=== uart_transmit ===
uart_transmit, I/O nets highlighted:
Drawn at 8 px/micron.
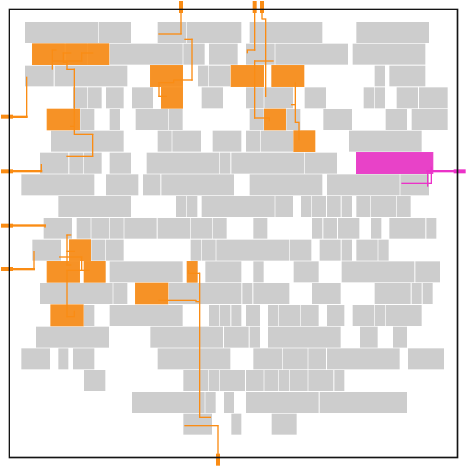
uart_transmit, gate families picked out:
Drawn at 8 px/micron.
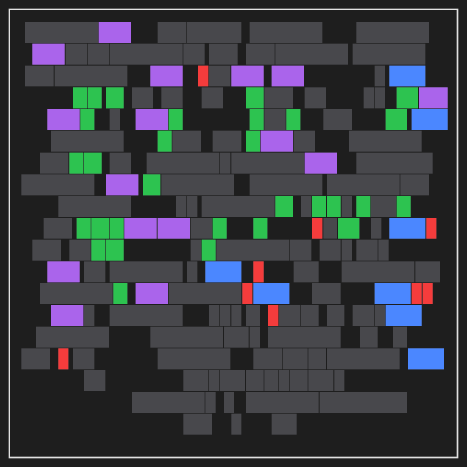
uart_transmit, routing congestion map:
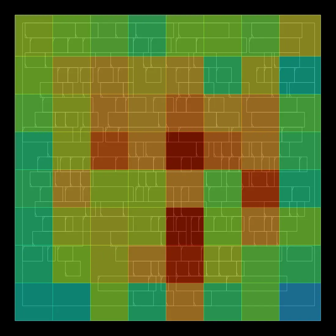
[src/rtl/uart_transmit.sv]
// uart_transmit
//   8N1/8N2 UART transmitter, LSB first, line idles high. A one-entry holding register
//   lets the upstream queue the next byte mid-frame so frames go out back-to-back.
//
// Parameters
//   CYCLES_PER_BIT  clock cycles per bit period (>= 2)
//   STOP_BITS       number of stop bits (1 or 2)
//
// Ports
//   i_clk        system clock, rising edge
//   i_rst        asynchronous active-high reset
//   i_tx_valid   i_tx_byte is valid; transfer on i_tx_valid && o_tx_ready
//   i_tx_byte    byte to send
//   o_tx_ready   holding register empty, a byte may be accepted this cycle
//   o_serial_tx  registered serial line
//   o_tx_busy    high while a frame (start..last stop) is on the line
//   o_tx_done    one-cycle strobe on the final cycle of the last stop bit
module uart_transmit #(
    parameter int unsigned CYCLES_PER_BIT = 217,
    parameter int unsigned STOP_BITS      = 1
) (
    input  logic       i_clk,
    input  logic       i_rst,
    input  logic       i_tx_valid,
    input  logic [7:0] i_tx_byte,
    output logic       o_tx_ready,
    output logic       o_serial_tx,
    output logic       o_tx_busy,
    output logic       o_tx_done
);

    localparam int unsigned CW = $clog2(CYCLES_PER_BIT);
    localparam logic [CW-1:0] CYC_LAST = CW'(CYCLES_PER_BIT - 1);

    typedef enum logic [1:0] {
        StIdle,
        StStart,
        StData,
        StStop
    } state_e;

    state_e        state_q, state_d;
    logic [CW-1:0] cyc_q, cyc_d;
    logic [2:0]    bit_q, bit_d;
    logic          stop_q, stop_d;       // index of the stop bit being sent
    logic [7:0]    shift_q, shift_d;
    logic [7:0]    hold_q, hold_d;
    logic          hold_valid_q, hold_valid_d;
    logic          line_q, line_d;

    logic bit_end;
    logic stop_last;
    logic last_stop_cycle;
    logic shifter_free;
    logic xfer;

    assign bit_end         = (cyc_q == CYC_LAST);
    assign stop_last       = (STOP_BITS < 2) || stop_q;
    assign last_stop_cycle = (state_q == StStop) && bit_end && stop_last;
    // The shifter can take a new byte in the same cycle the last stop bit ends,
    // which is what makes consecutive frames contiguous.
    assign shifter_free    = (state_q == StIdle) || last_stop_cycle;
    assign xfer            = i_tx_valid && !hold_valid_q;

    always_comb begin
        state_d      = state_q;
        cyc_d        = bit_end ? '0 : cyc_q + 1'b1;
        bit_d        = bit_q;
        stop_d       = stop_q;
        shift_d      = shift_q;
        hold_d       = hold_q;
        hold_valid_d = hold_valid_q;

        case (state_q)
            StIdle: begin
                cyc_d = '0;
            end
            StStart: begin
                if (bit_end) begin
                    state_d = StData;
                    bit_d   = 3'd0;
                end
            end
            StData: begin
                if (bit_end) begin
                    shift_d = {1'b0, shift_q[7:1]};
                    bit_d   = bit_q + 3'd1;   // wraps 7 -> 0 on entry to STOP
                    if (bit_q == 3'd7) begin
                        state_d = StStop;
                        stop_d  = 1'b0;
                    end
                end
            end
            StStop: begin
                // Only reached for a non-final stop bit; the final one is handled below.
                if (bit_end) begin
                    stop_d = 1'b1;
                end
            end
            default: begin
                state_d = StIdle;
                cyc_d   = '0;
            end
        endcase

        if (shifter_free) begin
            cyc_d  = '0;
            bit_d  = 3'd0;
            stop_d = 1'b0;
            if (hold_valid_q) begin
                shift_d      = hold_q;
                hold_valid_d = 1'b0;
                state_d      = StStart;
            end else if (xfer) begin
                // Bypass: holding is empty, so load the incoming byte directly.
                shift_d = i_tx_byte;
                state_d = StStart;
            end else begin
                state_d = StIdle;
            end
        end else if (xfer) begin
            hold_d       = i_tx_byte;
            hold_valid_d = 1'b1;
        end

        // Line is registered from the next state so it never glitches.
        case (state_d)
            StStart: line_d = 1'b0;
            StData:  line_d = shift_d[0];
            default: line_d = 1'b1;
        endcase
    end

    always_ff @(posedge i_clk or posedge i_rst) begin
        if (i_rst) begin
            state_q      <= StIdle;
            cyc_q        <= '0;
            bit_q        <= 3'd0;
            stop_q       <= 1'b0;
            shift_q      <= 8'd0;
            hold_q       <= 8'd0;
            hold_valid_q <= 1'b0;
            line_q       <= 1'b1;
        end else begin
            state_q      <= state_d;
            cyc_q        <= cyc_d;
            bit_q        <= bit_d;
            stop_q       <= stop_d;
            shift_q      <= shift_d;
            hold_q       <= hold_d;
            hold_valid_q <= hold_valid_d;
            line_q       <= line_d;
        end
    end

    assign o_tx_ready  = !hold_valid_q;
    assign o_serial_tx = line_q;
    assign o_tx_busy   = (state_q != StIdle);
    assign o_tx_done   = last_stop_cycle;

endmodule

[config.mk]
export PLATFORM = sky130hd
export DESIGN_NAME = uart_transmit
export DESIGN_NICKNAME = d
export VERILOG_FILES = /design/src/rtl/uart_transmit.sv
export SDC_FILE = /design/constraint.sdc
export NUM_CORES = 1
export LEC_CHECK = 0
export CORE_MARGIN = 1
export CORE_UTILIZATION = 56
export DETAILED_ROUTE_END_ITERATION = 8
export PLACE_DENSITY = 0.78
export SYNTH_ARGS = -nofsm -noshare
export SYNTH_HDL_FRONTEND = slang
export SYNTH_SLANG_ARGS = --single-unit
[constraint.sdc]
create_clock -name i_clk -period 2.1 [get_ports i_clk]
set_input_delay 0.42 -clock i_clk [delete_from_list [all_inputs] [get_ports i_clk]]
set_output_delay 0.42 -clock i_clk [all_outputs]
set_load 0.02 [all_outputs]
==> git commit body <==
Refresh implementation metrics

- Slowest stage cell, crit path: sky130_fd_sc_hd__dfrtp_1
- Once placement completed, the tool counted placed cells totaling 201.
- Gates resized during post-CTS repair numbered 2.
- Termination of the worst setup path: shift_q[0]$_DFF_PP0_
* Fill cell total of the finished layout: 213
* Accumulated negative setup slack: 0 ns
* Total sequential power: 0.624 mW
* H-tree depth: 2
- The clock network consumes a total of 0.451 mW.
- Net total in the final layout: 196
- Mean number of vias per cell: 5.94
- In the final report, the number of endpoints failing setup comes to 0.
- Post-detailed-route DRC marker count: 0
- Number of top-level design ports: 15
* FF+latch count, synth: 31
- The flow ran to the end, and the final reports show no timing, DRC or antenna violations.
* Top area cell types: sky130_fd_sc_hd__dfrtp_1, sky130_fd_sc_hd__mux2_2, sky130_fd_sc_hd__ha_1, sky130_fd_sc_hd__o21ai_0, sky130_fd_sc_hd__nor2_1
* Half-perimeter wire length after detailed placement: 2.19 mm
* Area after DPL: 1830 sq um
* Clock buffer count from CTS: 5
* Clk sink count: 31
- WP depth: 7
- Most frequent logic cells in the routed design: sky130_fd_sc_hd__dfrtp_1, sky130_fd_sc_hd__nor2_1, sky130_fd_sc_hd__mux2_2, sky130_fd_sc_hd__o21ai_0, sky130_fd_sc_hd__clkdlybuf4s50_1
* GP Congestion: 0.730
- Overall die width: 55.9 microns
- The setup path with the least slack is of type reg -> reg.
* Initial core utilization: 58.9%
- Largest fanout on the critical path: 10
Notes on 'I/O nets highlighted' of uart_transmit above:
legend:
  `i_tx_byte`:
    color: orange
    direction: input
    edge: 4 left, 3 top, 1 bottom
    end_cells: 16
    wire: 159 microns
  `o_serial_tx`:
    color: magenta
    direction: output
    edge: right
    end_cells: 1
    wire: 11.0 microns

Notes on 'gate families picked out' of uart_transmit above:
legend:
  adder and majority cells:
    color: blue
    cells: 8
  inverting AOI/OAI gates:
    color: green
    cells: 30
  inverters:
    color: red
    cells: 9
  multiplexers:
    color: purple
    cells: 16

Notes on 'routing congestion map' of uart_transmit above:
highest-utilization routing layer at the global route stage: met2
met1 capacity usage during global routing: 26.1%

## kinds of logic (layout without fill, tap and decap cells)
group	Yosys count	count (layout)	synth area share, %
DFF	31	31	47.8
AOI/OAI and AO/OA	34	34	12.5
adders and majority gates	8	8	6.16
xor gates and xnor gates	6	6	3.24
muxes	16	16	11.0
and+or+nand+nor	44	44	14.9
buffers and inverters	17	39	4.31
## layer usage
| metal | up-vias | GRT usage, % | share of wire (%) |
|---|---|---|---|
| li1 | 592 | - | - |
| met1 | 613 | 26.1 | 44 |
| met2 | 30 | 37.7 | 50 |
| met3 | 6 | 7.91 | 4.7 |
| met4 | 0 | 9.06 | 1.4 |
| met5 | - | 0 | 0 |
## cell type report
class	count	area [sq um]	share of cell area (%)
flip-flops and latches	31	777	41.0
multi-input cells	108	777	41.0
repair buffers	22	194	10.2
clock buffers	7	45.0	2.38
well taps	31	38.8	2.05
inverters	9	33.8	1.78
clock inverters	1	30.0	1.58
## through the flow
stage	hold slack [ns]	total power, mW
after floorplan	0.455	0.665
after global placement	0.472	0.694
after detailed placement	0.482	0.698
after CTS	0.450	1.15
after global routing	0.479	1.19
final	0.451	1.14

=== score_keeper ===
score_keeper, the metal 2 layer:
Drawn at 1.5 px/micron.
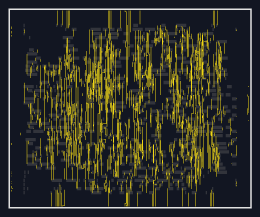
**src/rtl/score_pkg.sv**
```systemverilog
// Shared encodings and limits for the score_keeper datapath.
package score_pkg;
  localparam int          STATE_W   = 2;
  localparam logic [31:0] MAX_SCORE = 32'd99_999_999;

  typedef enum logic [STATE_W-1:0] {
    ST_IDLE = 2'd0,
    ST_PLAY = 2'd1,
    ST_OVER = 2'd2
  } state_t;
endpackage

```
**src/rtl/score_keeper_combo_tracker.sv**
```systemverilog
// Combo bookkeeping: hit counter, multiplier and down-counting combo timer.
module combo_tracker #(
  parameter int COMBO_TIMEOUT = 50_000_000,
  parameter int HITS_PER_STEP = 4,
  parameter int MAX_MULT      = 4
) (
  input  logic       clk,
  input  logic       rst,
  input  logic       hit,
  input  logic       miss,
  input  logic       clear,
  output logic [2:0] mult
);
  localparam int TW = $clog2(COMBO_TIMEOUT + 1);
  localparam int CW = $clog2(HITS_PER_STEP + 1);
  localparam logic [TW-1:0] TIMER_LOAD = TW'(COMBO_TIMEOUT);
  localparam logic [CW-1:0] STEP_LAST  = CW'(HITS_PER_STEP - 1);
  localparam logic [2:0]    MULT_CAP   = 3'(MAX_MULT);

  logic [TW-1:0] timer;
  logic [CW-1:0] hit_cnt;
  logic          expire;

  // The combo breaks on the edge where the timer would reach zero.
  assign expire = !hit && (timer == TW'(1)) && ((hit_cnt != '0) || (mult != 3'd1));

  always_ff @(posedge clk) begin
    if (rst || clear) begin
      timer   <= '0;
      hit_cnt <= '0;
      mult    <= 3'd1;
    end else if (hit) begin
      timer <= TIMER_LOAD;
      if (miss) begin
        hit_cnt <= '0;
        mult    <= 3'd1;
      end else if (hit_cnt == STEP_LAST) begin
        hit_cnt <= '0;
        if (mult < MULT_CAP) mult <= mult + 3'd1;
      end else begin
        hit_cnt <= hit_cnt + CW'(1);
      end
    end else if (miss || expire) begin
      timer   <= '0;
      hit_cnt <= '0;
      mult    <= 3'd1;
    end else if (timer != '0) begin
      timer <= timer - TW'(1);
    end
  end
endmodule

```
**src/rtl/score_keeper.sv**
```systemverilog
// Game score datapath: FSM, saturating adder, high score and display mux.
// Define SCORE_HISCORE_EN to build the high-score register and OVER alternation.
//   state | meaning
//   IDLE  | waiting for START, bus shows high score
//   PLAY  | scoring hits, bus shows live score
//   OVER  | score frozen, bus alternates final/high score
module score_keeper
  import score_pkg::*;
#(
  parameter int COMBO_TIMEOUT = 50_000_000,
  parameter int HITS_PER_STEP = 4,
  parameter int MAX_MULT      = 4,
  parameter int SHOW_CYCLES   = 100_000_000
) (
  input  logic               CLK,
  input  logic               RST,
  input  logic               START,
  input  logic               HIT,
  input  logic [7:0]         HIT_POINTS,
  input  logic               MISS,
  input  logic               GAME_OVER,
  output logic [31:0]        BINARY_SCORE,
  output logic [31:0]        HIGH_SCORE,
  output logic [2:0]         MULT,
  output logic [STATE_W-1:0] STATE,
  output logic               NEW_HIGH
);
  state_t      state, state_next;
  logic [31:0] score, score_next, bin_next, sum;
  logic [10:0] product;
  logic        play, hit_eff, miss_eff;

  assign play     = (state == ST_PLAY);
  assign hit_eff  = play && HIT && !START && !GAME_OVER;
  assign miss_eff = play && MISS && !START && !GAME_OVER;
  assign product  = 11'(HIT_POINTS) * 11'(MULT);
  assign sum      = score + 32'(product);

  combo_tracker #(
    .COMBO_TIMEOUT(COMBO_TIMEOUT),
    .HITS_PER_STEP(HITS_PER_STEP),
    .MAX_MULT     (MAX_MULT)
  ) u_combo (
    .clk  (CLK),
    .rst  (RST),
    .hit  (hit_eff),
    .miss (miss_eff),
    .clear(START),
    .mult (MULT)
  );

  always_comb begin
    state_next = state;
    score_next = score;
    if (START) begin
      state_next = ST_PLAY;
      score_next = '0;
    end else if (play && GAME_OVER) begin
      state_next = ST_OVER;
    end else if (hit_eff) begin
      score_next = (sum > MAX_SCORE) ? MAX_SCORE : sum;
    end
  end

  always_ff @(posedge CLK) begin
    if (RST) begin
      state        <= ST_IDLE;
      score        <= '0;
      BINARY_SCORE <= '0;
    end else begin
      state        <= state_next;
      score        <= score_next;
      BINARY_SCORE <= bin_next;
    end
  end

  assign STATE = state;

`ifdef SCORE_HISCORE_EN
  localparam int SW = $clog2(SHOW_CYCLES + 1);
  localparam logic [SW-1:0] SHOW_LAST = SW'(SHOW_CYCLES - 1);

  logic [31:0]   high_next;
  logic          new_high_next, show_high, show_high_next;
  logic [SW-1:0] alt_cnt, alt_cnt_next;

  always_comb begin
    high_next      = HIGH_SCORE;
    new_high_next  = NEW_HIGH;
    show_high_next = show_high;
    alt_cnt_next   = alt_cnt;
    if (START) begin
      new_high_next = 1'b0;
    end else if (play && GAME_OVER && (score > HIGH_SCORE)) begin
      high_next     = score;
      new_high_next = 1'b1;
    end
    // Alternation restarts from the final score on every entry into OVER.
    if ((state != ST_OVER) || (state_next != ST_OVER)) begin
      alt_cnt_next   = '0;
      show_high_next = 1'b0;
    end else if (alt_cnt == SHOW_LAST) begin
      alt_cnt_next   = '0;
      show_high_next = !show_high;
    end else begin
      alt_cnt_next = alt_cnt + SW'(1);
    end
    case (state_next)
      ST_IDLE: bin_next = high_next;
      ST_OVER: bin_next = show_high_next ? high_next : score_next;
      default: bin_next = score_next;
    endcase
  end

  always_ff @(posedge CLK) begin
    if (RST) begin
      HIGH_SCORE <= '0;
      NEW_HIGH   <= 1'b0;
      show_high  <= 1'b0;
      alt_cnt    <= '0;
    end else begin
      HIGH_SCORE <= high_next;
      NEW_HIGH   <= new_high_next;
      show_high  <= show_high_next;
      alt_cnt    <= alt_cnt_next;
    end
  end
`else
  logic unused_show;

  assign unused_show = (SHOW_CYCLES > 0);
  assign HIGH_SCORE  = '0;
  assign NEW_HIGH    = 1'b0;
  assign bin_next    = (state_next == ST_IDLE) ? 32'd0 : score_next;
`endif
endmodule

```
**config.mk**
```make
export PLATFORM = sky130hd
export DESIGN_NAME = score_keeper
export DESIGN_NICKNAME = d
export VERILOG_FILES = /design/src/rtl/score_pkg.sv /design/src/rtl/score_keeper_combo_tracker.sv /design/src/rtl/score_keeper.sv
export SDC_FILE = /design/constraint.sdc
export NUM_CORES = 1
export LEC_CHECK = 0
export ABC_CLOCK_PERIOD_IN_PS = 13680
export CELL_PAD_IN_SITES_DETAIL_PLACEMENT = 1
export CELL_PAD_IN_SITES_GLOBAL_PLACEMENT = 1
export CORE_ASPECT_RATIO = 0.8
export CORE_MARGIN = 8
export CORE_UTILIZATION = 35
export DETAILED_ROUTE_END_ITERATION = 12
export PLACE_DENSITY_LB_ADDON = 0.1
export SLEW_MARGIN = 20
export SYNTH_ARGS = -nofsm -noshare
export SYNTH_HDL_FRONTEND = slang
export SYNTH_SLANG_ARGS = --single-unit
```
**constraint.sdc**
```tcl
create_clock -name CLK -period 13.68 [get_ports CLK]
set_clock_uncertainty 0.2 [all_clocks]
set_input_delay 4.104 -clock CLK [delete_from_list [all_inputs] [get_ports CLK]]
set_output_delay 4.104 -clock CLK [all_outputs]
set_load 0.005 [all_outputs]
```
==> git commit body <==
Refresh implementation metrics

- Status: finished clean
- Cell class ranked first by area: combinational gates
- For the worst min-delay path, the startpoint reported by OpenROAD is u_combo.hit_cnt[2]$_SDFFE_PP0P_.
- Count of warnings emitted by yosys: 0
* Total sequential power: 0.338 mW
* Finished Layout Cells: 954
- Largest vdd supply drop: 0.0000725 V
- Buffer type at the clock tree root: sky130_fd_sc_hd__clkbuf_16
- By instance count after routing, the leading logic cell type is sky130_fd_sc_hd__dfxtp_1.
* Number of buffers other than clock buffers in the final layout: 53
- Measured slew at the worst slew-check pin: 0.756 ns
- Of all cell types, the one taking the most synthesized area is sky130_fd_sc_hd__dfxtp_1.
- Global routing consumed, on the met3 layer, 4.00% of the routing resources.
- Per STA, the worst path accumulates the most delay in the family AND-OR/OR-AND gates.
- Count of library flops with an enable pin: 0
- In this run, CTS created clock tree buffers numbering 9.
* Number of standard cells reported by yosys: 697
- Worst setup slack after layout: 4.12 ns
* Number of core rows: 42
* Worst setup slack before clock tree synthesis: 3.80 ns
- In the finished design, the share of the clock period the worst path needs comes to 69.9%.
- Once the clock tree was built, the resizer swapped 0 gates to a different size.
- The clock H-tree reported by CTS has 3 levels.
* Post-CTS setup repair buffer count: 0
- Clk cell area share: 4.74%
* WP depth: 17
- For met2 alone, demand over resource in global routing was 25.0%.
- The synthesis run shows multiplexers occupying 0.366% of the cell area.
- Combinational-cell power consumption: 0.328 mW
- Highest-utilization routing layer at the global route stage: met2
Notes on 'the metal 2 layer' of score_keeper above:
longest straight run: 51.0 microns
share of all routed wire: 46%
nets with wire on the layer: 692
main direction: vertical

==> state kept, by name (all words and copies together), names as in the netlist <==
signal	flops
BINARY_SCORE	32
score	32
u_combo.timer	26
u_combo.hit_cnt	3
u_combo.mult	3
STATE	2
==> worst register-to-register path, cell delays in order, from the launching register on <==
cell and delay (ns):
sky130_fd_sc_hd__dfxtp_1 0.46, sky130_fd_sc_hd__and2_1 0.24, sky130_fd_sc_hd__fa_1 0.53, sky130_fd_sc_hd__inv_1 0.05
sky130_fd_sc_hd__fa_1 0.50, sky130_fd_sc_hd__inv_1 0.05, sky130_fd_sc_hd__ha_1 0.33, sky130_fd_sc_hd__a21o_1 0.15
sky130_fd_sc_hd__nand4_1 0.23, sky130_fd_sc_hd__a21oi_1 0.55, sky130_fd_sc_hd__o21ai_1 0.34, sky130_fd_sc_hd__o31a_1 0.34
sky130_fd_sc_hd__a211o_1 0.32, sky130_fd_sc_hd__nor3_4 0.63, sky130_fd_sc_hd__nand2_4 0.37, sky130_fd_sc_hd__a221oi_2 0.40
sky130_fd_sc_hd__nor3_1 0.07

=== serial_word_collector_flat ===
serial_word_collector_flat, gate families picked out:
Drawn at 8 px/micron.
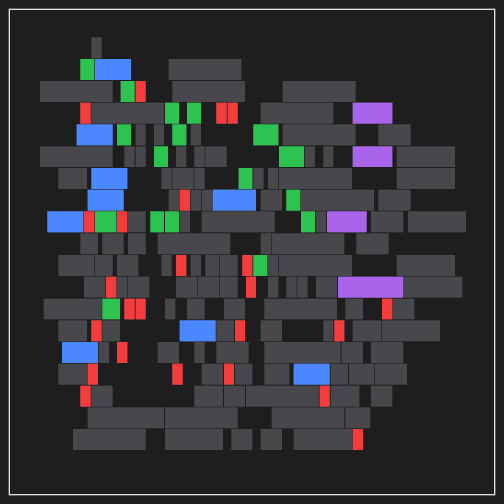
serial_word_collector_flat, a small window of the routed layout:
Window x 10 to 50, y 20 to 60 microns. Cells in gray, sequential cells in the stronger gray; small squares are vias.
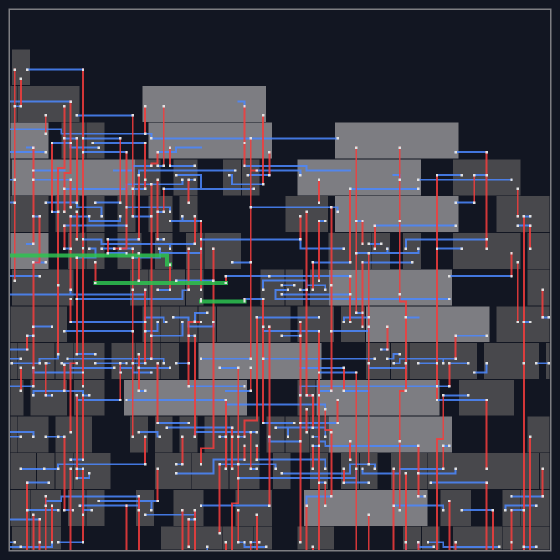
$ cat config.mk
export PLATFORM = sky130hd
export DESIGN_NAME = serial_word_collector_flat
export DESIGN_NICKNAME = d
export VERILOG_FILES = /design/src/rtl/serial_word_collector_if.sv /design/src/rtl/serial_word_collector.sv /design/src/flat_wrapper.sv
export SDC_FILE = /design/constraint.sdc
export NUM_CORES = 1
export LEC_CHECK = 0
export ABC_AREA = 1
export CORE_MARGIN = 3
export CORE_UTILIZATION = 38
export DETAILED_ROUTE_END_ITERATION = 8
export PLACE_DENSITY = 0.66
export SYNTH_ARGS = -nofsm -noshare
export SYNTH_HDL_FRONTEND = slang
export SYNTH_SLANG_ARGS = --single-unit
$ cat constraint.sdc
create_clock -name clk -period 1.9 [get_ports clk]
set_clock_uncertainty 0.15 [all_clocks]
set_input_delay 0.57 -clock clk [delete_from_list [all_inputs] [get_ports clk]]
set_output_delay 0.57 -clock clk [all_outputs]
set_load 0.1 [all_outputs]
$ cat src/rtl/serial_word_collector_if.sv
// rtl/serial_word_collector_if.sv - serial bit input and word output handshake bundle
interface serial_word_collector_if #(
  parameter int WIDTH = 4
);
  logic             bit_in;
  logic             bit_vld;
  logic             sof;
  logic [WIDTH-1:0] word_out;
  logic             word_vld;
  logic             word_rdy;
  logic             busy;
  logic             err_frame;
  logic             drop;

  // Producer of bits and consumer of words.
  modport master (
    output bit_in, bit_vld, sof, word_rdy,
    input  word_out, word_vld, busy, err_frame, drop
  );

  // The collector itself.
  modport slave (
    input  bit_in, bit_vld, sof, word_rdy,
    output word_out, word_vld, busy, err_frame, drop
  );
endinterface

$ cat src/rtl/serial_word_collector.sv
// rtl/serial_word_collector.sv - LSB-first deserialiser with output FIFO; SWC_DROP_CNT_EN adds drop_cnt
module serial_word_collector #(
  parameter int WIDTH = 4,
  parameter int DEPTH = 2
) (
  input  logic                   clk,
  input  logic                   set,
  serial_word_collector_if.slave bus
`ifdef SWC_DROP_CNT_EN
  ,
  output logic [7:0]             drop_cnt
`endif
);

  localparam int CW = (WIDTH > 1) ? $clog2(WIDTH) : 1;
  localparam int AW = (DEPTH > 1) ? $clog2(DEPTH) : 1;
  localparam int PW = AW + 1;

  typedef enum logic {
    IDLE  = 1'b0,
    SHIFT = 1'b1
  } state_t;

  state_t           state_q, state_d;
  logic [CW-1:0]    cnt_q, cnt_d;
  logic [WIDTH-1:0] sr_q, sr_d;
  logic             err_q, err_d;
  logic             drop_q, drop_d;
  logic [PW-1:0]    wr_ptr_q, wr_ptr_d;
  logic [PW-1:0]    rd_ptr_q, rd_ptr_d;
  logic [WIDTH-1:0] mem_q [DEPTH];
  logic [WIDTH-1:0] mem_d [DEPTH];

  logic             commit;
  logic [WIDTH-1:0] commit_word;
  logic             fifo_full;
  logic             fifo_empty;
  logic             pop;
  logic             push;

  // Framing FSM: collects bits into sr and flags a word as complete on its last bit.
  always_comb begin
    state_d     = state_q;
    cnt_d       = cnt_q;
    sr_d        = sr_q;
    err_d       = 1'b0;
    commit      = 1'b0;
    commit_word = '0;
    if (bus.bit_vld) begin
      case (state_q)
        IDLE: begin
          if (bus.sof) begin
            sr_d    = '0;
            sr_d[0] = bus.bit_in;
            cnt_d   = CW'(1);
            state_d = SHIFT;
          end else begin
            err_d = 1'b1;
          end
        end
        SHIFT: begin
          if (bus.sof) begin
            // A new start marker mid-word abandons the partial word and reframes.
            err_d   = 1'b1;
            sr_d    = '0;
            sr_d[0] = bus.bit_in;
            cnt_d   = CW'(1);
          end else begin
            sr_d[cnt_q] = bus.bit_in;
            if (cnt_q == CW'(WIDTH - 1)) begin
              commit      = 1'b1;
              commit_word = sr_d;
              cnt_d       = '0;
              state_d     = IDLE;
            end else begin
              cnt_d = cnt_q + CW'(1);
            end
          end
        end
        default: state_d = IDLE;
      endcase
    end
  end

  // FIFO bookkeeping: simultaneous push and pop are both honoured, even when full.
  always_comb begin
    fifo_empty = (wr_ptr_q == rd_ptr_q);
    fifo_full  = (wr_ptr_q[AW] != rd_ptr_q[AW]) &&
                 (wr_ptr_q[AW-1:0] == rd_ptr_q[AW-1:0]);
    pop        = !fifo_empty && bus.word_rdy;
    push       = commit && (!fifo_full || pop);
    drop_d     = commit && fifo_full && !pop;
    wr_ptr_d   = wr_ptr_q + PW'(push);
    rd_ptr_d   = rd_ptr_q + PW'(pop);
    for (int i = 0; i < DEPTH; i++) begin
      mem_d[i] = mem_q[i];
    end
    if (push) begin
      mem_d[wr_ptr_q[AW-1:0]] = commit_word;
    end
  end

  // State, pointer, storage and pulse registers.
  always_ff @(posedge clk or posedge set) begin
    if (set) begin
      state_q  <= IDLE;
      cnt_q    <= '0;
      sr_q     <= '0;
      err_q    <= 1'b0;
      drop_q   <= 1'b0;
      wr_ptr_q <= '0;
      rd_ptr_q <= '0;
      for (int i = 0; i < DEPTH; i++) begin
        mem_q[i] <= '0;
      end
    end else begin
      state_q  <= state_d;
      cnt_q    <= cnt_d;
      sr_q     <= sr_d;
      err_q    <= err_d;
      drop_q   <= drop_d;
      wr_ptr_q <= wr_ptr_d;
      rd_ptr_q <= rd_ptr_d;
      for (int i = 0; i < DEPTH; i++) begin
        mem_q[i] <= mem_d[i];
      end
    end
  end

`ifdef SWC_DROP_CNT_EN
  logic [7:0] drop_cnt_q, drop_cnt_d;

  // Saturating count of dropped words, tracking the drop pulse edge for edge.
  always_comb begin
    drop_cnt_d = drop_cnt_q;
    if (drop_d && (drop_cnt_q != 8'hFF)) begin
      drop_cnt_d = drop_cnt_q + 8'd1;
    end
  end

  // Drop counter register, cleared only by reset.
  always_ff @(posedge clk or posedge set) begin
    if (set) begin
      drop_cnt_q <= 8'd0;
    end else begin
      drop_cnt_q <= drop_cnt_d;
    end
  end

  assign drop_cnt = drop_cnt_q;
`endif

  // Outputs come straight from registers or the FIFO head, never from the inputs.
  always_comb begin
    bus.word_vld  = !fifo_empty;
    bus.word_out  = fifo_empty ? '0 : mem_q[rd_ptr_q[AW-1:0]];
    bus.busy      = (state_q == SHIFT);
    bus.err_frame = err_q;
    bus.drop      = drop_q;
  end

endmodule

$ cat src/flat_wrapper.sv
// flat-port wrapper written by rule: the top's interface ports become plain ports
module serial_word_collector_flat 
#(
  parameter int WIDTH = 4,
  parameter int DEPTH = 2
)
  (clk, set, bus_bit_in, bus_bit_vld, bus_sof, bus_word_rdy, bus_word_out, bus_word_vld, bus_busy, bus_err_frame, bus_drop);
  serial_word_collector_if #(.WIDTH(WIDTH)) bus_i ();
  input  logic clk;
  input  logic set;
  input wire logic [$bits(bus_i.bit_in)-1:0] bus_bit_in;
  input wire logic [$bits(bus_i.bit_vld)-1:0] bus_bit_vld;
  input wire logic [$bits(bus_i.sof)-1:0] bus_sof;
  input wire logic [$bits(bus_i.word_rdy)-1:0] bus_word_rdy;
  output wire logic [$bits(bus_i.word_out)-1:0] bus_word_out;
  output wire logic [$bits(bus_i.word_vld)-1:0] bus_word_vld;
  output wire logic [$bits(bus_i.busy)-1:0] bus_busy;
  output wire logic [$bits(bus_i.err_frame)-1:0] bus_err_frame;
  output wire logic [$bits(bus_i.drop)-1:0] bus_drop;
  assign bus_i.bit_in = bus_bit_in;
  assign bus_i.bit_vld = bus_bit_vld;
  assign bus_i.sof = bus_sof;
  assign bus_i.word_rdy = bus_word_rdy;
  assign bus_word_out = bus_i.word_out;
  assign bus_word_vld = bus_i.word_vld;
  assign bus_busy = bus_i.busy;
  assign bus_err_frame = bus_i.err_frame;
  assign bus_drop = bus_i.drop;
  serial_word_collector #(.WIDTH(WIDTH), .DEPTH(DEPTH)) u_core (.clk(clk), .set(set), .bus(bus_i));
endmodule
==> git commit body <==
Refresh implementation metrics

- The number of gates resized after CTS was 9.
- Counting the warning lines in the Yosys log gives 0.
- Per the slew report, the remaining headroom to the max-slew limit stands at 80.5%.
* Area of the mapped netlist: 1130 sq um
- Crit Path Category: reg -> out
- Register with the highest flop count: u_core.mem_q
- The flow ran to the end, but the final reports show violations.
- Wire length of the first global-routing pass: 3.91 mm
- Net count of the mapped netlist: 145
* Max-slew violation count: 0
- The end-of-flow timing check tallies setup violations at 5.
- Across all setup checks in the final design, the least slack found is -0.242 ns.
- After layout, the worst path uses 113% of the clock period.
- Worst Hold Margin: 0.372 ns
* Required time at the endpoint of the critical path: 1.18 ns
- Kind of capture point of the worst setup path: primary output
- GP Congestion: 0.787
- In this run the worst setup path terminates at bus_word_out[1].
* Violated checks: negative setup slack
- In this run the critical path is formed by inv_2, nand2_2, and2_4, nor2_4, buf_12, nor2_4, buf_12.
- The final timing report lists a hold violation count of 0.
- Post-Syn Instances: 130
## Picture notes: 'gate families picked out' of serial_word_collector_flat
legend:
  multiplexers:
    color: purple
    cells: 4
  inverters:
    color: red
    cells: 24
  adder and majority cells:
    color: blue
    cells: 9
  inverting AOI/OAI gates:
    color: green
    cells: 17

## Picture notes: 'a small window of the routed layout' of serial_word_collector_flat
legend:
  met2:
    color: red
  met1:
    color: blue
  met3:
    color: green
most frequent: nand2_1 (27), dfrtp_1 (13), inv_1 (11)
sequential cells in the window: 13
netlist names of flops here include: `u_core.mem_q` (8), `u_core.sr_q` (4)
cells with their middle in the window: 111

logic make-up (layout without fill, tap and decap cells):
kind of cell	after synthesis	after routing
AOI/OAI and AO/OA	17	17
muxes	4	4
xor gates and xnor gates	2	2
adders and majority gates	9	9
buffers and inverters	25	61
DFF	21	21
and+or+nand+nor	52	52
area by class of cell:
type                            instances  area, sq um  share of cell area (%)
Clock buffer                            3         22.5                    1.37
Clock inverter                          1         5.00                   0.304
Inverter                               24         90.1                    5.48
Multi-Input combinational cell         84          581                    35.3
Sequential cell                        21          528                    32.1
Tap cell                               31         38.8                    2.36
Timing Repair Buffer                   33          379                    23.1
through the flow:
stage	utilization [%]	TNS [ns]	instance area (sq um)	power, mW
finish	59.1	-1.17	1640	2.27
global route	59.1	-1.68	1640	2.45
CTS	57.8	-1.17	1610	2.24
detailed placement	54.1	-2.73	1510	1.87
global placement	54.1	-2.19	1510	1.83
floorplan	-	-0.357	1160	1.44
report_power, final:
group / total [mW] / switching (mW) / internal [mW]
logic: 1.38 / 0.764 / 0.620
registers: 0.677 / 0.114 / 0.562
clock network: 0.207 / 0.129 / 0.0782
total: 2.27 / 1.01 / 1.26

=== regfile_sequencer ===
regfile_sequencer, gate families picked out:
Drawn at 4 px/micron.
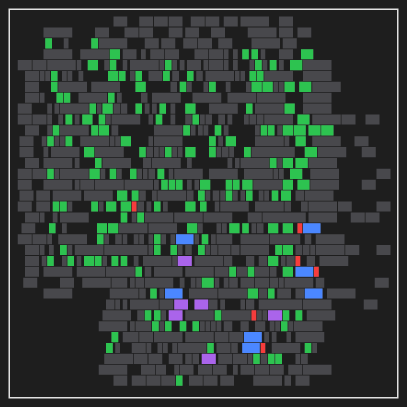
regfile_sequencer, I/O nets highlighted:
Drawn at 4 px/micron.
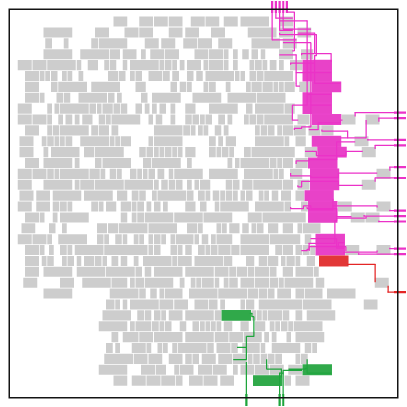
<file path="config.mk">
export PLATFORM = sky130hd
export DESIGN_NAME = regfile_sequencer
export DESIGN_NICKNAME = d
export VERILOG_FILES = /design/src/rtl/regfile_sequencer.sv
export SDC_FILE = /design/constraint.sdc
export NUM_CORES = 1
export LEC_CHECK = 0
export ABC_CLOCK_PERIOD_IN_PS = 4860
export CAP_MARGIN = 10
export CORE_MARGIN = 1.5
export CORE_UTILIZATION = 50
export CTS_BUF_LIST = sky130_fd_sc_hd__clkbuf_2
export CTS_CLUSTER_DIAMETER = 30
export DETAILED_ROUTE_END_ITERATION = 16
export GPL_ROUTABILITY_DRIVEN = 1
export PLACE_DENSITY = 0.9
export SLEW_MARGIN = 20
export SYNTH_ARGS = -nofsm -noshare
export SYNTH_HDL_FRONTEND = slang
export SYNTH_SLANG_ARGS = --single-unit
export TNS_END_PERCENT = 20
</file>
<file path="constraint.sdc">
create_clock -name Clk -period 4.86 [get_ports Clk]
set_input_delay 0.972 -clock Clk [delete_from_list [all_inputs] [get_ports Clk]]
set_output_delay 0.972 -clock Clk [all_outputs]
set_load 0.03 [all_outputs]
</file>
<file path="src/rtl/regfile_sequencer.sv">
// Command sequencer in front of the 8 x 16 register file: turns one-shot LDI/MOV/SWAP/CLR
// requests into registered REG_WE/select/data sequences over a Start/Busy/Done handshake.
module regfile_sequencer #(
    parameter int unsigned DataWidth  = 16,
    parameter int unsigned SelectSize = 3
) (
    input  logic                  Clk,
    input  logic                  Reset_N,
    input  logic                  Start,
    input  logic [1:0]            Cmd,
    input  logic [SelectSize-1:0] RegA,
    input  logic [SelectSize-1:0] RegB,
    input  logic [DataWidth-1:0]  Imm,
    output logic                  Busy,
    output logic                  Done,
    output logic [DataWidth-1:0]  Result,
    output logic                  REG_WE,
    output logic [SelectSize-1:0] REG_Dst,
    output logic [SelectSize-1:0] REG_Src1,
    output logic [SelectSize-1:0] REG_Src2,
    output logic [DataWidth-1:0]  DIn,
    input  logic [DataWidth-1:0]  SRC1,
    input  logic [DataWidth-1:0]  SRC2
);

    typedef enum logic [1:0] {
        CMD_LDI  = 2'b00,
        CMD_MOV  = 2'b01,
        CMD_SWAP = 2'b10,
        CMD_CLR  = 2'b11
    } cmd_t;

    typedef enum logic [2:0] {
        S_IDLE,
        S_READ,
        S_WRITE1,
        S_WRITE2,
        S_CLEAR,
        S_DONE
    } state_t;

    state_t                state_q, state_d;
    cmd_t                  cmd_q;
    logic [SelectSize-1:0] rega_q, regb_q;
    logic [DataWidth-1:0]  imm_q, vala_q, valb_q;
    logic [SelectSize-1:0] cnt_q, cnt_d;

    logic                  we_d, busy_d, done_d;
    logic [SelectSize-1:0] dst_d, src1_d, src2_d;
    logic [DataWidth-1:0]  din_d, result_d;

    // Outputs are computed for the state being entered and registered, so they line up with state_q.
    always_comb begin
        state_d  = state_q;
        cnt_d    = cnt_q;
        we_d     = 1'b1;
        dst_d    = REG_Dst;
        src1_d   = REG_Src1;
        src2_d   = REG_Src2;
        din_d    = DIn;
        done_d   = 1'b0;
        result_d = Result;

        case (state_q)
            S_IDLE: begin
                if (Start) begin
                    case (cmd_t'(Cmd))
                        CMD_LDI:  state_d = S_WRITE1;
                        CMD_MOV,
                        CMD_SWAP: state_d = S_READ;
                        CMD_CLR:  state_d = S_CLEAR;
                        default:  state_d = S_IDLE;
                    endcase
                end
            end
            S_READ:   state_d = S_WRITE1;
            S_WRITE1: state_d = (cmd_q == CMD_SWAP) ? S_WRITE2 : S_DONE;
            S_WRITE2: state_d = S_DONE;
            S_CLEAR: begin
                if (cnt_q == '1) begin
                    state_d = S_DONE;
                    cnt_d   = '0;
                end else begin
                    cnt_d = cnt_q + 1'b1;
                end
            end
            S_DONE:   state_d = S_IDLE;
            default:  state_d = S_IDLE;
        endcase

        case (state_d)
            S_READ: begin
                src1_d = RegA;
                src2_d = RegB;
            end
            // WRITE1 is entered from IDLE (LDI, fields not yet latched) or from READ (data still on SRC2).
            S_WRITE1: begin
                we_d  = 1'b0;
                dst_d = (state_q == S_IDLE) ? RegA : rega_q;
                din_d = (state_q == S_IDLE) ? Imm  : SRC2;
            end
            S_WRITE2: begin
                we_d  = 1'b0;
                dst_d = regb_q;
                din_d = vala_q;
            end
            S_CLEAR: begin
                we_d  = 1'b0;
                dst_d = cnt_d;
                din_d = '0;
            end
            S_DONE: begin
                done_d = 1'b1;
                case (cmd_q)
                    CMD_LDI:  result_d = imm_q;
                    CMD_MOV,
                    CMD_SWAP: result_d = valb_q;
                    default:  result_d = '0;
                endcase
            end
            default: ;
        endcase

        busy_d = (state_d != S_IDLE);
    end

    always_ff @(posedge Clk) begin
        if (!Reset_N) begin
            state_q  <= S_IDLE;
            cnt_q    <= '0;
            cmd_q    <= CMD_LDI;
            rega_q   <= '0;
            regb_q   <= '0;
            imm_q    <= '0;
            vala_q   <= '0;
            valb_q   <= '0;
            REG_WE   <= 1'b1;
            REG_Dst  <= '0;
            REG_Src1 <= '0;
            REG_Src2 <= '0;
            DIn      <= '0;
            Busy     <= 1'b0;
            Done     <= 1'b0;
            Result   <= '0;
        end else begin
            state_q  <= state_d;
            cnt_q    <= cnt_d;
            REG_WE   <= we_d;
            REG_Dst  <= dst_d;
            REG_Src1 <= src1_d;
            REG_Src2 <= src2_d;
            DIn      <= din_d;
            Busy     <= busy_d;
            Done     <= done_d;
            Result   <= result_d;
            if (state_q == S_IDLE && Start) begin
                cmd_q  <= cmd_t'(Cmd);
                rega_q <= RegA;
                regb_q <= RegB;
                imm_q  <= Imm;
            end
            if (state_q == S_READ) begin
                vala_q <= SRC1;
                valb_q <= SRC2;
            end
        end
    end

endmodule

</file>
==> git commit body <==
Refresh implementation metrics

- The multi-input combinational cells in the finished layout cover a total of 2080 sq um.
- Among logic cells in the layout, the one with the most instances is sky130_fd_sc_hd__nand2_1.
* Sequence of cells on the critical path: clkdlybuf4s50_1, inv_1, ha_1, nand3b_4, a21oi_1, o211ai_1, and2_1, o2bb2ai_1
* Post-detailed-route DRC marker count: 0
- Area enclosed by the die boundary: 9360 sq um
- The design has 106 sequential cells.
- Area taken by flip-flops and latches: 2120 sq um
- Adder and majority cell fraction of the synthesized area: 1.99%
- Summing the sequential cell areas from Yosys gives 48.3% of the chip area.
* Clk sink count: 106
* Count of warnings emitted by yosys: 0
* Power density over the cells: 396 nW/um^2
* Clock tree from TritonCTS: yes
* Overflow left after global routing: 0
- Largest net degree at the start of global routing: 63
* Wire length of the first global-routing pass: 19.4 mm
- Largest fanout on the critical path: 11
- The number of global-route vias before repair is 4004.
- In the final report, the number of pins over their slew limit comes to 0.
- Number of buffers other than clock buffers in the final layout: 103
* Number of top-level design ports: 103
* Post-CTS setup repair buffer count: 0
- Largest area contributor in the netlist: sky130_fd_sc_hd__dfxtp_1
- Met3 Usage GRT: 4.34%
* Kind of capture point of the worst setup path: register
- Overall die width: 96.7 microns
* Slowest stage cell, crit path: sky130_fd_sc_hd__o211ai_1
- Area figure in the yosys stat output: 4390 sq um
- The run finished with clean final reports.
- Clock buffer count from CTS: 9
- Counting the fill cells in the layout gives 694.
- Per the final layout report, the fraction of cells sized above drive strength 1 comes to 4.81%.
Notes on 'gate families picked out' of regfile_sequencer above:
legend:
  inverting AOI/OAI gates:
    color: green
    cells: 154
  inverters:
    color: red
    cells: 6
  multiplexers:
    color: purple
    cells: 6
    where: bottom center
  adder and majority cells:
    color: blue
    cells: 7

Notes on 'I/O nets highlighted' of regfile_sequencer above:
legend:
  `REG_Src1`:
    color: green
    direction: output
    edge: bottom
    end_cells: 3
    wire: 67.8 microns
  `Result`:
    color: magenta
    direction: output
    edge: 11 right, 5 top
    end_cells: 16
    wire: 473 microns
  `Done`:
    color: red
    direction: output
    edge: right
    end_cells: 1
    wire: 14.5 microns

## per-layer routing
layer / share of wire [%] / wire length, microns / vias to the layer above
met5: 0 / 0 / -
met4: 3.4 / 404 / 0
met3: 8.0 / 962 / 40
met2: 48 / 5760 / 238
met1: 41 / 4910 / 2004
li1: - / - / 2029
## final timing paths
path              slack (ns)                      end                    from  depth (start not counted)
hold reg to reg         0.47   vala_q[7]$_SDFFE_PN0P_  vala_q[7]$_SDFFE_PN0P_                          2
setup / recovery        1.97   Result[4]$_SDFFE_PN0P_                  Cmd[1]                          8
setup reg to reg        2.06  REG_Dst[2]$_SDFFE_PN0N_   state_q[0]$_SDFF_PN0_                          5
hold / removal          0.47   vala_q[7]$_SDFFE_PN0P_  vala_q[7]$_SDFFE_PN0P_                          2
## flip-flops by register name (all words and copies together), names as in the netlist
register  cells
rega_q        3
regb_q        3
vala_q       16
Done          1
Result       16
valb_q       16
cmd_q         2
Busy          1
REG_Src1      3
state_q       3
REG_Src2      3
imm_q        16
cnt_q         3
REG_Dst       3
DIn          16
REG_WE        1
## where the power goes
part / leakage, nW / internal, mW / switching, mW
Sequential: 0.863 / 0.959 / 0.0708
Clock: 0.104 / 0.273 / 0.269
Combinational: 1.03 / 0.239 / 0.394

=== fp_add_seq_flat ===
fp_add_seq_flat, sequential cells colored by netlist name:
Drawn at 3 px/micron. Other sequential cells in the stronger gray, the rest of the logic in the fainter gray.
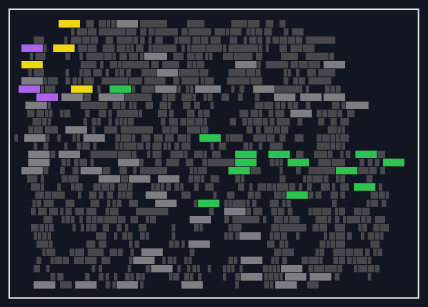
fp_add_seq_flat, gate families picked out:
Drawn at 3 px/micron.
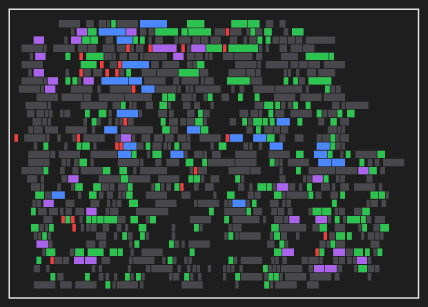
fp_add_seq_flat, the metal 2 layer:
Drawn at 2 px/micron.
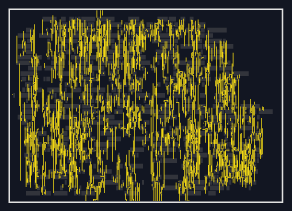
File: src/rtl/fp_add_seq_pkg.sv
// fp_add_seq_pkg: widths, saturation limits, FSM encoding and operand expansion shared by the adder
package fp_add_seq_pkg;
  localparam int EXP_W = 3;
  localparam int FRAC_W = 4;
  localparam int INT_W = 13;
  localparam logic [EXP_W-1:0] SAT_E = 3'd7;
  localparam logic [FRAC_W-1:0] SAT_F = 4'd15;
  typedef enum logic [2:0] {IDLE, LOAD, SUM, NORM, RND} state_t;
  function automatic logic signed [INT_W-1:0] expand(input logic s, input logic [EXP_W-1:0] e,
                                                     input logic [FRAC_W-1:0] f);
    logic signed [INT_W-1:0] m;
    m = INT_W'(f) << e;
    return s ? -m : m;
  endfunction
endpackage

File: src/rtl/fp_add_seq_if.sv
// fp_add_seq_if: operand/request and result/status bundle of the sequential float adder
interface fp_add_seq_if;
  import fp_add_seq_pkg::*;
  logic start, sub, SA, SB, S, busy, done, ovf;
  logic [EXP_W-1:0] EA, EB, E;
  logic [FRAC_W-1:0] FA, FB, F;
  modport master (output start, sub, SA, EA, FA, SB, EB, FB, input S, E, F, busy, done, ovf);
  modport slave (input start, sub, SA, EA, FA, SB, EB, FB, output S, E, F, busy, done, ovf);
endinterface

File: src/rtl/fp_norm_round.sv
// fp_norm_round: normalizes a 12-bit magnitude to 4-bit significand, rounds half-up, saturates
module fp_norm_round
  import fp_add_seq_pkg::*;
(
  input  logic [INT_W-2:0]  m,
  output logic [EXP_W-1:0]  e,
  output logic [FRAC_W-1:0] f,
  output logic              ovf
);
  logic [3:0] p;
  logic [4:0] sh, sum, ex;
  logic big;
  always_comb begin
    p = '0;
    for (int i = 0; i < INT_W - 1; i++) p = m[i] ? 4'(i) : p;
    big = p >= 4'd4;
    // sh[4:1] is the kept significand, sh[0] the round bit
    sh = 5'(m >> (p - 4'd4));
    sum = {1'b0, sh[4:1]} + {4'b0, sh[0]};
    ex = {1'b0, p} - 5'd3 + {4'b0, sum[4]};
    ovf = big && ex > 5'd7;
    e = !big ? '0 : ovf ? SAT_E : ex[2:0];
    f = !big ? m[3:0] : ovf ? SAT_F : sum[4] ? 4'd8 : sum[3:0];
  end
endmodule

File: src/rtl/fp_add_seq.sv
// fp_add_seq: five-state sequential adder/subtractor for the (S,E,F) integer-float format
module fp_add_seq
  import fp_add_seq_pkg::*;
(
  input logic clk,
  input logic rst_n,
  fp_add_seq_if.slave io
);
  state_t state, nxt;
  logic sub_q, sa_q, sb_q;
  logic [EXP_W-1:0] ea_q, eb_q, e_n;
  logic [FRAC_W-1:0] fa_q, fb_q, f_n;
  logic signed [INT_W-1:0] a_i, b_i, r;
  logic [INT_W-2:0] m;
  logic ovf_n;
  always_ff @(posedge clk) state <= !rst_n ? IDLE : nxt;
  always_comb begin
    nxt = state == IDLE ? (io.start ? LOAD : IDLE) :
          state == LOAD ? SUM : state == SUM ? NORM : state == NORM ? RND : IDLE;
  end
  always_comb begin
    io.busy = state != IDLE;
    io.done = state == RND;
  end
  assign m = (INT_W-1)'(r[INT_W-1] ? -r : r);
  fp_norm_round u_nr (.m(m), .e(e_n), .f(f_n), .ovf(ovf_n));
  always_ff @(posedge clk) begin
    if (!rst_n) begin
      {sub_q, sa_q, sb_q, ea_q, eb_q, fa_q, fb_q} <= '0;
      {a_i, b_i, r} <= '0;
      {io.S, io.E, io.F, io.ovf} <= '0;
    end else begin
      if (state == IDLE && io.start) begin
        {sub_q, sa_q, ea_q, fa_q, sb_q, eb_q, fb_q} <= {io.sub, io.SA, io.EA, io.FA, io.SB, io.EB, io.FB};
      end
      if (state == LOAD) begin
        a_i <= expand(sa_q, ea_q, fa_q);
        b_i <= expand(sb_q, eb_q, fb_q);
      end
      if (state == SUM) r <= sub_q ? a_i - b_i : a_i + b_i;
      // results land on entry to RND so they are valid alongside done
      if (state == NORM) {io.S, io.E, io.F, io.ovf} <= {r[INT_W-1], e_n, f_n, ovf_n};
    end
  end
endmodule

File: src/flat_wrapper.sv
// flat-port wrapper written by rule: the top's interface ports become plain ports
module fp_add_seq_flat import fp_add_seq_pkg::*;
  (clk, rst_n, io_start, io_sub, io_SA, io_EA, io_FA, io_SB, io_EB, io_FB, io_S, io_E, io_F, io_busy, io_done, io_ovf);
  fp_add_seq_if io_i ();
  input logic clk;
  input logic rst_n;
  input wire logic [$bits(io_i.start)-1:0] io_start;
  input wire logic [$bits(io_i.sub)-1:0] io_sub;
  input wire logic [$bits(io_i.SA)-1:0] io_SA;
  input wire logic [$bits(io_i.EA)-1:0] io_EA;
  input wire logic [$bits(io_i.FA)-1:0] io_FA;
  input wire logic [$bits(io_i.SB)-1:0] io_SB;
  input wire logic [$bits(io_i.EB)-1:0] io_EB;
  input wire logic [$bits(io_i.FB)-1:0] io_FB;
  output wire logic [$bits(io_i.S)-1:0] io_S;
  output wire logic [$bits(io_i.E)-1:0] io_E;
  output wire logic [$bits(io_i.F)-1:0] io_F;
  output wire logic [$bits(io_i.busy)-1:0] io_busy;
  output wire logic [$bits(io_i.done)-1:0] io_done;
  output wire logic [$bits(io_i.ovf)-1:0] io_ovf;
  assign io_i.start = io_start;
  assign io_i.sub = io_sub;
  assign io_i.SA = io_SA;
  assign io_i.EA = io_EA;
  assign io_i.FA = io_FA;
  assign io_i.SB = io_SB;
  assign io_i.EB = io_EB;
  assign io_i.FB = io_FB;
  assign io_S = io_i.S;
  assign io_E = io_i.E;
  assign io_F = io_i.F;
  assign io_busy = io_i.busy;
  assign io_done = io_i.done;
  assign io_ovf = io_i.ovf;
  fp_add_seq u_core (.clk(clk), .rst_n(rst_n), .io(io_i));
endmodule
File: config.mk
export PLATFORM = sky130hd
export DESIGN_NAME = fp_add_seq_flat
export DESIGN_NICKNAME = d
export VERILOG_FILES = /design/src/rtl/fp_add_seq_pkg.sv /design/src/rtl/fp_add_seq_if.sv /design/src/rtl/fp_norm_round.sv /design/src/rtl/fp_add_seq.sv /design/src/flat_wrapper.sv
export SDC_FILE = /design/constraint.sdc
export NUM_CORES = 1
export LEC_CHECK = 0
export CELL_PAD_IN_SITES_DETAIL_PLACEMENT = 0
export CELL_PAD_IN_SITES_GLOBAL_PLACEMENT = 1
export CORE_ASPECT_RATIO = 0.7
export CORE_UTILIZATION = 43
export CTS_BUF_LIST = sky130_fd_sc_hd__clkbuf_16
export DETAILED_ROUTE_END_ITERATION = 10
export DONT_BUFFER_PORTS = 1
export GPL_TIMING_DRIVEN = 0
export PLACE_DENSITY_LB_ADDON = 0.2
export SLEW_MARGIN = 25
export SYNTH_ARGS = -nofsm -noshare
export SYNTH_HDL_FRONTEND = slang
export SYNTH_HIERARCHICAL = 1
export SYNTH_SLANG_ARGS = --single-unit
export TNS_END_PERCENT = 20
File: constraint.sdc
create_clock -name clk -period 4.6 [get_ports clk]
set_clock_uncertainty 0.2 [all_clocks]
set_input_delay 0.69 -clock clk [delete_from_list [all_inputs] [get_ports clk]]
set_output_delay 0.69 -clock clk [all_outputs]
set_load 0.02 [all_outputs]
==> git commit body <==
Refresh implementation metrics

* Power density over the cells: 661 nW/um^2
- Top area cell types: sky130_fd_sc_hd__dfxtp_1, sky130_fd_sc_hd__nand2_1, sky130_fd_sc_hd__a21oi_1, sky130_fd_sc_hd__ha_1, sky130_fd_sc_hd__xnor2_1
* Largest fanout on the critical path: 7
* Area figure in the yosys stat output: 5400 sq um
* Via count: 5406
* Core area: 12000 sq um
* Worst setup slack after layout: -0.112 ns
- Violated checks: negative setup slack
- The run finished, with violations left.
- The routed design could run at a clock period as short as 4.71 ns.
* Number of setup violations in the final report: 6
- For this design the top-level I/O count stands at 31.
* Critical Path Start: u_core/r[0]$_SDFFE_PN0P_
* Total net switching power: 1.85 mW
- Overall die width: 136 microns
## Picture notes: 'sequential cells colored by netlist name' of fp_add_seq_flat
legend:
  `u_core/io.E`:
    color: purple
    placed_flops: 3
  `u_core/a_i`:
    color: green
    placed_flops: 13
  `u_core/io.F`:
    color: yellow
    placed_flops: 4
    where: upper left

## Picture notes: 'gate families picked out' of fp_add_seq_flat
legend:
  multiplexers:
    color: purple
    cells: 29
    where: spread over the die
  inverters:
    color: red
    cells: 26
  inverting AOI/OAI gates:
    color: green
    cells: 176
    where: spread over the die
  adder and majority cells:
    color: blue
    cells: 23

## Picture notes: 'the metal 2 layer' of fp_add_seq_flat
longest straight run: 44.5 microns
share of all routed wire: 39%
nets with wire on the layer: 674
wire length on this layer: 6470 microns
main direction: vertical

## layout make-up
| type | instances | share of cell area (%) |
|---|---|---|
| buffer | 48 | 3.64 |
| clock buffer | 9 | 3.53 |
| clock inverter | 7 | 1.57 |
| inverter | 26 | 1.53 |
| multi-input combinational | 577 | 62.1 |
| sequential | 68 | 21.5 |
| tap | 157 | 3.08 |
| timing repair buffer | 26 | 3.06 |
## worst min-delay path, delay by kind of cell, from the launching register on
| kind | cells | cell delay (ns) |
|---|---|---|
| compound gates | 1 | 0.05 |
| flops | 1 | 0.32 |
| simple gates | 1 | 0.05 |
## routing by layer
metal	part of all wire (%)	track usage (%)	up-vias	routed length, microns
met2	39	35.5	182	6470
li1	-	-	2633	-
met3	7.1	6.37	14	1180
met4	0.99	5.46	0	163
met5	0	0	-	0
met1	53	39.8	2577	8680
## power groups by stage
stage | Combinational, mW | Clock (mW) | Sequential (mW)
global placement | 1.99 | 0 | 0.754
CTS | 2.52 | 0.775 | 0.750
finish | 2.70 | 0.764 | 0.755
floorplan | 1.61 | 0 | 0.732
global route | 2.90 | 0.805 | 0.764
detailed placement | 2.02 | 0 | 0.753

=== gen_gamma_decoder ===
`src/rtl/gen_gamma_pkg.sv`:
```
// Shared types and sizes for the gamma decoder.
// Width defaults, FSM state encoding and counter sizing.
package gen_gamma_pkg;

   localparam int DW_DEF  = 8;
   localparam int MDW_DEF = DW_DEF + 1;
   localparam int CNT_W   = $clog2(DW_DEF + 1);

   typedef enum logic [1:0] {
      NOKEY,
      IDLE,
      SUB,
      HOLD
   } state_t;

endpackage

```
`src/rtl/gen_gamma_bit_sub.sv`:
```
// One-bit serial full subtractor.
// Borrow is held in a register between bit slices.
module gen_gamma_bit_sub (
   input  logic clk,
   input  logic rst,
   input  logic clr,
   input  logic en,
   input  logic a,
   input  logic b,
   output logic d
);

   logic borrow_q;
   logic borrow_d;

   assign d = a ^ b ^ borrow_q;

   always_comb begin
      borrow_d = borrow_q;
      if (clr)
         borrow_d = 1'b0;
      else if (en)
         borrow_d = (~a & b) | (~(a ^ b) & borrow_q);
   end

   always_ff @(posedge clk) begin
      if (rst)
         borrow_q <= 1'b0;
      else
         borrow_q <= borrow_d;
   end

endmodule

```
`src/rtl/gen_gamma_decoder.sv`:
```
// Gamma decoder: recovers id = md - key, one bit per clock, LSB first.
// Result is flagged when md < key or the difference exceeds DW bits.
module gen_gamma_decoder
   import gen_gamma_pkg::*;
#(
   parameter int DW = DW_DEF
) (
   input  logic          clk,
   input  logic          rst,
   input  logic          key_ld_i,
   input  logic [DW-1:0] key_i,
   output logic          key_vld_o,
   input  logic          md_valid_i,
   output logic          md_ready_o,
   input  logic [DW:0]   md_i,
   output logic          od_valid_o,
   input  logic          od_ready_i,
   output logic [DW-1:0] od_o,
   output logic          od_err_o
);

   localparam int MDW = DW + 1;
   localparam int CW  = $clog2(DW + 1);

   state_t           state_q, state_d;
   logic [DW-1:0]    key_q;
   logic             key_vld_q;
   logic [MDW-1:0]   a_q, a_d;
   logic [MDW-1:0]   b_q, b_d;
   logic [MDW-1:0]   res_q, res_d;
   logic [CW-1:0]    cnt_q, cnt_d;
   logic             sub_clr;
   logic             sub_en;
   logic             sub_d;
   logic             err;

   gen_gamma_bit_sub u_sub (
      .clk (clk),
      .rst (rst),
      .clr (sub_clr),
      .en  (sub_en),
      .a   (a_q[0]),
      .b   (b_q[0]),
      .d   (sub_d)
   );

   always_comb begin
      state_d = state_q;
      a_d     = a_q;
      b_d     = b_q;
      res_d   = res_q;
      cnt_d   = cnt_q;
      sub_clr = 1'b0;
      sub_en  = 1'b0;
      unique case (state_q)
         NOKEY: begin
            if (key_ld_i)
               state_d = IDLE;
         end
         IDLE: begin
            if (md_valid_i) begin
               a_d     = md_i;
               b_d     = {1'b0, key_q};
               cnt_d   = '0;
               sub_clr = 1'b1;
               state_d = SUB;
            end
         end
         SUB: begin
            sub_en = 1'b1;
            a_d    = {1'b0, a_q[MDW-1:1]};
            b_d    = {1'b0, b_q[MDW-1:1]};
            res_d  = {sub_d, res_q[MDW-1:1]};
            cnt_d  = cnt_q + 1'b1;
            if (cnt_q == CW'(DW))
               state_d = HOLD;
         end
         HOLD: begin
            if (od_ready_i)
               state_d = IDLE;
         end
         default: state_d = NOKEY;
      endcase
   end

   always_ff @(posedge clk) begin
      if (rst) begin
         state_q   <= NOKEY;
         key_q     <= '0;
         key_vld_q <= 1'b0;
         a_q       <= '0;
         b_q       <= '0;
         res_q     <= '0;
         cnt_q     <= '0;
      end else begin
         state_q <= state_d;
         a_q     <= a_d;
         b_q     <= b_d;
         res_q   <= res_d;
         cnt_q   <= cnt_d;
         if (key_ld_i) begin
            key_q     <= key_i;
            key_vld_q <= 1'b1;
         end
      end
   end

   // Operands are fully shifted out in HOLD, so the subtractor
   // output there is exactly the final borrow.
   assign err = sub_d | res_q[DW];

   assign key_vld_o  = key_vld_q;
   assign md_ready_o = (state_q == IDLE);
   assign od_valid_o = (state_q == HOLD);
   assign od_err_o   = od_valid_o & err;
   assign od_o       = (od_valid_o && !err) ? res_q[DW-1:0] : '0;

endmodule

```
`config.mk`:
```
export PLATFORM = sky130hd
export DESIGN_NAME = gen_gamma_decoder
export DESIGN_NICKNAME = d
export VERILOG_FILES = /design/src/rtl/gen_gamma_pkg.sv /design/src/rtl/gen_gamma_bit_sub.sv /design/src/rtl/gen_gamma_decoder.sv
export SDC_FILE = /design/constraint.sdc
export NUM_CORES = 1
export LEC_CHECK = 0
export ABC_AREA = 1
export ABC_CLOCK_PERIOD_IN_PS = 2200
export CAP_MARGIN = 10
export CORE_MARGIN = 8
export CORE_UTILIZATION = 40
export CTS_BUF_LIST = sky130_fd_sc_hd__clkbuf_8
export DETAILED_ROUTE_END_ITERATION = 8
export PLACE_DENSITY = 0.69
export SLEW_MARGIN = 25
export SYNTH_ARGS = -nofsm -noshare
export SYNTH_HDL_FRONTEND = slang
export SYNTH_SLANG_ARGS = --single-unit
```
`constraint.sdc`:
```
create_clock -name clk -period 2.2 [get_ports clk]
set_input_delay 0.22 -clock clk [delete_from_list [all_inputs] [get_ports clk]]
set_output_delay 0.22 -clock clk [all_outputs]
set_load 0.01 [all_outputs]
```
gen_gamma_decoder, sequential cells colored by netlist name:
Drawn at 6 px/micron. Other sequential cells in the stronger gray, the rest of the logic in the fainter gray.
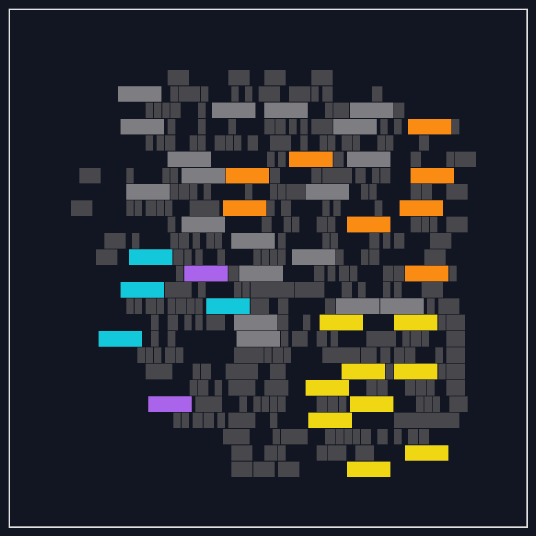
legend:
  `res_q`:
    color: yellow
    placed_flops: 9
  `key_q`:
    color: orange
    placed_flops: 8
  `state_q`:
    color: purple
    placed_flops: 2
  `cnt_q`:
    color: cyan
    placed_flops: 4
    where: middle left
not colored: 19

gen_gamma_decoder, the metal 2 layer:
Drawn at 3 px/micron.
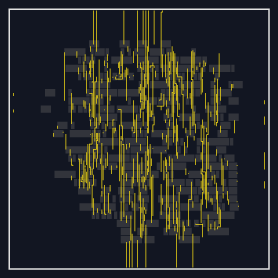
nets with wire on the layer: 227
wire length on this layer: 1830 microns
main direction: vertical
share of all routed wire: 45%
longest straight run: 24.5 microns

==> git commit body <==
Refresh implementation metrics

- Fraction of met2 tracks used by global routing: 20.1%
* Number of standard cells reported by yosys: 272
- Internal power of the cells: 1.71 mW
- The worst path uses 90.5% of the clock period.
- Worst Hold Margin: 0.468 ns
- Most frequent logic cells in the routed design: sky130_fd_sc_hd__nand2_1, sky130_fd_sc_hd__nor2_1, sky130_fd_sc_hd__dfxtp_1, sky130_fd_sc_hd__inv_1, sky130_fd_sc_hd__clkdlybuf4s50_1
- Fmax: 502 MHz
- Area enclosed by the die boundary: 7410 sq um
- The critical path starts at b_q[0]$_SDFFE_PP0P_.
- Largest power group: combinational logic
* Final design area excluding fillers: 2390 sq um
* Clock-pin slew on the worst setup and hold paths: 0.08 ns
- Net count of the mapped netlist: 302
- In this run the cell area measured after placement is 2270 sq um.
- Post-synth ARST share: 0%
- For the worst reg-to-reg path, the startpoint reported by OpenROAD is state_q[0]$_SDFFE_PP0P_.
- The flow measured a signed area growth from synthesis to layout of 21.5%.
- Overflow left after global routing: 0
- Commonest cells in the synthesized netlist: sky130_fd_sc_hd__nand2_1, sky130_fd_sc_hd__nor2_1, sky130_fd_sc_hd__dfxtp_1
- Power attributed to combinational cells is 1.13 mW.
- For the sequential group, total power comes out at 1.09 mW.
* Antenna fix cells: 0
* Kind of capture point of the worst setup path: primary output
* Largest area contributor in the netlist: sky130_fd_sc_hd__dfxtp_1
- Summed over the clock group, the power is 0.615 mW.
* Worst setup slack after layout: 0.210 ns
- The flow ran to the end, and the final reports show no timing, DRC or antenna violations.
- The min-delay analysis places its worst path in the category reg -> reg.
- The count of cells in the finished layout, fillers not included, comes to 368.
* Routed length on met1: 1.86 mm
* Mean number of vias per cell: 4.55
- TritonCTS built the clock tree.
* Final Core Density: 50.5%
* Dominant synthesized flop cell: sky130_fd_sc_hd__dfxtp_1
* Max-Slew Margin vs Limit: 67.2%
- Fill cell total of the finished layout: 479
* Met1 capacity usage during global routing: 12.0%
- Via count: 1673
[registers in the layout, indices dropped and copies added, names as in the netlist]
register / cells
a_q: 9
b_q: 8
cnt_q: 4
key_q: 8
key_vld_o: 1
res_q: 9
state_q: 2
u_sub.borrow_q: 1
[cells by family after synthesis]
family	Yosys count
AND/OR/NAND/NOR	118
flip-flops	42
adder cells (fa/ha/maj)	8
buffers and inverters	44
AND-OR/OR-AND	60
[area by class of cell]
| type | instances | area [sq um] | area share, % |
|---|---|---|---|
| Sequential cell | 42 | 841 | 35.2 |
| Clock inverter | 3 | 43.8 | 1.83 |
| Tap cell | 67 | 83.8 | 3.51 |
| Inverter | 30 | 118 | 4.93 |
| Multi-Input combinational cell | 186 | 895 | 37.5 |
| Timing Repair Buffer | 35 | 338 | 14.2 |
| Clock buffer | 5 | 68.8 | 2.88 |
[worst max-delay path, stage by stage (launching register included)]
cell and delay, ns:
sky130_fd_sc_hd__dfxtp_1 0.31, sky130_fd_sc_hd__inv_1 0.06, sky130_fd_sc_hd__fa_1 0.51, sky130_fd_sc_hd__inv_2 0.10, sky130_fd_sc_hd__nand3_4 0.11, sky130_fd_sc_hd__nor2_1 0.11
sky130_fd_sc_hd__dlygate4sd2_1 0.27

=== i2s_rx_ctrl ===
### config.mk
export PLATFORM = sky130hd
export DESIGN_NAME = i2s_rx_ctrl
export DESIGN_NICKNAME = d
export VERILOG_FILES = /design/src/rtl/i2s_pkg.sv /design/src/rtl/i2s_clkgen.sv /design/src/rtl/i2s_rx_ctrl.sv
export SDC_FILE = /design/constraint.sdc
export NUM_CORES = 1
export LEC_CHECK = 0
export ABC_AREA = 0
export CAP_MARGIN = 20
export CORE_AREA = 2 2 88 98
export DETAILED_ROUTE_END_ITERATION = 16
export DIE_AREA = 0 0 90 100
export GPL_ROUTABILITY_DRIVEN = 1
export PLACE_DENSITY_LB_ADDON = 0.08
export SLEW_MARGIN = 20
export SYNTH_ARGS = -nofsm -noshare
export SYNTH_HDL_FRONTEND = slang
export SYNTH_SLANG_ARGS = --single-unit
export TNS_END_PERCENT = 10
### constraint.sdc
create_clock -name clk -period 3.7 [get_ports clk]
set_input_delay 0.555 -clock clk [delete_from_list [all_inputs] [get_ports clk]]
set_output_delay 0.555 -clock clk [all_outputs]
set_load 0.05 [all_outputs]
### src/rtl/i2s_pkg.sv
// Shared definitions for the I2S capture controller and its bit/word clock generator.
`timescale 1ns/1ps
package i2s_pkg;

    typedef enum logic [2:0] {
        IDLE     = 3'd0,
        SETTLE   = 3'd1,
        RUN      = 3'd2,
        DRAIN    = 3'd3,
        STOPPING = 3'd4
    } ctrl_state_t;

    localparam int FRAME_BCLKS    = 64;
    localparam int SLOT_BCLKS     = 32;
    localparam int BIT_CNT_W      = $clog2(FRAME_BCLKS);
    localparam int DATA_W_DEFAULT = 24;

    // States that are only waiting for the next frame boundary before going idle.
    function automatic logic is_winding_down(ctrl_state_t s);
        return (s == DRAIN) || (s == STOPPING);
    endfunction

endpackage

### src/rtl/i2s_clkgen.sv
// Divides the system clock into the I2S bit clock and word-select clock and flags each frame boundary.
`timescale 1ns/1ps
module i2s_clkgen
    import i2s_pkg::*;
#(
    parameter int BCLK_HALF = 16
) (
    input  logic clk,
    input  logic rst,
    input  logic run,
    output logic bclk,
    output logic lrclk,
    output logic frame_start
);

    localparam int DIV_W = (BCLK_HALF > 1) ? $clog2(BCLK_HALF) : 1;
    localparam logic [DIV_W-1:0] DIV_LAST = DIV_W'(BCLK_HALF - 1);
    localparam logic [BIT_CNT_W-1:0] BIT_LAST = BIT_CNT_W'(FRAME_BCLKS - 1);

    logic [DIV_W-1:0]     div_cnt;
    logic [BIT_CNT_W-1:0] bit_cnt;
    logic [BIT_CNT_W-1:0] bit_next;
    logic                 half_done;

    assign half_done = (div_cnt == DIV_LAST);
    assign bit_next  = bit_cnt + 1'b1;

    // Asserted during the cycle whose edge produces the falling bclk that wraps the frame.
    assign frame_start = run && half_done && bclk && (bit_cnt == BIT_LAST);

    always_ff @(posedge clk) begin
        if (!rst || !run) begin
            div_cnt <= '0;
            bit_cnt <= '0;
            bclk    <= 1'b0;
            lrclk   <= 1'b0;
        end else if (half_done) begin
            div_cnt <= '0;
            bclk    <= ~bclk;
            if (bclk) begin
                bit_cnt <= bit_next;
                lrclk   <= bit_next[BIT_CNT_W-1];
            end
        end else begin
            div_cnt <= div_cnt + 1'b1;
        end
    end

endmodule

### src/rtl/i2s_rx_ctrl.sv
// I2S capture controller: sequences the receiver enable around frame boundaries and
// pairs left/right samples into stereo frames on a valid/ready output.
`timescale 1ns/1ps
module i2s_rx_ctrl
    import i2s_pkg::*;
#(
    parameter int BCLK_HALF     = 16,
    parameter int SETTLE_FRAMES = 4,
    parameter int DATA_W        = DATA_W_DEFAULT
) (
    input  logic              clk,
    input  logic              rst,
    input  logic              start,
    input  logic              stop,
    output logic              bclk,
    output logic              lrclk,
    output logic              rx_en,
    input  logic              adc_valid_l,
    input  logic              adc_valid_r,
    input  logic [DATA_W-1:0] adc_data,
    output logic              out_valid,
    input  logic              out_ready,
    output logic [DATA_W-1:0] out_left,
    output logic [DATA_W-1:0] out_right,
    output logic              busy,
    output logic              overrun,
    input  logic              clr_overrun
);

    localparam logic [7:0] SETTLE_LAST = 8'(SETTLE_FRAMES - 1);

    ctrl_state_t       state;
    logic [7:0]        settle_cnt;
    logic              frame_start;
    logic              going_idle;
    logic              have_left;
    logic [DATA_W-1:0] left_reg;
    logic              pair_done;
    logic              pair_load;
    logic              pair_drop;

    assign busy       = (state != IDLE);
    assign going_idle = is_winding_down(state) && frame_start;

    i2s_clkgen #(
        .BCLK_HALF (BCLK_HALF)
    ) u_clkgen (
        .clk         (clk),
        .rst         (rst),
        .run         (busy),
        .bclk        (bclk),
        .lrclk       (lrclk),
        .frame_start (frame_start)
    );

    // Every exit to IDLE happens on a frame boundary, so the codec always sees whole frames.
    always_ff @(posedge clk) begin
        if (!rst) begin
            state      <= IDLE;
            settle_cnt <= '0;
            rx_en      <= 1'b0;
        end else begin
            case (state)
                IDLE: begin
                    if (start && !stop) begin
                        state      <= SETTLE;
                        settle_cnt <= '0;
                    end
                end
                SETTLE: begin
                    if (stop) begin
                        state <= STOPPING;
                    end else if (frame_start) begin
                        if (settle_cnt == SETTLE_LAST) begin
                            state <= RUN;
                            rx_en <= 1'b1;
                        end else begin
                            settle_cnt <= settle_cnt + 1'b1;
                        end
                    end
                end
                RUN: begin
                    if (stop) begin
                        state <= DRAIN;
                    end
                end
                DRAIN: begin
                    if (frame_start) begin
                        state <= IDLE;
                        rx_en <= 1'b0;
                    end
                end
                STOPPING: begin
                    if (frame_start) begin
                        state <= IDLE;
                    end
                end
                default: begin
                    state <= IDLE;
                    rx_en <= 1'b0;
                end
            endcase
        end
    end

    assign pair_done = rx_en && adc_valid_r && have_left;
    assign pair_load = pair_done && (!out_valid || out_ready);
    assign pair_drop = pair_done && out_valid && !out_ready;

    // A held pair is never disturbed by a newer one; the newer pair is dropped and flagged.
    always_ff @(posedge clk) begin
        if (!rst) begin
            have_left <= 1'b0;
            left_reg  <= '0;
            out_valid <= 1'b0;
            out_left  <= '0;
            out_right <= '0;
            overrun   <= 1'b0;
        end else begin
            if (going_idle) begin
                have_left <= 1'b0;
            end else if (rx_en && adc_valid_l) begin
                left_reg  <= adc_data;
                have_left <= 1'b1;
            end else if (pair_done) begin
                have_left <= 1'b0;
            end

            if (pair_load) begin
                out_left  <= left_reg;
                out_right <= adc_data;
                out_valid <= 1'b1;
            end else if (out_valid && out_ready) begin
                out_valid <= 1'b0;
            end

            overrun <= pair_drop || (overrun && !clr_overrun);
        end
    end

endmodule

i2s_rx_ctrl, routing congestion map:
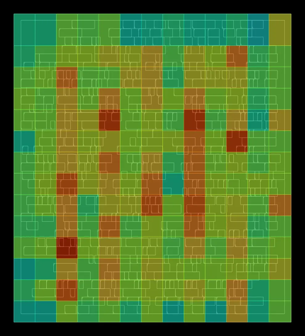
met3 Usage GRT: 3.53%
highest-utilization routing layer at the global route stage: met2
Final Core Density: 61.5%

==> git commit body <==
Refresh implementation metrics

- Fill cells in the final layout number 726.
- Per the CTS log, the root buffer master is sky130_fd_sc_hd__clkbuf_8.
- Main kind of combinational logic by area: simple AND/OR/NAND/NOR gates
- Max-Slew Margin vs Limit: 34.1%
- Routed length per placed instance: 13.1 microns
- Quantity of I/O buffers inserted on ports: 85
- The report lists the cells along the critical path as or3_4, clkdlybuf4s50_1.
- Post-cts gate resize count: 0
- The finished layout holds 619 standard cells, fillers aside.
- For the finished layout, the period the worst path requires is 2.52 ns.
- Fmax: 397 MHz
* Power density over the cells: 370 nW/um^2
- Wire length of the first global-routing pass: 13.4 mm
- Among all flip-flop cells after synthesis, the most frequent one is sky130_fd_sc_hd__dfxtp_1.
- Via count of the first global-routing pass: 2828
- Synthesis produced a netlist with a net count of 467.
* Logic gate fraction of the total cell area: 36.7%
- Status: finished clean
- Layout cell share with drive strength beyond 1: 5.91%
* Cell class ranked first by area: registers
[tightest hold or removal path: stages, from the launching register on]
cell,delay [ns]
sky130_fd_sc_hd__dfxtp_1,0.32
sky130_fd_sc_hd__nand2_1,0.05
sky130_fd_sc_hd__a21oi_1,0.05
[report_power, final]
part,switching (mW),leakage (nW),total [mW],internal [mW]
Combinational,0.0379,0.683,0.0847,0.0468
Clock,0.337,0.0943,0.707,0.370
Sequential,0.00490,0.789,1.06,1.06
Total,0.380,1.57,1.85,1.47
[per-stage QoR]
stage / instance area (sq um) / worst slack [ns] / utilization [%] / power, mW / hold slack [ns]
after CTS: 5010 / 1.17 / 61.5 / 1.87 / 0.453
final: 5010 / 1.18 / 61.5 / 1.85 / 0.450
after global routing: 5010 / 1.12 / 61.5 / 1.92 / 0.466
after global placement: 4810 / 1.27 / 59.1 / 1.17 / 0.435
after floorplan: 3910 / 1.62 / - / 1.12 / 0.431
after detailed placement: 4810 / 1.27 / 59.1 / 1.17 / 0.443
[metal layers]
metal / vias up / wire, microns
met5: - / 0
met4: 0 / 130
met1: 1429 / 4050
li1: 1595 / -
met3: 11 / 308
met2: 60 / 3610

=== atm_session_ctrl_flat ===
--- src/rtl/atm_session_ctrl_if.sv ---
// Bundle of front-panel strobes, lookup request/result and display/status
// signals exchanged with the ATM session controller.
`timescale 1ns/1ps
interface atm_session_ctrl_if;
   // Front-panel strobes and data
   logic        card_valid;
   logic [11:0] card_acc;
   logic        pin_valid;
   logic [3:0]  pin_in;
   logic        menu_valid;
   logic [1:0]  menu_sel;
   logic        amount_valid;
   logic [15:0] amount;
   // Account lookup request and result
   logic [11:0] auth_acc;
   logic [3:0]  auth_pin;
   logic        auth_action;
   logic        auth_deauth;
   logic        auth_success;
   logic [3:0]  auth_index;
   // Status and display
   logic [3:0]  state;
   logic [15:0] balance_out;
   logic        balance_valid;
   logic [2:0]  err;

   // Environment side: front panel, lookup and display
   modport master (
      output card_valid, card_acc, pin_valid, pin_in,
      output menu_valid, menu_sel, amount_valid, amount,
      output auth_success, auth_index,
      input  auth_acc, auth_pin, auth_action, auth_deauth,
      input  state, balance_out, balance_valid, err
   );

   // Session controller side
   modport slave (
      input  card_valid, card_acc, pin_valid, pin_in,
      input  menu_valid, menu_sel, amount_valid, amount,
      input  auth_success, auth_index,
      output auth_acc, auth_pin, auth_action, auth_deauth,
      output state, balance_out, balance_valid, err
   );
endinterface

--- src/rtl/atm_session_ctrl.sv ---
// ATM session sequencer: drives the account lookup, checks PINs with
// lockout, owns per-account balances and enforces an inactivity timeout.
`timescale 1ns/1ps
module atm_session_ctrl #(
   parameter int NUM_ACC        = 10,
   parameter int MAX_TRIES      = 3,
   parameter int TIMEOUT_CYCLES = 1000,
   parameter int INIT_BALANCE   = 500
) (
   input logic             clk,
   input logic             rst_n,
   atm_session_ctrl_if.slave bus
);

   localparam int TRY_W = $clog2(MAX_TRIES + 1);
   localparam int TMO_W = $clog2(TIMEOUT_CYCLES);

   localparam logic [3:0]       NUM_ACC_C   = 4'(NUM_ACC);
   localparam logic [TRY_W-1:0] MAX_TRIES_C = TRY_W'(MAX_TRIES);
   localparam logic [TMO_W-1:0] TMO_LAST_C  = TMO_W'(TIMEOUT_CYCLES - 1);
   localparam logic [15:0]      INIT_BAL_C  = 16'(INIT_BALANCE);

   typedef enum logic [3:0] {
      S_WAITING   = 4'd0,
      S_FIND_REQ  = 4'd1,
      S_FIND_CHK  = 4'd2,
      S_PIN_WAIT  = 4'd3,
      S_AUTH_REQ  = 4'd4,
      S_AUTH_CHK  = 4'd5,
      S_MENU      = 4'd6,
      S_BALANCE   = 4'd7,
      S_WITHDRAW  = 4'd8,
      S_WD_SHOW   = 4'd9,
      S_DEAUTH    = 4'd10
   } state_t;

   state_t             r_state;
   logic [11:0]        r_acc;
   logic [3:0]         r_pin;
   logic               r_action;
   logic               r_deauth;
   logic [15:0]        r_bal_out;
   logic               r_bal_valid;
   logic [2:0]         r_err;
   logic [3:0]         r_idx;
   logic [TRY_W-1:0]   r_tries;
   logic [TMO_W-1:0]   r_tmo;
   logic [15:0]        r_balance [NUM_ACC];
   logic [NUM_ACC-1:0] r_lock;

   logic               w_idle_state;
   logic               w_strobe_acc;
   logic               w_tmo_hit;
   logic [TMO_W-1:0]   w_tmo_next;
   logic               w_idx_ok;
   logic               w_find_locked;
   logic [15:0]        w_cur_bal;
   logic [TRY_W-1:0]   w_tries_inc;

   assign bus.state         = r_state;
   assign bus.auth_acc      = r_acc;
   assign bus.auth_pin      = r_pin;
   assign bus.auth_action   = r_action;
   assign bus.auth_deauth   = r_deauth;
   assign bus.balance_out   = r_bal_out;
   assign bus.balance_valid = r_bal_valid;
   assign bus.err           = r_err;

   // Decode strobe acceptance, timeout progress and lookup result qualifiers
   always_comb begin
      w_idle_state  = 1'b0;
      w_strobe_acc  = 1'b0;
      w_tmo_next    = '0;
      w_idx_ok      = (bus.auth_index < NUM_ACC_C);
      w_find_locked = 1'b0;
      w_cur_bal     = r_balance[r_idx];
      w_tries_inc   = r_tries + TRY_W'(1);

      case (r_state)
         S_WAITING:  begin w_idle_state = 1'b0; w_strobe_acc = bus.card_valid;   end
         S_PIN_WAIT: begin w_idle_state = 1'b1; w_strobe_acc = bus.pin_valid;    end
         S_MENU:     begin w_idle_state = 1'b1; w_strobe_acc = bus.menu_valid;   end
         S_WITHDRAW: begin w_idle_state = 1'b1; w_strobe_acc = bus.amount_valid; end
         default:    begin w_idle_state = 1'b0; w_strobe_acc = 1'b0;             end
      endcase

      // An accepted strobe on the last idle cycle takes priority over timeout
      w_tmo_hit = w_idle_state && !w_strobe_acc && (r_tmo == TMO_LAST_C);

      if (!w_idle_state || w_strobe_acc || w_tmo_hit) begin
         w_tmo_next = '0;
      end else begin
         w_tmo_next = r_tmo + TMO_W'(1);
      end

      if (w_idx_ok) begin
         w_find_locked = r_lock[bus.auth_index];
      end else begin
         w_find_locked = 1'b0;
      end
   end

   // Session FSM with registered outputs, balance store and lockout flags
   always_ff @(posedge clk or negedge rst_n) begin
      if (!rst_n) begin
         r_state     <= S_WAITING;
         r_acc       <= 12'd0;
         r_pin       <= 4'd0;
         r_action    <= 1'b0;
         r_deauth    <= 1'b0;
         r_bal_out   <= 16'd0;
         r_bal_valid <= 1'b0;
         r_err       <= 3'd0;
         r_idx       <= 4'd0;
         r_tries     <= '0;
         r_tmo       <= '0;
         r_lock      <= '0;
         for (int i = 0; i < NUM_ACC; i++) begin
            r_balance[i] <= INIT_BAL_C;
         end
      end else begin
         r_deauth    <= 1'b0;
         r_bal_valid <= 1'b0;
         r_tmo       <= w_tmo_next;

         case (r_state)
            S_WAITING: begin
               if (bus.card_valid) begin
                  r_acc    <= bus.card_acc;
                  r_action <= 1'b0;
                  r_err    <= 3'd0;
                  r_tries  <= '0;
                  r_state  <= S_FIND_REQ;
               end
            end

            S_FIND_REQ: r_state <= S_FIND_CHK;

            S_FIND_CHK: begin
               if (!bus.auth_success || !w_idx_ok) begin
                  r_err   <= 3'd1;
                  r_state <= S_WAITING;
               end else if (w_find_locked) begin
                  r_err   <= 3'd3;
                  r_state <= S_WAITING;
               end else begin
                  r_idx   <= bus.auth_index;
                  r_state <= S_PIN_WAIT;
               end
            end

            S_PIN_WAIT: begin
               if (bus.pin_valid) begin
                  r_pin    <= bus.pin_in;
                  r_action <= 1'b1;
                  r_state  <= S_AUTH_REQ;
               end else if (w_tmo_hit) begin
                  r_err    <= 3'd5;
                  r_deauth <= 1'b1;
                  r_acc    <= 12'd0;
                  r_pin    <= 4'd0;
                  r_action <= 1'b0;
                  r_state  <= S_DEAUTH;
               end
            end

            S_AUTH_REQ: r_state <= S_AUTH_CHK;

            S_AUTH_CHK: begin
               if (bus.auth_success && (bus.auth_index == r_idx)) begin
                  r_tries <= '0;
                  r_err   <= 3'd0;
                  r_state <= S_MENU;
               end else if (w_tries_inc == MAX_TRIES_C) begin
                  r_tries       <= w_tries_inc;
                  r_lock[r_idx] <= 1'b1;
                  r_err         <= 3'd3;
                  r_deauth      <= 1'b1;
                  r_acc         <= 12'd0;
                  r_pin         <= 4'd0;
                  r_action      <= 1'b0;
                  r_state       <= S_DEAUTH;
               end else begin
                  r_tries <= w_tries_inc;
                  r_err   <= 3'd2;
                  r_state <= S_PIN_WAIT;
               end
            end

            S_MENU: begin
               if (bus.menu_valid) begin
                  r_err <= 3'd0;
                  case (bus.menu_sel)
                     2'b01: begin
                        r_bal_out   <= w_cur_bal;
                        r_bal_valid <= 1'b1;
                        r_state     <= S_BALANCE;
                     end
                     2'b10: r_state <= S_WITHDRAW;
                     2'b11: begin
                        r_deauth <= 1'b1;
                        r_acc    <= 12'd0;
                        r_pin    <= 4'd0;
                        r_action <= 1'b0;
                        r_state  <= S_DEAUTH;
                     end
                     default: r_state <= S_MENU;
                  endcase
               end else if (w_tmo_hit) begin
                  r_err    <= 3'd5;
                  r_deauth <= 1'b1;
                  r_acc    <= 12'd0;
                  r_pin    <= 4'd0;
                  r_action <= 1'b0;
                  r_state  <= S_DEAUTH;
               end
            end

            S_BALANCE: r_state <= S_MENU;

            S_WITHDRAW: begin
               if (bus.amount_valid) begin
                  if (bus.amount > w_cur_bal) begin
                     r_err   <= 3'd4;
                     r_state <= S_MENU;
                  end else begin
                     r_balance[r_idx] <= w_cur_bal - bus.amount;
                     r_bal_out        <= w_cur_bal - bus.amount;
                     r_bal_valid      <= 1'b1;
                     r_state          <= S_WD_SHOW;
                  end
               end else if (w_tmo_hit) begin
                  r_err    <= 3'd5;
                  r_deauth <= 1'b1;
                  r_acc    <= 12'd0;
                  r_pin    <= 4'd0;
                  r_action <= 1'b0;
                  r_state  <= S_DEAUTH;
               end
            end

            S_WD_SHOW: r_state <= S_MENU;

            S_DEAUTH: r_state <= S_WAITING;

            default: r_state <= S_WAITING;
         endcase
      end
   end

endmodule

--- src/flat_wrapper.sv ---
// flat-port wrapper written by rule: the top's interface ports become plain ports
module atm_session_ctrl_flat 
#(
   parameter int NUM_ACC        = 10,
   parameter int MAX_TRIES      = 3,
   parameter int TIMEOUT_CYCLES = 1000,
   parameter int INIT_BALANCE   = 500
)
  (clk, rst_n, bus_card_valid, bus_card_acc, bus_pin_valid, bus_pin_in, bus_menu_valid, bus_menu_sel, bus_amount_valid, bus_amount, bus_auth_success, bus_auth_index, bus_auth_acc, bus_auth_pin, bus_auth_action, bus_auth_deauth, bus_state, bus_balance_out, bus_balance_valid, bus_err);
  atm_session_ctrl_if bus_i ();
  input logic clk;
  input logic rst_n;
  input wire logic [$bits(bus_i.card_valid)-1:0] bus_card_valid;
  input wire logic [$bits(bus_i.card_acc)-1:0] bus_card_acc;
  input wire logic [$bits(bus_i.pin_valid)-1:0] bus_pin_valid;
  input wire logic [$bits(bus_i.pin_in)-1:0] bus_pin_in;
  input wire logic [$bits(bus_i.menu_valid)-1:0] bus_menu_valid;
  input wire logic [$bits(bus_i.menu_sel)-1:0] bus_menu_sel;
  input wire logic [$bits(bus_i.amount_valid)-1:0] bus_amount_valid;
  input wire logic [$bits(bus_i.amount)-1:0] bus_amount;
  input wire logic [$bits(bus_i.auth_success)-1:0] bus_auth_success;
  input wire logic [$bits(bus_i.auth_index)-1:0] bus_auth_index;
  output wire logic [$bits(bus_i.auth_acc)-1:0] bus_auth_acc;
  output wire logic [$bits(bus_i.auth_pin)-1:0] bus_auth_pin;
  output wire logic [$bits(bus_i.auth_action)-1:0] bus_auth_action;
  output wire logic [$bits(bus_i.auth_deauth)-1:0] bus_auth_deauth;
  output wire logic [$bits(bus_i.state)-1:0] bus_state;
  output wire logic [$bits(bus_i.balance_out)-1:0] bus_balance_out;
  output wire logic [$bits(bus_i.balance_valid)-1:0] bus_balance_valid;
  output wire logic [$bits(bus_i.err)-1:0] bus_err;
  assign bus_i.card_valid = bus_card_valid;
  assign bus_i.card_acc = bus_card_acc;
  assign bus_i.pin_valid = bus_pin_valid;
  assign bus_i.pin_in = bus_pin_in;
  assign bus_i.menu_valid = bus_menu_valid;
  assign bus_i.menu_sel = bus_menu_sel;
  assign bus_i.amount_valid = bus_amount_valid;
  assign bus_i.amount = bus_amount;
  assign bus_i.auth_success = bus_auth_success;
  assign bus_i.auth_index = bus_auth_index;
  assign bus_auth_acc = bus_i.auth_acc;
  assign bus_auth_pin = bus_i.auth_pin;
  assign bus_auth_action = bus_i.auth_action;
  assign bus_auth_deauth = bus_i.auth_deauth;
  assign bus_state = bus_i.state;
  assign bus_balance_out = bus_i.balance_out;
  assign bus_balance_valid = bus_i.balance_valid;
  assign bus_err = bus_i.err;
  atm_session_ctrl #(.NUM_ACC(NUM_ACC), .MAX_TRIES(MAX_TRIES), .TIMEOUT_CYCLES(TIMEOUT_CYCLES), .INIT_BALANCE(INIT_BALANCE)) u_core (.clk(clk), .rst_n(rst_n), .bus(bus_i));
endmodule
--- config.mk ---
export PLATFORM = sky130hd
export DESIGN_NAME = atm_session_ctrl_flat
export DESIGN_NICKNAME = d
export VERILOG_FILES = /design/src/rtl/atm_session_ctrl_if.sv /design/src/rtl/atm_session_ctrl.sv /design/src/flat_wrapper.sv
export SDC_FILE = /design/constraint.sdc
export NUM_CORES = 1
export LEC_CHECK = 0
export CORE_UTILIZATION = 37
export DETAILED_ROUTE_END_ITERATION = 6
export HOLD_SLACK_MARGIN = 0.1
export PLACE_DENSITY_LB_ADDON = 0.2
export SLEW_MARGIN = 5
export SYNTH_ARGS = -nofsm -noshare
export SYNTH_HDL_FRONTEND = slang
export SYNTH_SLANG_ARGS = --single-unit
--- constraint.sdc ---
create_clock -name clk -period 11 [get_ports clk]
set_input_delay 1.1 -clock clk [delete_from_list [all_inputs] [get_ports clk]]
set_output_delay 1.1 -clock clk [all_outputs]
set_load 0.02 [all_outputs]
==> git commit body <==
Refresh implementation metrics

- FF+latch count, synth: 228
- Sequence of cells on the critical path: buf_4, nor4bb_4, a222oi_1, ha_1, fa_1, nand2b_1, a21o_1, a21oi_1, buf_4, o21a_4, or2_1, mux2_2
* Max reg flops: 160
- Largest vdd supply drop: 0.000109 V
* H-tree depth: 1
* Met1 capacity usage during global routing: 27.6%
- Die Y: 179 microns
- The first detailed-routing pass ran for 5 iterations.
- For reference, the top logic cell family by area is AND-OR/OR-AND gates.
- Met3 Usage GRT: 2.44%
* Number of routed nets with antenna violations: 0
- Looking at the post-CTS report, the setup buffer insertion count equals 0.
- Net count of the mapped netlist: 1207
- Counting only logic cells after layout, the most numerous master is sky130_fd_sc_hd__nand2_1.
- The tree is rooted in a sky130_fd_sc_hd__clkbuf_16.
- Per the OpenROAD floorplan log, the area of the core is 30700 sq um.
- In this run, the synthesized area fraction spent on AND-OR/OR-AND gates is recorded as 19.3%.
- Reg-to-reg setup timing slack: 5.65 ns
* Routed length on met1: 14.2 mm
- Final design area excluding fillers: 13800 sq um
- STA classifies the critical path startpoint as a register.
- Dividing the detail-routed wire length by the instance count gives 18.2 microns.
- Sequential elements use 50.0% of the synthesized area.
* Top area cell types: sky130_fd_sc_hd__dfrtp_1, sky130_fd_sc_hd__dfstp_2, sky130_fd_sc_hd__o21ai_0, sky130_fd_sc_hd__nand2_1, sky130_fd_sc_hd__mux4_2
- The layout has 36 clock buffers.
- u_core.r_balance holds more flip-flops than any other register.
- For this run, asynchronously set or reset flops after synthesis account for 100%.
- Hold analysis shows the worst path with a depth of 1.
* Area figure in the yosys stat output: 11600 sq um
- Cell class contributing the biggest share of worst-path delay: simple AND/OR/NAND/NOR gates
- Clk pwr share: 36.8%
* Net total in the final layout: 1250
- The layout summary lists the proportion of cells stronger than drive strength 1 as 17.8%.
* Area taken by flip-flops and latches: 5780 sq um
- Internal power comes to 1.78 mW.
- The stage logs contain a warning count of 28.
- By instance count, the cell type seen most on the critical path is sky130_fd_sc_hd__buf_4.
- The flow ran to the end, and the final reports show no timing, DRC or antenna violations.
* Top layer used by detailed routing: met4
* Largest power group: registers
- Looking at the global route congestion table, the highest-usage layer is met2.
through the flow:
stage / hold WS (ns) / utilization [%] / setup slack, ns / std cells / power (mW)
2_1_floorplan: 0.427 / - / 6.83 / 1143 / 1.40
3_3_place_gp: 0.445 / 41.7 / 5.61 / 1554 / 1.66
3_5_place_dp: 0.449 / 41.7 / 5.54 / 1554 / 1.67
4_1_cts: 0.464 / 44.9 / 5.54 / 1602 / 2.64
5_1_grt: 0.477 / 44.9 / 5.20 / 1602 / 2.73
6_report: 0.464 / 44.9 / 5.65 / 1602 / 2.60
cells in the mapped netlist (all sizes together), types with 5 or more instances:
master,instances
o211ai,8
a31oi,7
a31o,11
o21ai,200
a21o,12
nor2b,10
o2111ai,11
nand2,210
o2bb2ai,5
nor3,13
mux4,34
a22o,15
xnor2,12
dfrtp,168
nor2,41
mux2i,13
inv,22
clkbuf,71
buf,19
nand2b,12
dfstp,60
nand3,11
and3,8
xor2,9
a21oi,24
and2,6
ha,18
mux2,18
a22oi,21
a211oi,10
atm_session_ctrl_flat, the metal 2 layer:
Drawn at 1.5 px/micron.
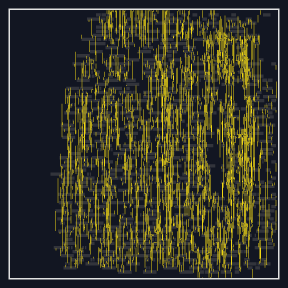
nets with wire on the layer: 971
longest straight run: 74.8 microns

atm_session_ctrl_flat, sequential cells colored by netlist name:
Drawn at 3 px/micron. Other sequential cells in the stronger gray, the rest of the logic in the fainter gray.
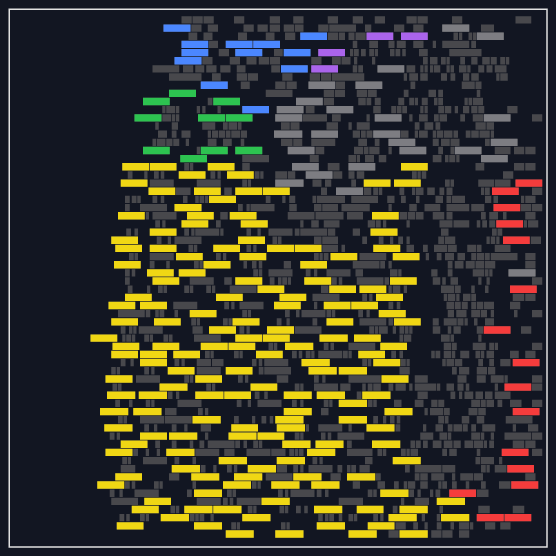
legend:
  `u_core.bus.auth_pin`:
    color: purple
    placed_flops: 4
  `u_core.bus.balance_out`:
    color: red
    placed_flops: 16
  `u_core.bus.auth_acc`:
    color: blue
    placed_flops: 12
    where: top center
  `u_core.r_balance`:
    color: yellow
    placed_flops: 160
  `u_core.r_tmo`:
    color: green
    placed_flops: 10
not colored: 26

atm_session_ctrl_flat, gate families picked out:
Drawn at 3 px/micron.
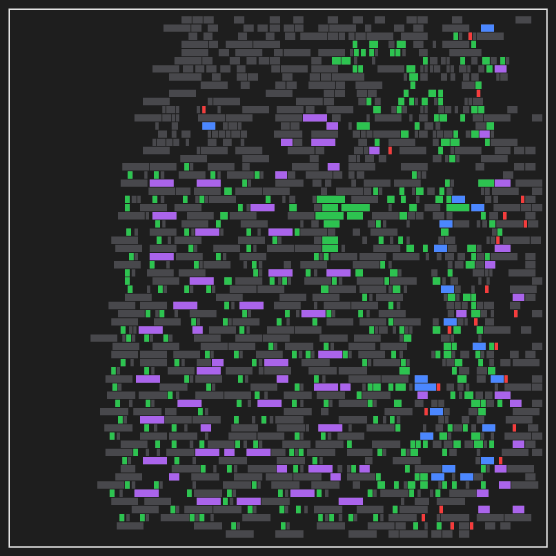
legend:
  inverters:
    color: red
    cells: 22
  adder and majority cells:
    color: blue
    cells: 19
  inverting AOI/OAI gates:
    color: green
    cells: 304
  multiplexers:
    color: purple
    cells: 65
    where: spread over the die


=== usr_shift_sequencer ===
usr_shift_sequencer, sequential cells colored by netlist name:
Drawn at 6 px/micron. Other sequential cells in the stronger gray, the rest of the logic in the fainter gray.
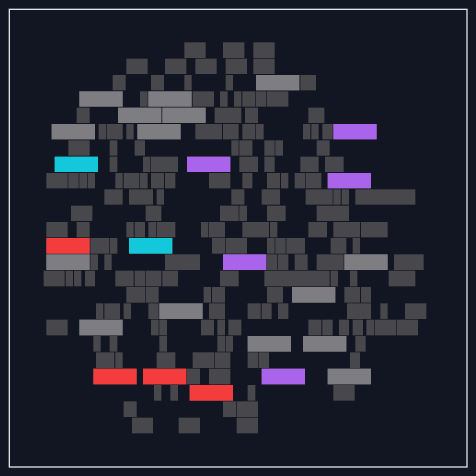
usr_shift_sequencer, routing congestion map:
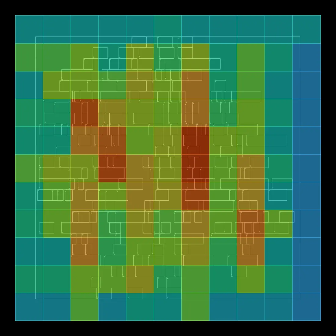
File: src/rtl/usr_shift_sequencer.sv
// Command sequencer for the 4-bit universal shift register.
// Takes one command at a time over valid/ready (load, shift right,
// shift left, rotate right by N) and plays it out one register step
// per cycle, then pulses done for a single cycle.

module usr_shift_sequencer #(
  parameter int WIDTH = 4,
  parameter int CNT_W = 4
) (
  input  logic             clk,
  input  logic             rst,
  input  logic             cmd_valid,
  output logic             cmd_ready,
  input  logic [1:0]       cmd_op,
  input  logic [CNT_W-1:0] cmd_count,
  input  logic [WIDTH-1:0] cmd_data,
  input  logic             sr_msb_out,
  input  logic             sr_lsb_out,
  output logic             s1,
  output logic             s0,
  output logic [WIDTH-1:0] sr_data,
  output logic             msb_in,
  output logic             lsb_in,
  output logic             busy,
  output logic             done
);

  typedef enum logic [1:0] {
    ST_IDLE = 2'd0,
    ST_RUN  = 2'd1,
    ST_DONE = 2'd2
  } state_t;

  localparam logic [1:0] OP_LOAD = 2'd0;
  localparam logic [1:0] OP_SHR  = 2'd1;
  localparam logic [1:0] OP_SHL  = 2'd2;
  localparam logic [1:0] OP_ROR  = 2'd3;

  // The count path is one bit wider than the command field so the clamp
  // to WIDTH and the step increment can never wrap.
  localparam logic [CNT_W:0] WIDTH_CNT = (CNT_W + 1)'(WIDTH);
  localparam logic [CNT_W:0] ONE_CNT   = (CNT_W + 1)'(1);

  state_t           state_q, state_d;
  logic [1:0]       op_q, op_d;
  logic [WIDTH-1:0] data_q, data_d;
  logic [CNT_W:0]   cnt_q, cnt_d;
  logic [CNT_W:0]   step_q, step_d;
  logic [1:0]       mode_q, mode_d;
  logic [WIDTH-1:0] sr_data_q, sr_data_d;
  logic             msb_fill_q, msb_fill_d;
  logic             lsb_fill_q, lsb_fill_d;
  logic             rot_q, rot_d;

  logic             accept;
  logic [CNT_W:0]   count_ext;
  logic [CNT_W:0]   eff_cnt;
  logic [CNT_W:0]   step_next;
  logic             drive_step;
  logic [1:0]       sel_op;
  logic [WIDTH-1:0] sel_data;
  logic [CNT_W:0]   sel_step;
  logic [WIDTH-1:0] shifted;
  logic             fill_bit;

  // The register MSB is not needed for any supported command; the
  // rotate only ever recirculates the LSB.
  logic unused_sr_msb;
  assign unused_sr_msb = sr_msb_out;

  // Handshake and the effective step count: load is always one step,
  // shifts and rotates are clamped to the register width.
  always_comb begin
    accept    = cmd_valid & cmd_ready;
    count_ext = {1'b0, cmd_count};
    eff_cnt   = count_ext;
    if (cmd_op == OP_LOAD) begin
      eff_cnt = ONE_CNT;
    end else if (count_ext > WIDTH_CNT) begin
      eff_cnt = WIDTH_CNT;
    end
  end

  // Next-state logic; register drive values are computed one cycle ahead
  // so they come straight out of flops during RUN.
  always_comb begin
    state_d    = state_q;
    op_d       = op_q;
    data_d     = data_q;
    cnt_d      = cnt_q;
    step_d     = step_q;
    mode_d     = 2'b00;
    sr_data_d  = sr_data_q;
    msb_fill_d = 1'b0;
    lsb_fill_d = 1'b0;
    rot_d      = 1'b0;
    step_next  = step_q + ONE_CNT;
    drive_step = 1'b0;
    sel_op     = op_q;
    sel_data   = data_q;
    sel_step   = step_q;

    case (state_q)
      ST_IDLE: begin
        if (accept) begin
          op_d   = cmd_op;
          data_d = cmd_data;
          cnt_d  = eff_cnt;
          step_d = '0;
          if (eff_cnt == '0) begin
            state_d = ST_DONE;
          end else begin
            state_d    = ST_RUN;
            drive_step = 1'b1;
            sel_op     = cmd_op;
            sel_data   = cmd_data;
            sel_step   = '0;
          end
        end
      end
      ST_RUN: begin
        if (step_next >= cnt_q) begin
          state_d = ST_DONE;
        end else begin
          step_d     = step_next;
          drive_step = 1'b1;
          sel_step   = step_next;
        end
      end
      ST_DONE: begin
        state_d = ST_IDLE;
      end
      default: begin
        state_d = ST_IDLE;
      end
    endcase

    shifted  = sel_data >> sel_step;
    fill_bit = shifted[0];

    if (drive_step) begin
      case (sel_op)
        OP_LOAD: begin
          mode_d    = 2'b11;
          sr_data_d = sel_data;
        end
        OP_SHR: begin
          mode_d     = 2'b01;
          msb_fill_d = fill_bit;
        end
        OP_SHL: begin
          mode_d     = 2'b10;
          lsb_fill_d = fill_bit;
        end
        default: begin
          mode_d = 2'b01;
          rot_d  = 1'b1;
        end
      endcase
    end
  end

  // Single state register for the FSM and its registered outputs;
  // synchronous active-low reset drops any command in flight.
  always_ff @(posedge clk) begin
    if (!rst) begin
      state_q    <= ST_IDLE;
      op_q       <= OP_LOAD;
      data_q     <= '0;
      cnt_q      <= '0;
      step_q     <= '0;
      mode_q     <= 2'b00;
      sr_data_q  <= '0;
      msb_fill_q <= 1'b0;
      lsb_fill_q <= 1'b0;
      rot_q      <= 1'b0;
    end else begin
      state_q    <= state_d;
      op_q       <= op_d;
      data_q     <= data_d;
      cnt_q      <= cnt_d;
      step_q     <= step_d;
      mode_q     <= mode_d;
      sr_data_q  <= sr_data_d;
      msb_fill_q <= msb_fill_d;
      lsb_fill_q <= lsb_fill_d;
      rot_q      <= rot_d;
    end
  end

  // Outputs are forced quiet while rst is low so the shift register
  // never sees a stale step during the resetting edge. The rotate bit
  // passes sr_lsb_out straight through to track the live register value.
  assign cmd_ready = (state_q == ST_IDLE) & rst;
  assign s1        = mode_q[1] & rst;
  assign s0        = mode_q[0] & rst;
  assign sr_data   = sr_data_q & {WIDTH{rst}};
  assign msb_in    = rst & (rot_q ? sr_lsb_out : msb_fill_q);
  assign lsb_in    = lsb_fill_q & rst;
  assign busy      = rst & (state_q != ST_IDLE);
  assign done      = rst & (state_q == ST_DONE);

endmodule

File: config.mk
export PLATFORM = sky130hd
export DESIGN_NAME = usr_shift_sequencer
export DESIGN_NICKNAME = d
export VERILOG_FILES = /design/src/rtl/usr_shift_sequencer.sv
export SDC_FILE = /design/constraint.sdc
export NUM_CORES = 1
export LEC_CHECK = 0
export ABC_CLOCK_PERIOD_IN_PS = 7100
export CORE_MARGIN = 5
export CORE_UTILIZATION = 35
export CTS_BUF_LIST = sky130_fd_sc_hd__clkbuf_4
export CTS_CLUSTER_DIAMETER = 30
export DETAILED_ROUTE_END_ITERATION = 12
export HOLD_SLACK_MARGIN = 0.02
export MAX_ROUTING_LAYER = met4
export SYNTH_ARGS = -nofsm -noshare
export SYNTH_HDL_FRONTEND = slang
export SYNTH_SLANG_ARGS = --single-unit
File: constraint.sdc
create_clock -name clk -period 7.1 [get_ports clk]
set_clock_uncertainty 0.15 [all_clocks]
set_input_delay 1.42 -clock clk [delete_from_list [all_inputs] [get_ports clk]]
set_output_delay 1.42 -clock clk [all_outputs]
set_load 0.02 [all_outputs]
==> git commit body <==
Refresh implementation metrics

* Post-synth ARST share: 0%
* Wire length of the first global-routing pass: 5.93 mm
- From bottom edge to top edge, the die measures 76.0 microns.
* Top area cell types: sky130_fd_sc_hd__dfxtp_1, sky130_fd_sc_hd__nand2_1, sky130_fd_sc_hd__nor2_1, sky130_fd_sc_hd__ha_1, sky130_fd_sc_hd__and2_1
* Clk buf depth: 2
- Area figure in the yosys stat output: 1530 sq um
- Post-detailed-route DRC marker count: 0
* Count of endpoints failing hold in the final timing report: 0
- Total net switching power: 0.0852 mW
- The routed wirelength on the met1 layer is recorded as 1.71 mm.
- The critical path in the final layout is reported with a setup slack of 2.25 ns.
- The overall die size recorded for this design is 5780 sq um.
- Counting pins that exceed their max-slew limit in the final report gives 0.
- Gate power share: 18.6%
- In this run the top signal layer used is met4.
- The commonest cells after synthesis are sky130_fd_sc_hd__nand2_1, sky130_fd_sc_hd__dfxtp_1, sky130_fd_sc_hd__nor2_1.
- TritonCTS built the clock tree.
- Summing the areas of all fa, ha and maj instances in the mapped netlist gives 4.10% of the synthesized area.
- OpenSTA, run right after detailed placement, puts the worst setup slack at 2.22 ns.
* Slowest stage cell, crit path: sky130_fd_sc_hd__clkdlybuf4s50_1
* Largest fanout on the critical path: 25
* Status: finished clean
* Antenna fix cells: 0
- Quantity of I/O buffers inserted on ports: 24
- Hold_sp: op_q[0]$_SDFFE_PN0P_
- Static timing analysis puts the maximum clock frequency at 206 MHz.
- In the CTS report, the clock slew at the register clock pins of the worst setup and hold paths is listed as 0.15 ns.
* Dominant synthesized flop cell: sky130_fd_sc_hd__dfxtp_1
- Launching element type of the critical path: primary input
- The combinational power reported by the tool is 0.0597 mW.
- Signal arrival time at the worst endpoint: 3.28 ns
* Count of library flops with an enable pin: 0
- In the placement report, post-DP HPWL is listed as 2.49 mm.
- The global routing report lists combined usage of all routing layers as 12.5%.
* Number of distinct library cells after synthesis: 54
- The number of antenna violations at the first check in global routing is 0.
- Looking at the group totals, the largest power group turns out to be registers.
- Clock buffer count from CTS: 3
* Most repeated library cell on the critical path: sky130_fd_sc_hd__clkdlybuf4s50_1
- Met2 layer wire length in the routed design: 1.62 mm
- Post-CTS repair ended up resizing 0 cells.
## Picture notes: 'sequential cells colored by netlist name' of usr_shift_sequencer
legend:
  `sr_data_q`:
    color: red
    placed_flops: 4
  `step_q`:
    color: purple
    placed_flops: 5
  `op_q`:
    color: cyan
    placed_flops: 2
not colored: 15

## Picture notes: 'routing congestion map' of usr_shift_sequencer
fraction of met2 tracks used by global routing: 21.2%
routed length per placed instance: 13.4 microns
met1 capacity usage during global routing: 14.9%
met3 Usage GRT: 2.72%
Final Core Density: 42.9%

worst max-delay path by stage:
stage,startpoint,end,slack [ns],depth (start not counted)
global route,rst,busy,2.11,5
finish,rst,msb_in,2.25,5
detailed placement,rst,msb_in,2.22,5
global placement,rst,msb_in,2.20,5
floorplan,rst,done,3.61,2
CTS,rst,msb_in,2.22,5
metrics by stage:
stage          cells  total power [mW]  area [sq um]  utilization (%)
2_1_floorplan    185             0.199          1530                -
6_report         257             0.322          1840             42.9
3_5_place_dp     253             0.221          1790             41.6
3_3_place_gp     253             0.221          1790             41.6
5_1_grt          257             0.340          1840             42.9
4_1_cts          257             0.327          1840             42.9
registers in the layout (all words and copies together), names as in the netlist, 2 cells and up:
signal,cells
cnt_q,4
mode_q,2
op_q,2
state_q,2
sr_data_q,4
step_q,5
data_q,4
layout make-up:
cell class              instances  area [sq um]
repair buffers                 25           248
multi-input cells             141           921
inverters                       9          33.8
clock inverters                 1          30.0
flip-flops and latches         26           520
fillers                       459          2450
well taps                      52          65.1
clock buffers                   3          22.5
worst min-delay path: cells and delay by family, from the launching register on:
family / cells / cell delay (ns)
compound gates: 1 / 0.06
flops: 1 / 0.34
simple gates: 1 / 0.05

=== rv32_mod_trap_controller_flat ===
rv32_mod_trap_controller_flat, a small window of the routed layout:
Window x 32 to 72, y 85 to 125 microns. Cells in gray, sequential cells in the stronger gray; small squares are vias.
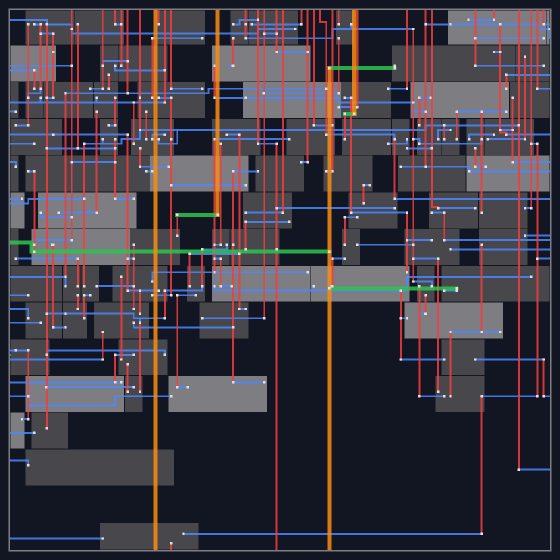
rv32_mod_trap_controller_flat, the metal 2 layer:
Drawn at 2 px/micron.
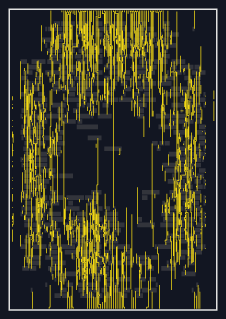
rv32_mod_trap_controller_flat, routing congestion map:
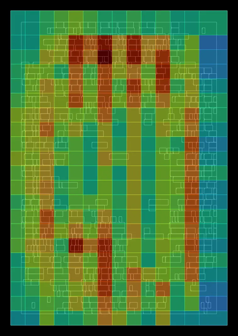
`src/rtl/rv32_mod_trap_controller_if.sv`:
```
`default_nettype none
// ============================================================================
// Module      : rv32_mod_trap_controller_if
// Description : Issue / redirect bundle shared by the instruction decoder and
//               the trap controller.
//               Decoder -> controller : instr_valid, pc, instr_imm0,
//                                        sys_jump_to_m, sys_ret_from_priv,
//                                        dec_error
//               Controller -> decoder : priviledge, in_trap_handler, busy
//               Controller -> fetch   : redirect_valid, redirect_pc
//               master = decoder/core side, slave = trap controller side.
// Revision    : 1.0 - initial release
// ============================================================================
interface rv32_mod_trap_controller_if;
  logic        instr_valid;
  logic [31:0] pc;
  logic        instr_imm0;
  logic        sys_jump_to_m;
  logic        sys_ret_from_priv;
  logic        dec_error;
  logic [1:0]  priviledge;
  logic        in_trap_handler;
  logic        busy;
  logic        redirect_valid;
  logic [31:0] redirect_pc;

  modport master (
    output instr_valid, pc, instr_imm0, sys_jump_to_m, sys_ret_from_priv, dec_error,
    input  priviledge, in_trap_handler, busy, redirect_valid, redirect_pc
  );

  modport slave (
    input  instr_valid, pc, instr_imm0, sys_jump_to_m, sys_ret_from_priv, dec_error,
    output priviledge, in_trap_handler, busy, redirect_valid, redirect_pc
  );
endinterface
`default_nettype wire

```
`src/rtl/rv32_mod_trap_controller.sv`:
```
`default_nettype none
// ============================================================================
// Module      : rv32_mod_trap_controller
// Description : Privilege and trap sequencer for the rv32imc_ss core. Takes
//               traps (interrupt, illegal instruction, ecall, ebreak), handles
//               mret, and issues one-cycle PC redirects. A fault raised while
//               already inside the trap handler halts the core until reset.
// Ports       : clk, rst       - clock, synchronous active-high reset
//               dec (slave)    - decoder issue / redirect bundle
//               irq, irq_enable- machine external interrupt and global enable
//               mtvec_we/wdata - trap vector write port
//               mepc, mcause, mtvec - trap CSRs
//               halted         - double fault, core stopped
//               instruction/mtval - only with RV32_TRAP_MTVAL_EN defined
// Options     : RV32_TRAP_MTVAL_EN - adds instruction input and mtval output
// Revision    : 1.0 - initial release
// ============================================================================
module rv32_mod_trap_controller #(
  parameter logic [31:0] MTVEC_RESET = 32'h0000_0100,
  parameter logic [1:0]  RESET_PRIV  = 2'b11
) (
  input  wire logic                     clk,
  input  wire logic                     rst,
  rv32_mod_trap_controller_if.slave     dec,
  input  wire logic                     irq,
  input  wire logic                     irq_enable,
  input  wire logic                     mtvec_we,
  input  wire logic [31:0]              mtvec_wdata,
`ifdef RV32_TRAP_MTVAL_EN
  input  wire logic [31:0]              instruction,
  output logic [31:0]                   mtval,
`endif
  output logic [31:0]                   mepc,
  output logic [31:0]                   mcause,
  output logic [31:0]                   mtvec,
  output logic                          halted
);

  localparam logic [31:0] CAUSE_IRQ     = 32'h8000_000B;
  localparam logic [31:0] CAUSE_ILLEGAL = 32'd2;
  localparam logic [31:0] CAUSE_BREAK   = 32'd3;
  localparam logic [31:0] CAUSE_ECALL_U = 32'd8;
  localparam logic [31:0] CAUSE_ECALL_M = 32'd11;
  localparam logic [1:0]  PRIV_U        = 2'b00;
  localparam logic [1:0]  PRIV_M        = 2'b11;

  typedef enum logic [1:0] {
    S_RUN    = 2'd0,
    S_ENTER  = 2'd1,
    S_RETURN = 2'd2,
    S_HALT   = 2'd3
  } state_t;

  state_t      state_q, state_d;
  logic [1:0]  priv_q, mpp_q;
  logic        in_trap_q;
  logic [31:0] mepc_q, mcause_q, mtvec_q, redirect_pc_q;
  logic [31:0] cause_d;
  logic        busy_d;

  // Next-state / cause selection. Priority order matters: a fault inside the
  // handler halts before anything else is considered.
  always_comb begin
    state_d = state_q;
    cause_d = mcause_q;
    busy_d  = 1'b0;
    unique case (state_q)
      S_RUN: begin
        if (dec.instr_valid) begin
          if ((dec.dec_error || dec.sys_jump_to_m) && in_trap_q) begin
            state_d = S_HALT;
            busy_d  = 1'b1;
          end else if (irq && irq_enable && !in_trap_q) begin
            state_d = S_ENTER;
            cause_d = CAUSE_IRQ;
            busy_d  = 1'b1;
          end else if (dec.dec_error) begin
            state_d = S_ENTER;
            cause_d = CAUSE_ILLEGAL;
            busy_d  = 1'b1;
          end else if (dec.sys_jump_to_m && dec.instr_imm0) begin
            state_d = S_ENTER;
            cause_d = CAUSE_BREAK;
            busy_d  = 1'b1;
          end else if (dec.sys_jump_to_m) begin
            state_d = S_ENTER;
            cause_d = (priv_q == PRIV_U) ? CAUSE_ECALL_U : CAUSE_ECALL_M;
            busy_d  = 1'b1;
          end else if (dec.sys_ret_from_priv) begin
            state_d = S_RETURN;
            busy_d  = 1'b1;
          end
        end
      end
      S_HALT: begin
        busy_d = 1'b1;
      end
      default: begin
        // ENTER / RETURN are single-cycle redirect slots.
        state_d = S_RUN;
        busy_d  = 1'b1;
      end
    endcase
  end

  // state_d can only be ENTER/RETURN when leaving RUN, so those tests double
  // as the "transition taken this edge" condition.
  always_ff @(posedge clk) begin
    if (rst) begin
      state_q       <= S_RUN;
      priv_q        <= RESET_PRIV;
      mpp_q         <= PRIV_M;
      in_trap_q     <= 1'b0;
      mepc_q        <= 32'd0;
      mcause_q      <= 32'd0;
      mtvec_q       <= MTVEC_RESET & ~32'h3;
      redirect_pc_q <= 32'd0;
`ifdef RV32_TRAP_MTVAL_EN
      mtval         <= 32'd0;
`endif
    end else begin
      state_q <= state_d;
      if (mtvec_we && (state_q != S_HALT)) begin
        mtvec_q <= mtvec_wdata & ~32'h3;
      end
      if (state_d == S_ENTER) begin
        mepc_q        <= dec.pc & ~32'h1;
        mcause_q      <= cause_d;
        mpp_q         <= priv_q;
        priv_q        <= PRIV_M;
        in_trap_q     <= 1'b1;
        // Old mtvec: a same-cycle write lands after this redirect.
        redirect_pc_q <= mtvec_q;
`ifdef RV32_TRAP_MTVAL_EN
        mtval         <= (cause_d == CAUSE_ILLEGAL) ? instruction : 32'd0;
`endif
      end else if (state_d == S_RETURN) begin
        redirect_pc_q <= mepc_q;
        priv_q        <= mpp_q;
        in_trap_q     <= 1'b0;
        mpp_q         <= PRIV_U;
      end
    end
  end

  assign dec.priviledge      = priv_q;
  assign dec.in_trap_handler = in_trap_q;
  assign dec.busy            = busy_d;
  assign dec.redirect_valid  = (state_q == S_ENTER) || (state_q == S_RETURN);
  assign dec.redirect_pc     = redirect_pc_q;
  assign mepc                = mepc_q;
  assign mcause              = mcause_q;
  assign mtvec               = mtvec_q;
  assign halted              = (state_q == S_HALT);

endmodule
`default_nettype wire
```
`src/flat_wrapper.sv`:
```
// flat-port wrapper written by rule: the top's interface ports become plain ports
module rv32_mod_trap_controller_flat 
#(
  parameter logic [31:0] MTVEC_RESET = 32'h0000_0100,
  parameter logic [1:0]  RESET_PRIV  = 2'b11
)
  (clk, rst, irq, irq_enable, mtvec_we, mtvec_wdata, mepc, mcause, mtvec, halted, dec_instr_valid, dec_pc, dec_instr_imm0, dec_sys_jump_to_m, dec_sys_ret_from_priv, dec_dec_error, dec_priviledge, dec_in_trap_handler, dec_busy, dec_redirect_valid, dec_redirect_pc);
  rv32_mod_trap_controller_if dec_i ();
  input  wire logic clk;
  input  wire logic rst;
  input  wire logic irq;
  input  wire logic irq_enable;
  input  wire logic mtvec_we;
  input  wire logic [31:0] mtvec_wdata;
  output logic [31:0] mepc;
  output logic [31:0] mcause;
  output logic [31:0] mtvec;
  output logic halted;
  input wire logic [$bits(dec_i.instr_valid)-1:0] dec_instr_valid;
  input wire logic [$bits(dec_i.pc)-1:0] dec_pc;
  input wire logic [$bits(dec_i.instr_imm0)-1:0] dec_instr_imm0;
  input wire logic [$bits(dec_i.sys_jump_to_m)-1:0] dec_sys_jump_to_m;
  input wire logic [$bits(dec_i.sys_ret_from_priv)-1:0] dec_sys_ret_from_priv;
  input wire logic [$bits(dec_i.dec_error)-1:0] dec_dec_error;
  output wire logic [$bits(dec_i.priviledge)-1:0] dec_priviledge;
  output wire logic [$bits(dec_i.in_trap_handler)-1:0] dec_in_trap_handler;
  output wire logic [$bits(dec_i.busy)-1:0] dec_busy;
  output wire logic [$bits(dec_i.redirect_valid)-1:0] dec_redirect_valid;
  output wire logic [$bits(dec_i.redirect_pc)-1:0] dec_redirect_pc;
  assign dec_i.instr_valid = dec_instr_valid;
  assign dec_i.pc = dec_pc;
  assign dec_i.instr_imm0 = dec_instr_imm0;
  assign dec_i.sys_jump_to_m = dec_sys_jump_to_m;
  assign dec_i.sys_ret_from_priv = dec_sys_ret_from_priv;
  assign dec_i.dec_error = dec_dec_error;
  assign dec_priviledge = dec_i.priviledge;
  assign dec_in_trap_handler = dec_i.in_trap_handler;
  assign dec_busy = dec_i.busy;
  assign dec_redirect_valid = dec_i.redirect_valid;
  assign dec_redirect_pc = dec_i.redirect_pc;
  rv32_mod_trap_controller #(.MTVEC_RESET(MTVEC_RESET), .RESET_PRIV(RESET_PRIV)) u_core (.clk(clk), .rst(rst), .dec(dec_i), .irq(irq), .irq_enable(irq_enable), .mtvec_we(mtvec_we), .mtvec_wdata(mtvec_wdata), .mepc(mepc), .mcause(mcause), .mtvec(mtvec), .halted(halted));
endmodule
```
`config.mk`:
```
export PLATFORM = sky130hd
export DESIGN_NAME = rv32_mod_trap_controller_flat
export DESIGN_NICKNAME = d
export VERILOG_FILES = /design/src/rtl/rv32_mod_trap_controller_if.sv /design/src/rtl/rv32_mod_trap_controller.sv /design/src/flat_wrapper.sv
export SDC_FILE = /design/constraint.sdc
export NUM_CORES = 1
export LEC_CHECK = 0
export CORE_ASPECT_RATIO = 1.5
export CORE_MARGIN = 5
export CORE_UTILIZATION = 34
export CTS_CLUSTER_DIAMETER = 80
export DETAILED_ROUTE_END_ITERATION = 8
export GPL_ROUTABILITY_DRIVEN = 0
export PLACE_DENSITY = 0.74
export SETUP_SLACK_MARGIN = 0.02
export SLEW_MARGIN = 0
export SYNTH_ARGS = -nofsm -noshare
export SYNTH_HDL_FRONTEND = slang
export SYNTH_SLANG_ARGS = --single-unit
export TNS_END_PERCENT = 1
```
`constraint.sdc`:
```
create_clock -name clk -period 3.3 [get_ports clk]
set_input_delay 0.66 -clock clk [delete_from_list [all_inputs] [get_ports clk]]
set_output_delay 0.66 -clock clk [all_outputs]
set_load 0.01 [all_outputs]
```
==> git commit body <==
Refresh implementation metrics

- Number of antenna violations at the first check in global routing: 0
- Required time at the endpoint of the critical path: 3.49 ns
* First DRT Iteration DRCs: 91
* Overall die width: 103 microns
- Gate power share: 35.6%
- The number of global-route vias before repair came to 3832.
- Post-synthesis xor/xnor area fraction: 0%
- Total net switching power: 1.24 mW
- In this run, CTS created clock tree buffers numbering 9.
- The most critical setup path has its endpoint at u_core.dec.redirect_pc[25]$_SDFFE_PP0P_.
- The tool flagged a number of max-cap violations equal to 0.
- Synthesized-area fraction occupied by and/or/nand/nor cells: 13.7%
* Hold Crit Class: reg -> reg
- The detailed router placed 3774 vias in this run.
- Detail Route met3 WL: 945 microns
- Sequential cells burn 37.3% of the power.
* Kind of capture point of the worst setup path: register
* Launching element type of the critical path: primary input
- Looking at the reg2reg group, the worst path starts from u_core.state_q[1]$_SDFF_PP0_.
- Clk Latency, worst-skew pair: 0.34 ns
* Cell class contributing the biggest share of worst-path delay: simple AND/OR/NAND/NOR gates
* Measured slew at the worst slew-check pin: 0.841 ns
- Clk pwr: 1.10 mW
- Mean instance size in the synthesized netlist: 9.42 sq um
- Switching share of power: 30.7%
- Wire length of the first global-routing pass: 19.2 mm
- On met3, the global router reports a usage of 4.24%.
- Initial core utilization: 34.3%
* Number of top-level design ports: 208
* FF+latch count, synth: 103
- Counting buffers and inverters, the worst setup path is 9 cells deep.
* Fraction of standard cell area that is sequential: 31.5%
* Post-synth seq share: 46.7%
* Inverter tally of the final layout excluding the clock network: 2
- The script parses the final routing iteration and logs DRC violations as 0.
- Final design area excluding fillers: 6560 sq um
- After clock tree synthesis, the flow added hold-fix buffers numbering 0.
- Listed in order, past its start point the critical path passes clkdlybuf4s50_1, a211o_4, and3_4, or4_1, ha_2, buf_4, mux2_2, mux2i_1, nor2_1.
- The run finished with clean final reports.
## Picture notes: 'a small window of the routed layout' of rv32_mod_trap_controller_flat
legend:
  met3:
    color: green
  met2:
    color: red
  met4:
    color: orange
  met1:
    color: blue
netlist names of flops here include: `u_core.dec.redirect_pc` (5), `u_core.mepc` (4), `u_core.mtvec` (4)
sequential cells in the window: 13
most frequent: clkdlybuf4s50_1 (17), dfxtp_1 (13)
cells with their middle in the window: 74

## Picture notes: 'the metal 2 layer' of rv32_mod_trap_controller_flat
share of all routed wire: 54%
main direction: vertical
wire length on this layer: 6880 microns
longest straight run: 64.3 microns

## Picture notes: 'routing congestion map' of rv32_mod_trap_controller_flat
fraction of met2 tracks used by global routing: 29.8%
routed length per placed instance: 16.0 microns
met1 capacity usage during global routing: 16.7%

==> worst min path at each step <==
stage                               endpoint  cells after the start                           from  slack [ns]
3_5_place_dp   u_core.mtvec[13]$_SDFFE_PP0P_                      2  u_core.mtvec[13]$_SDFFE_PP0P_        0.46
4_1_cts        u_core.mtvec[13]$_SDFFE_PP0P_                      2  u_core.mtvec[13]$_SDFFE_PP0P_        0.47
2_1_floorplan   u_core.mpp_q[0]$_SDFFE_PP1P_                      2   u_core.mpp_q[0]$_SDFFE_PP1P_        0.44
5_1_grt        u_core.mtvec[13]$_SDFFE_PP0P_                      2  u_core.mtvec[13]$_SDFFE_PP0P_        0.50
3_3_place_gp    u_core.mpp_q[0]$_SDFFE_PP1P_                      2   u_core.mpp_q[0]$_SDFFE_PP1P_        0.45
6_report       u_core.mtvec[13]$_SDFFE_PP0P_                      2  u_core.mtvec[13]$_SDFFE_PP0P_        0.47


==> layout pictures side by side <==
Sequential cells colored by netlist name.
image #1
Drawn at 4 px/micron. Other sequential cells in the stronger gray, the rest of the logic in the fainter gray.
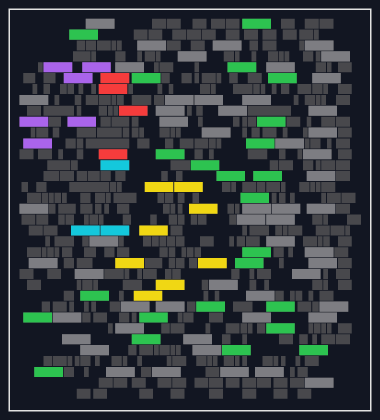
image #2
Drawn at 3 px/micron. Other sequential cells in the stronger gray, the rest of the logic in the fainter gray.
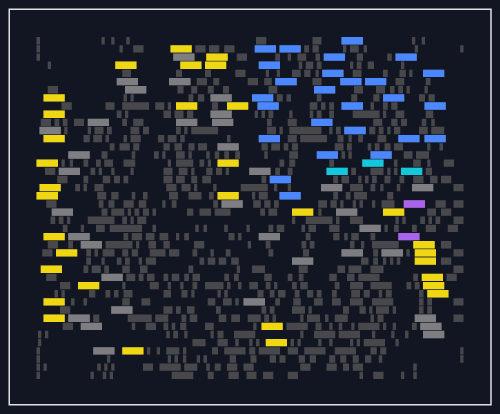
image #3
Drawn at 8 px/micron. Other sequential cells in the stronger gray, the rest of the logic in the fainter gray.
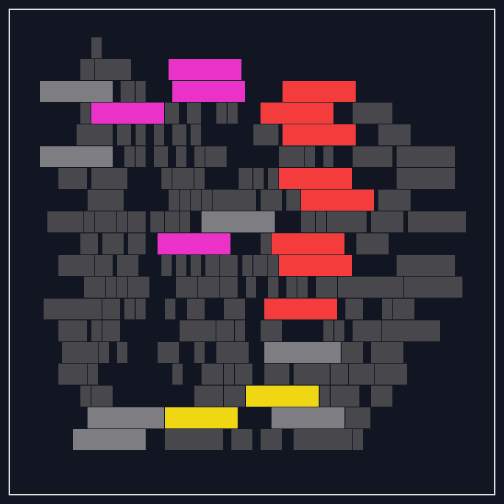
image #4
Drawn at 8 px/micron. Other sequential cells in the stronger gray, the rest of the logic in the fainter gray.
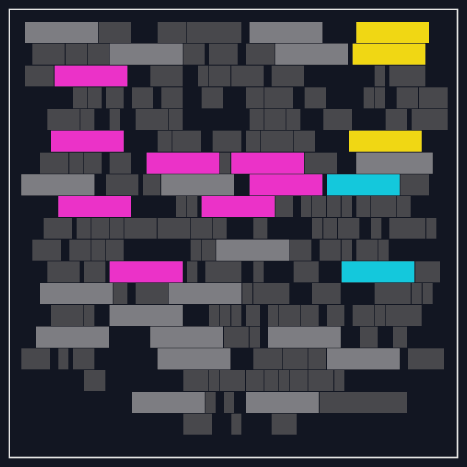
image #5
Drawn at 3 px/micron. Other sequential cells in the stronger gray, the rest of the logic in the fainter gray.
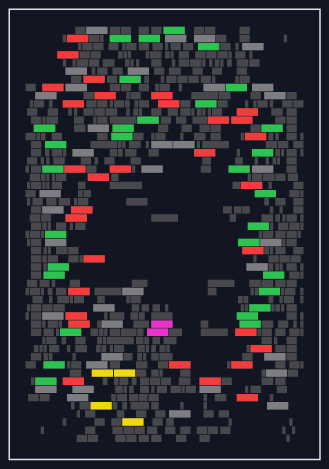
Image #5 comes from rv32_mod_trap_controller_flat.
Image #1 comes from i2s_rx_ctrl.
Image #3 comes from serial_word_collector_flat.
Image #4 comes from uart_transmit.
Image #2 comes from score_keeper.
Of these, largest die: image #2
Of these, smallest die: image #4

Key to image #4:
legend:
  `state_q`:
    color: cyan
    placed_flops: 2
  `bit_q`:
    color: yellow
    placed_flops: 3
  `shift_q`:
    color: magenta
    placed_flops: 8


==> gallery <==
The metal 2 layer.
(a)
Drawn at 3 px/micron.
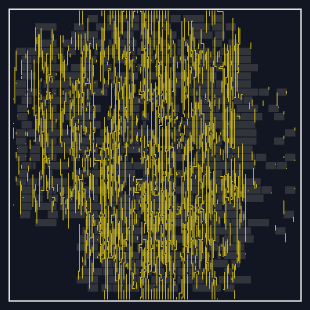
(b)
Drawn at 4 px/micron.
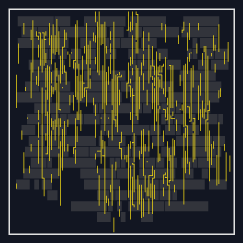
(c)
Drawn at 3 px/micron.
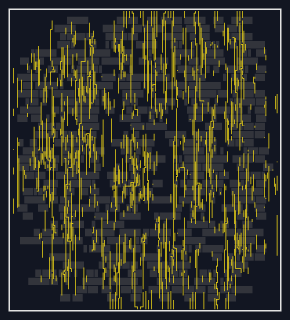
(d)
Drawn at 4 px/micron.
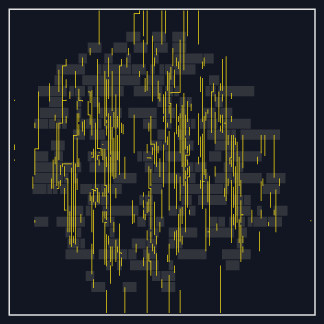
(e)
Drawn at 4 px/micron.
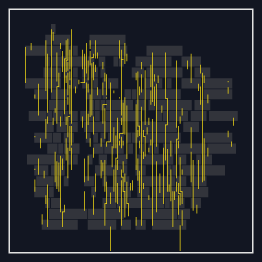
(c) is i2s_rx_ctrl.
(d) is usr_shift_sequencer.
(a) is regfile_sequencer.
(e) is serial_word_collector_flat.
(b) is uart_transmit.
- smallest die: (b)

Key to (d):
wire length on this layer: 1620 microns
main direction: vertical
share of all routed wire: 47%
longest straight run: 36.0 microns
nets with wire on the layer: 188

Power figures rest on the tool's default switching activity, not on a simulated workload.
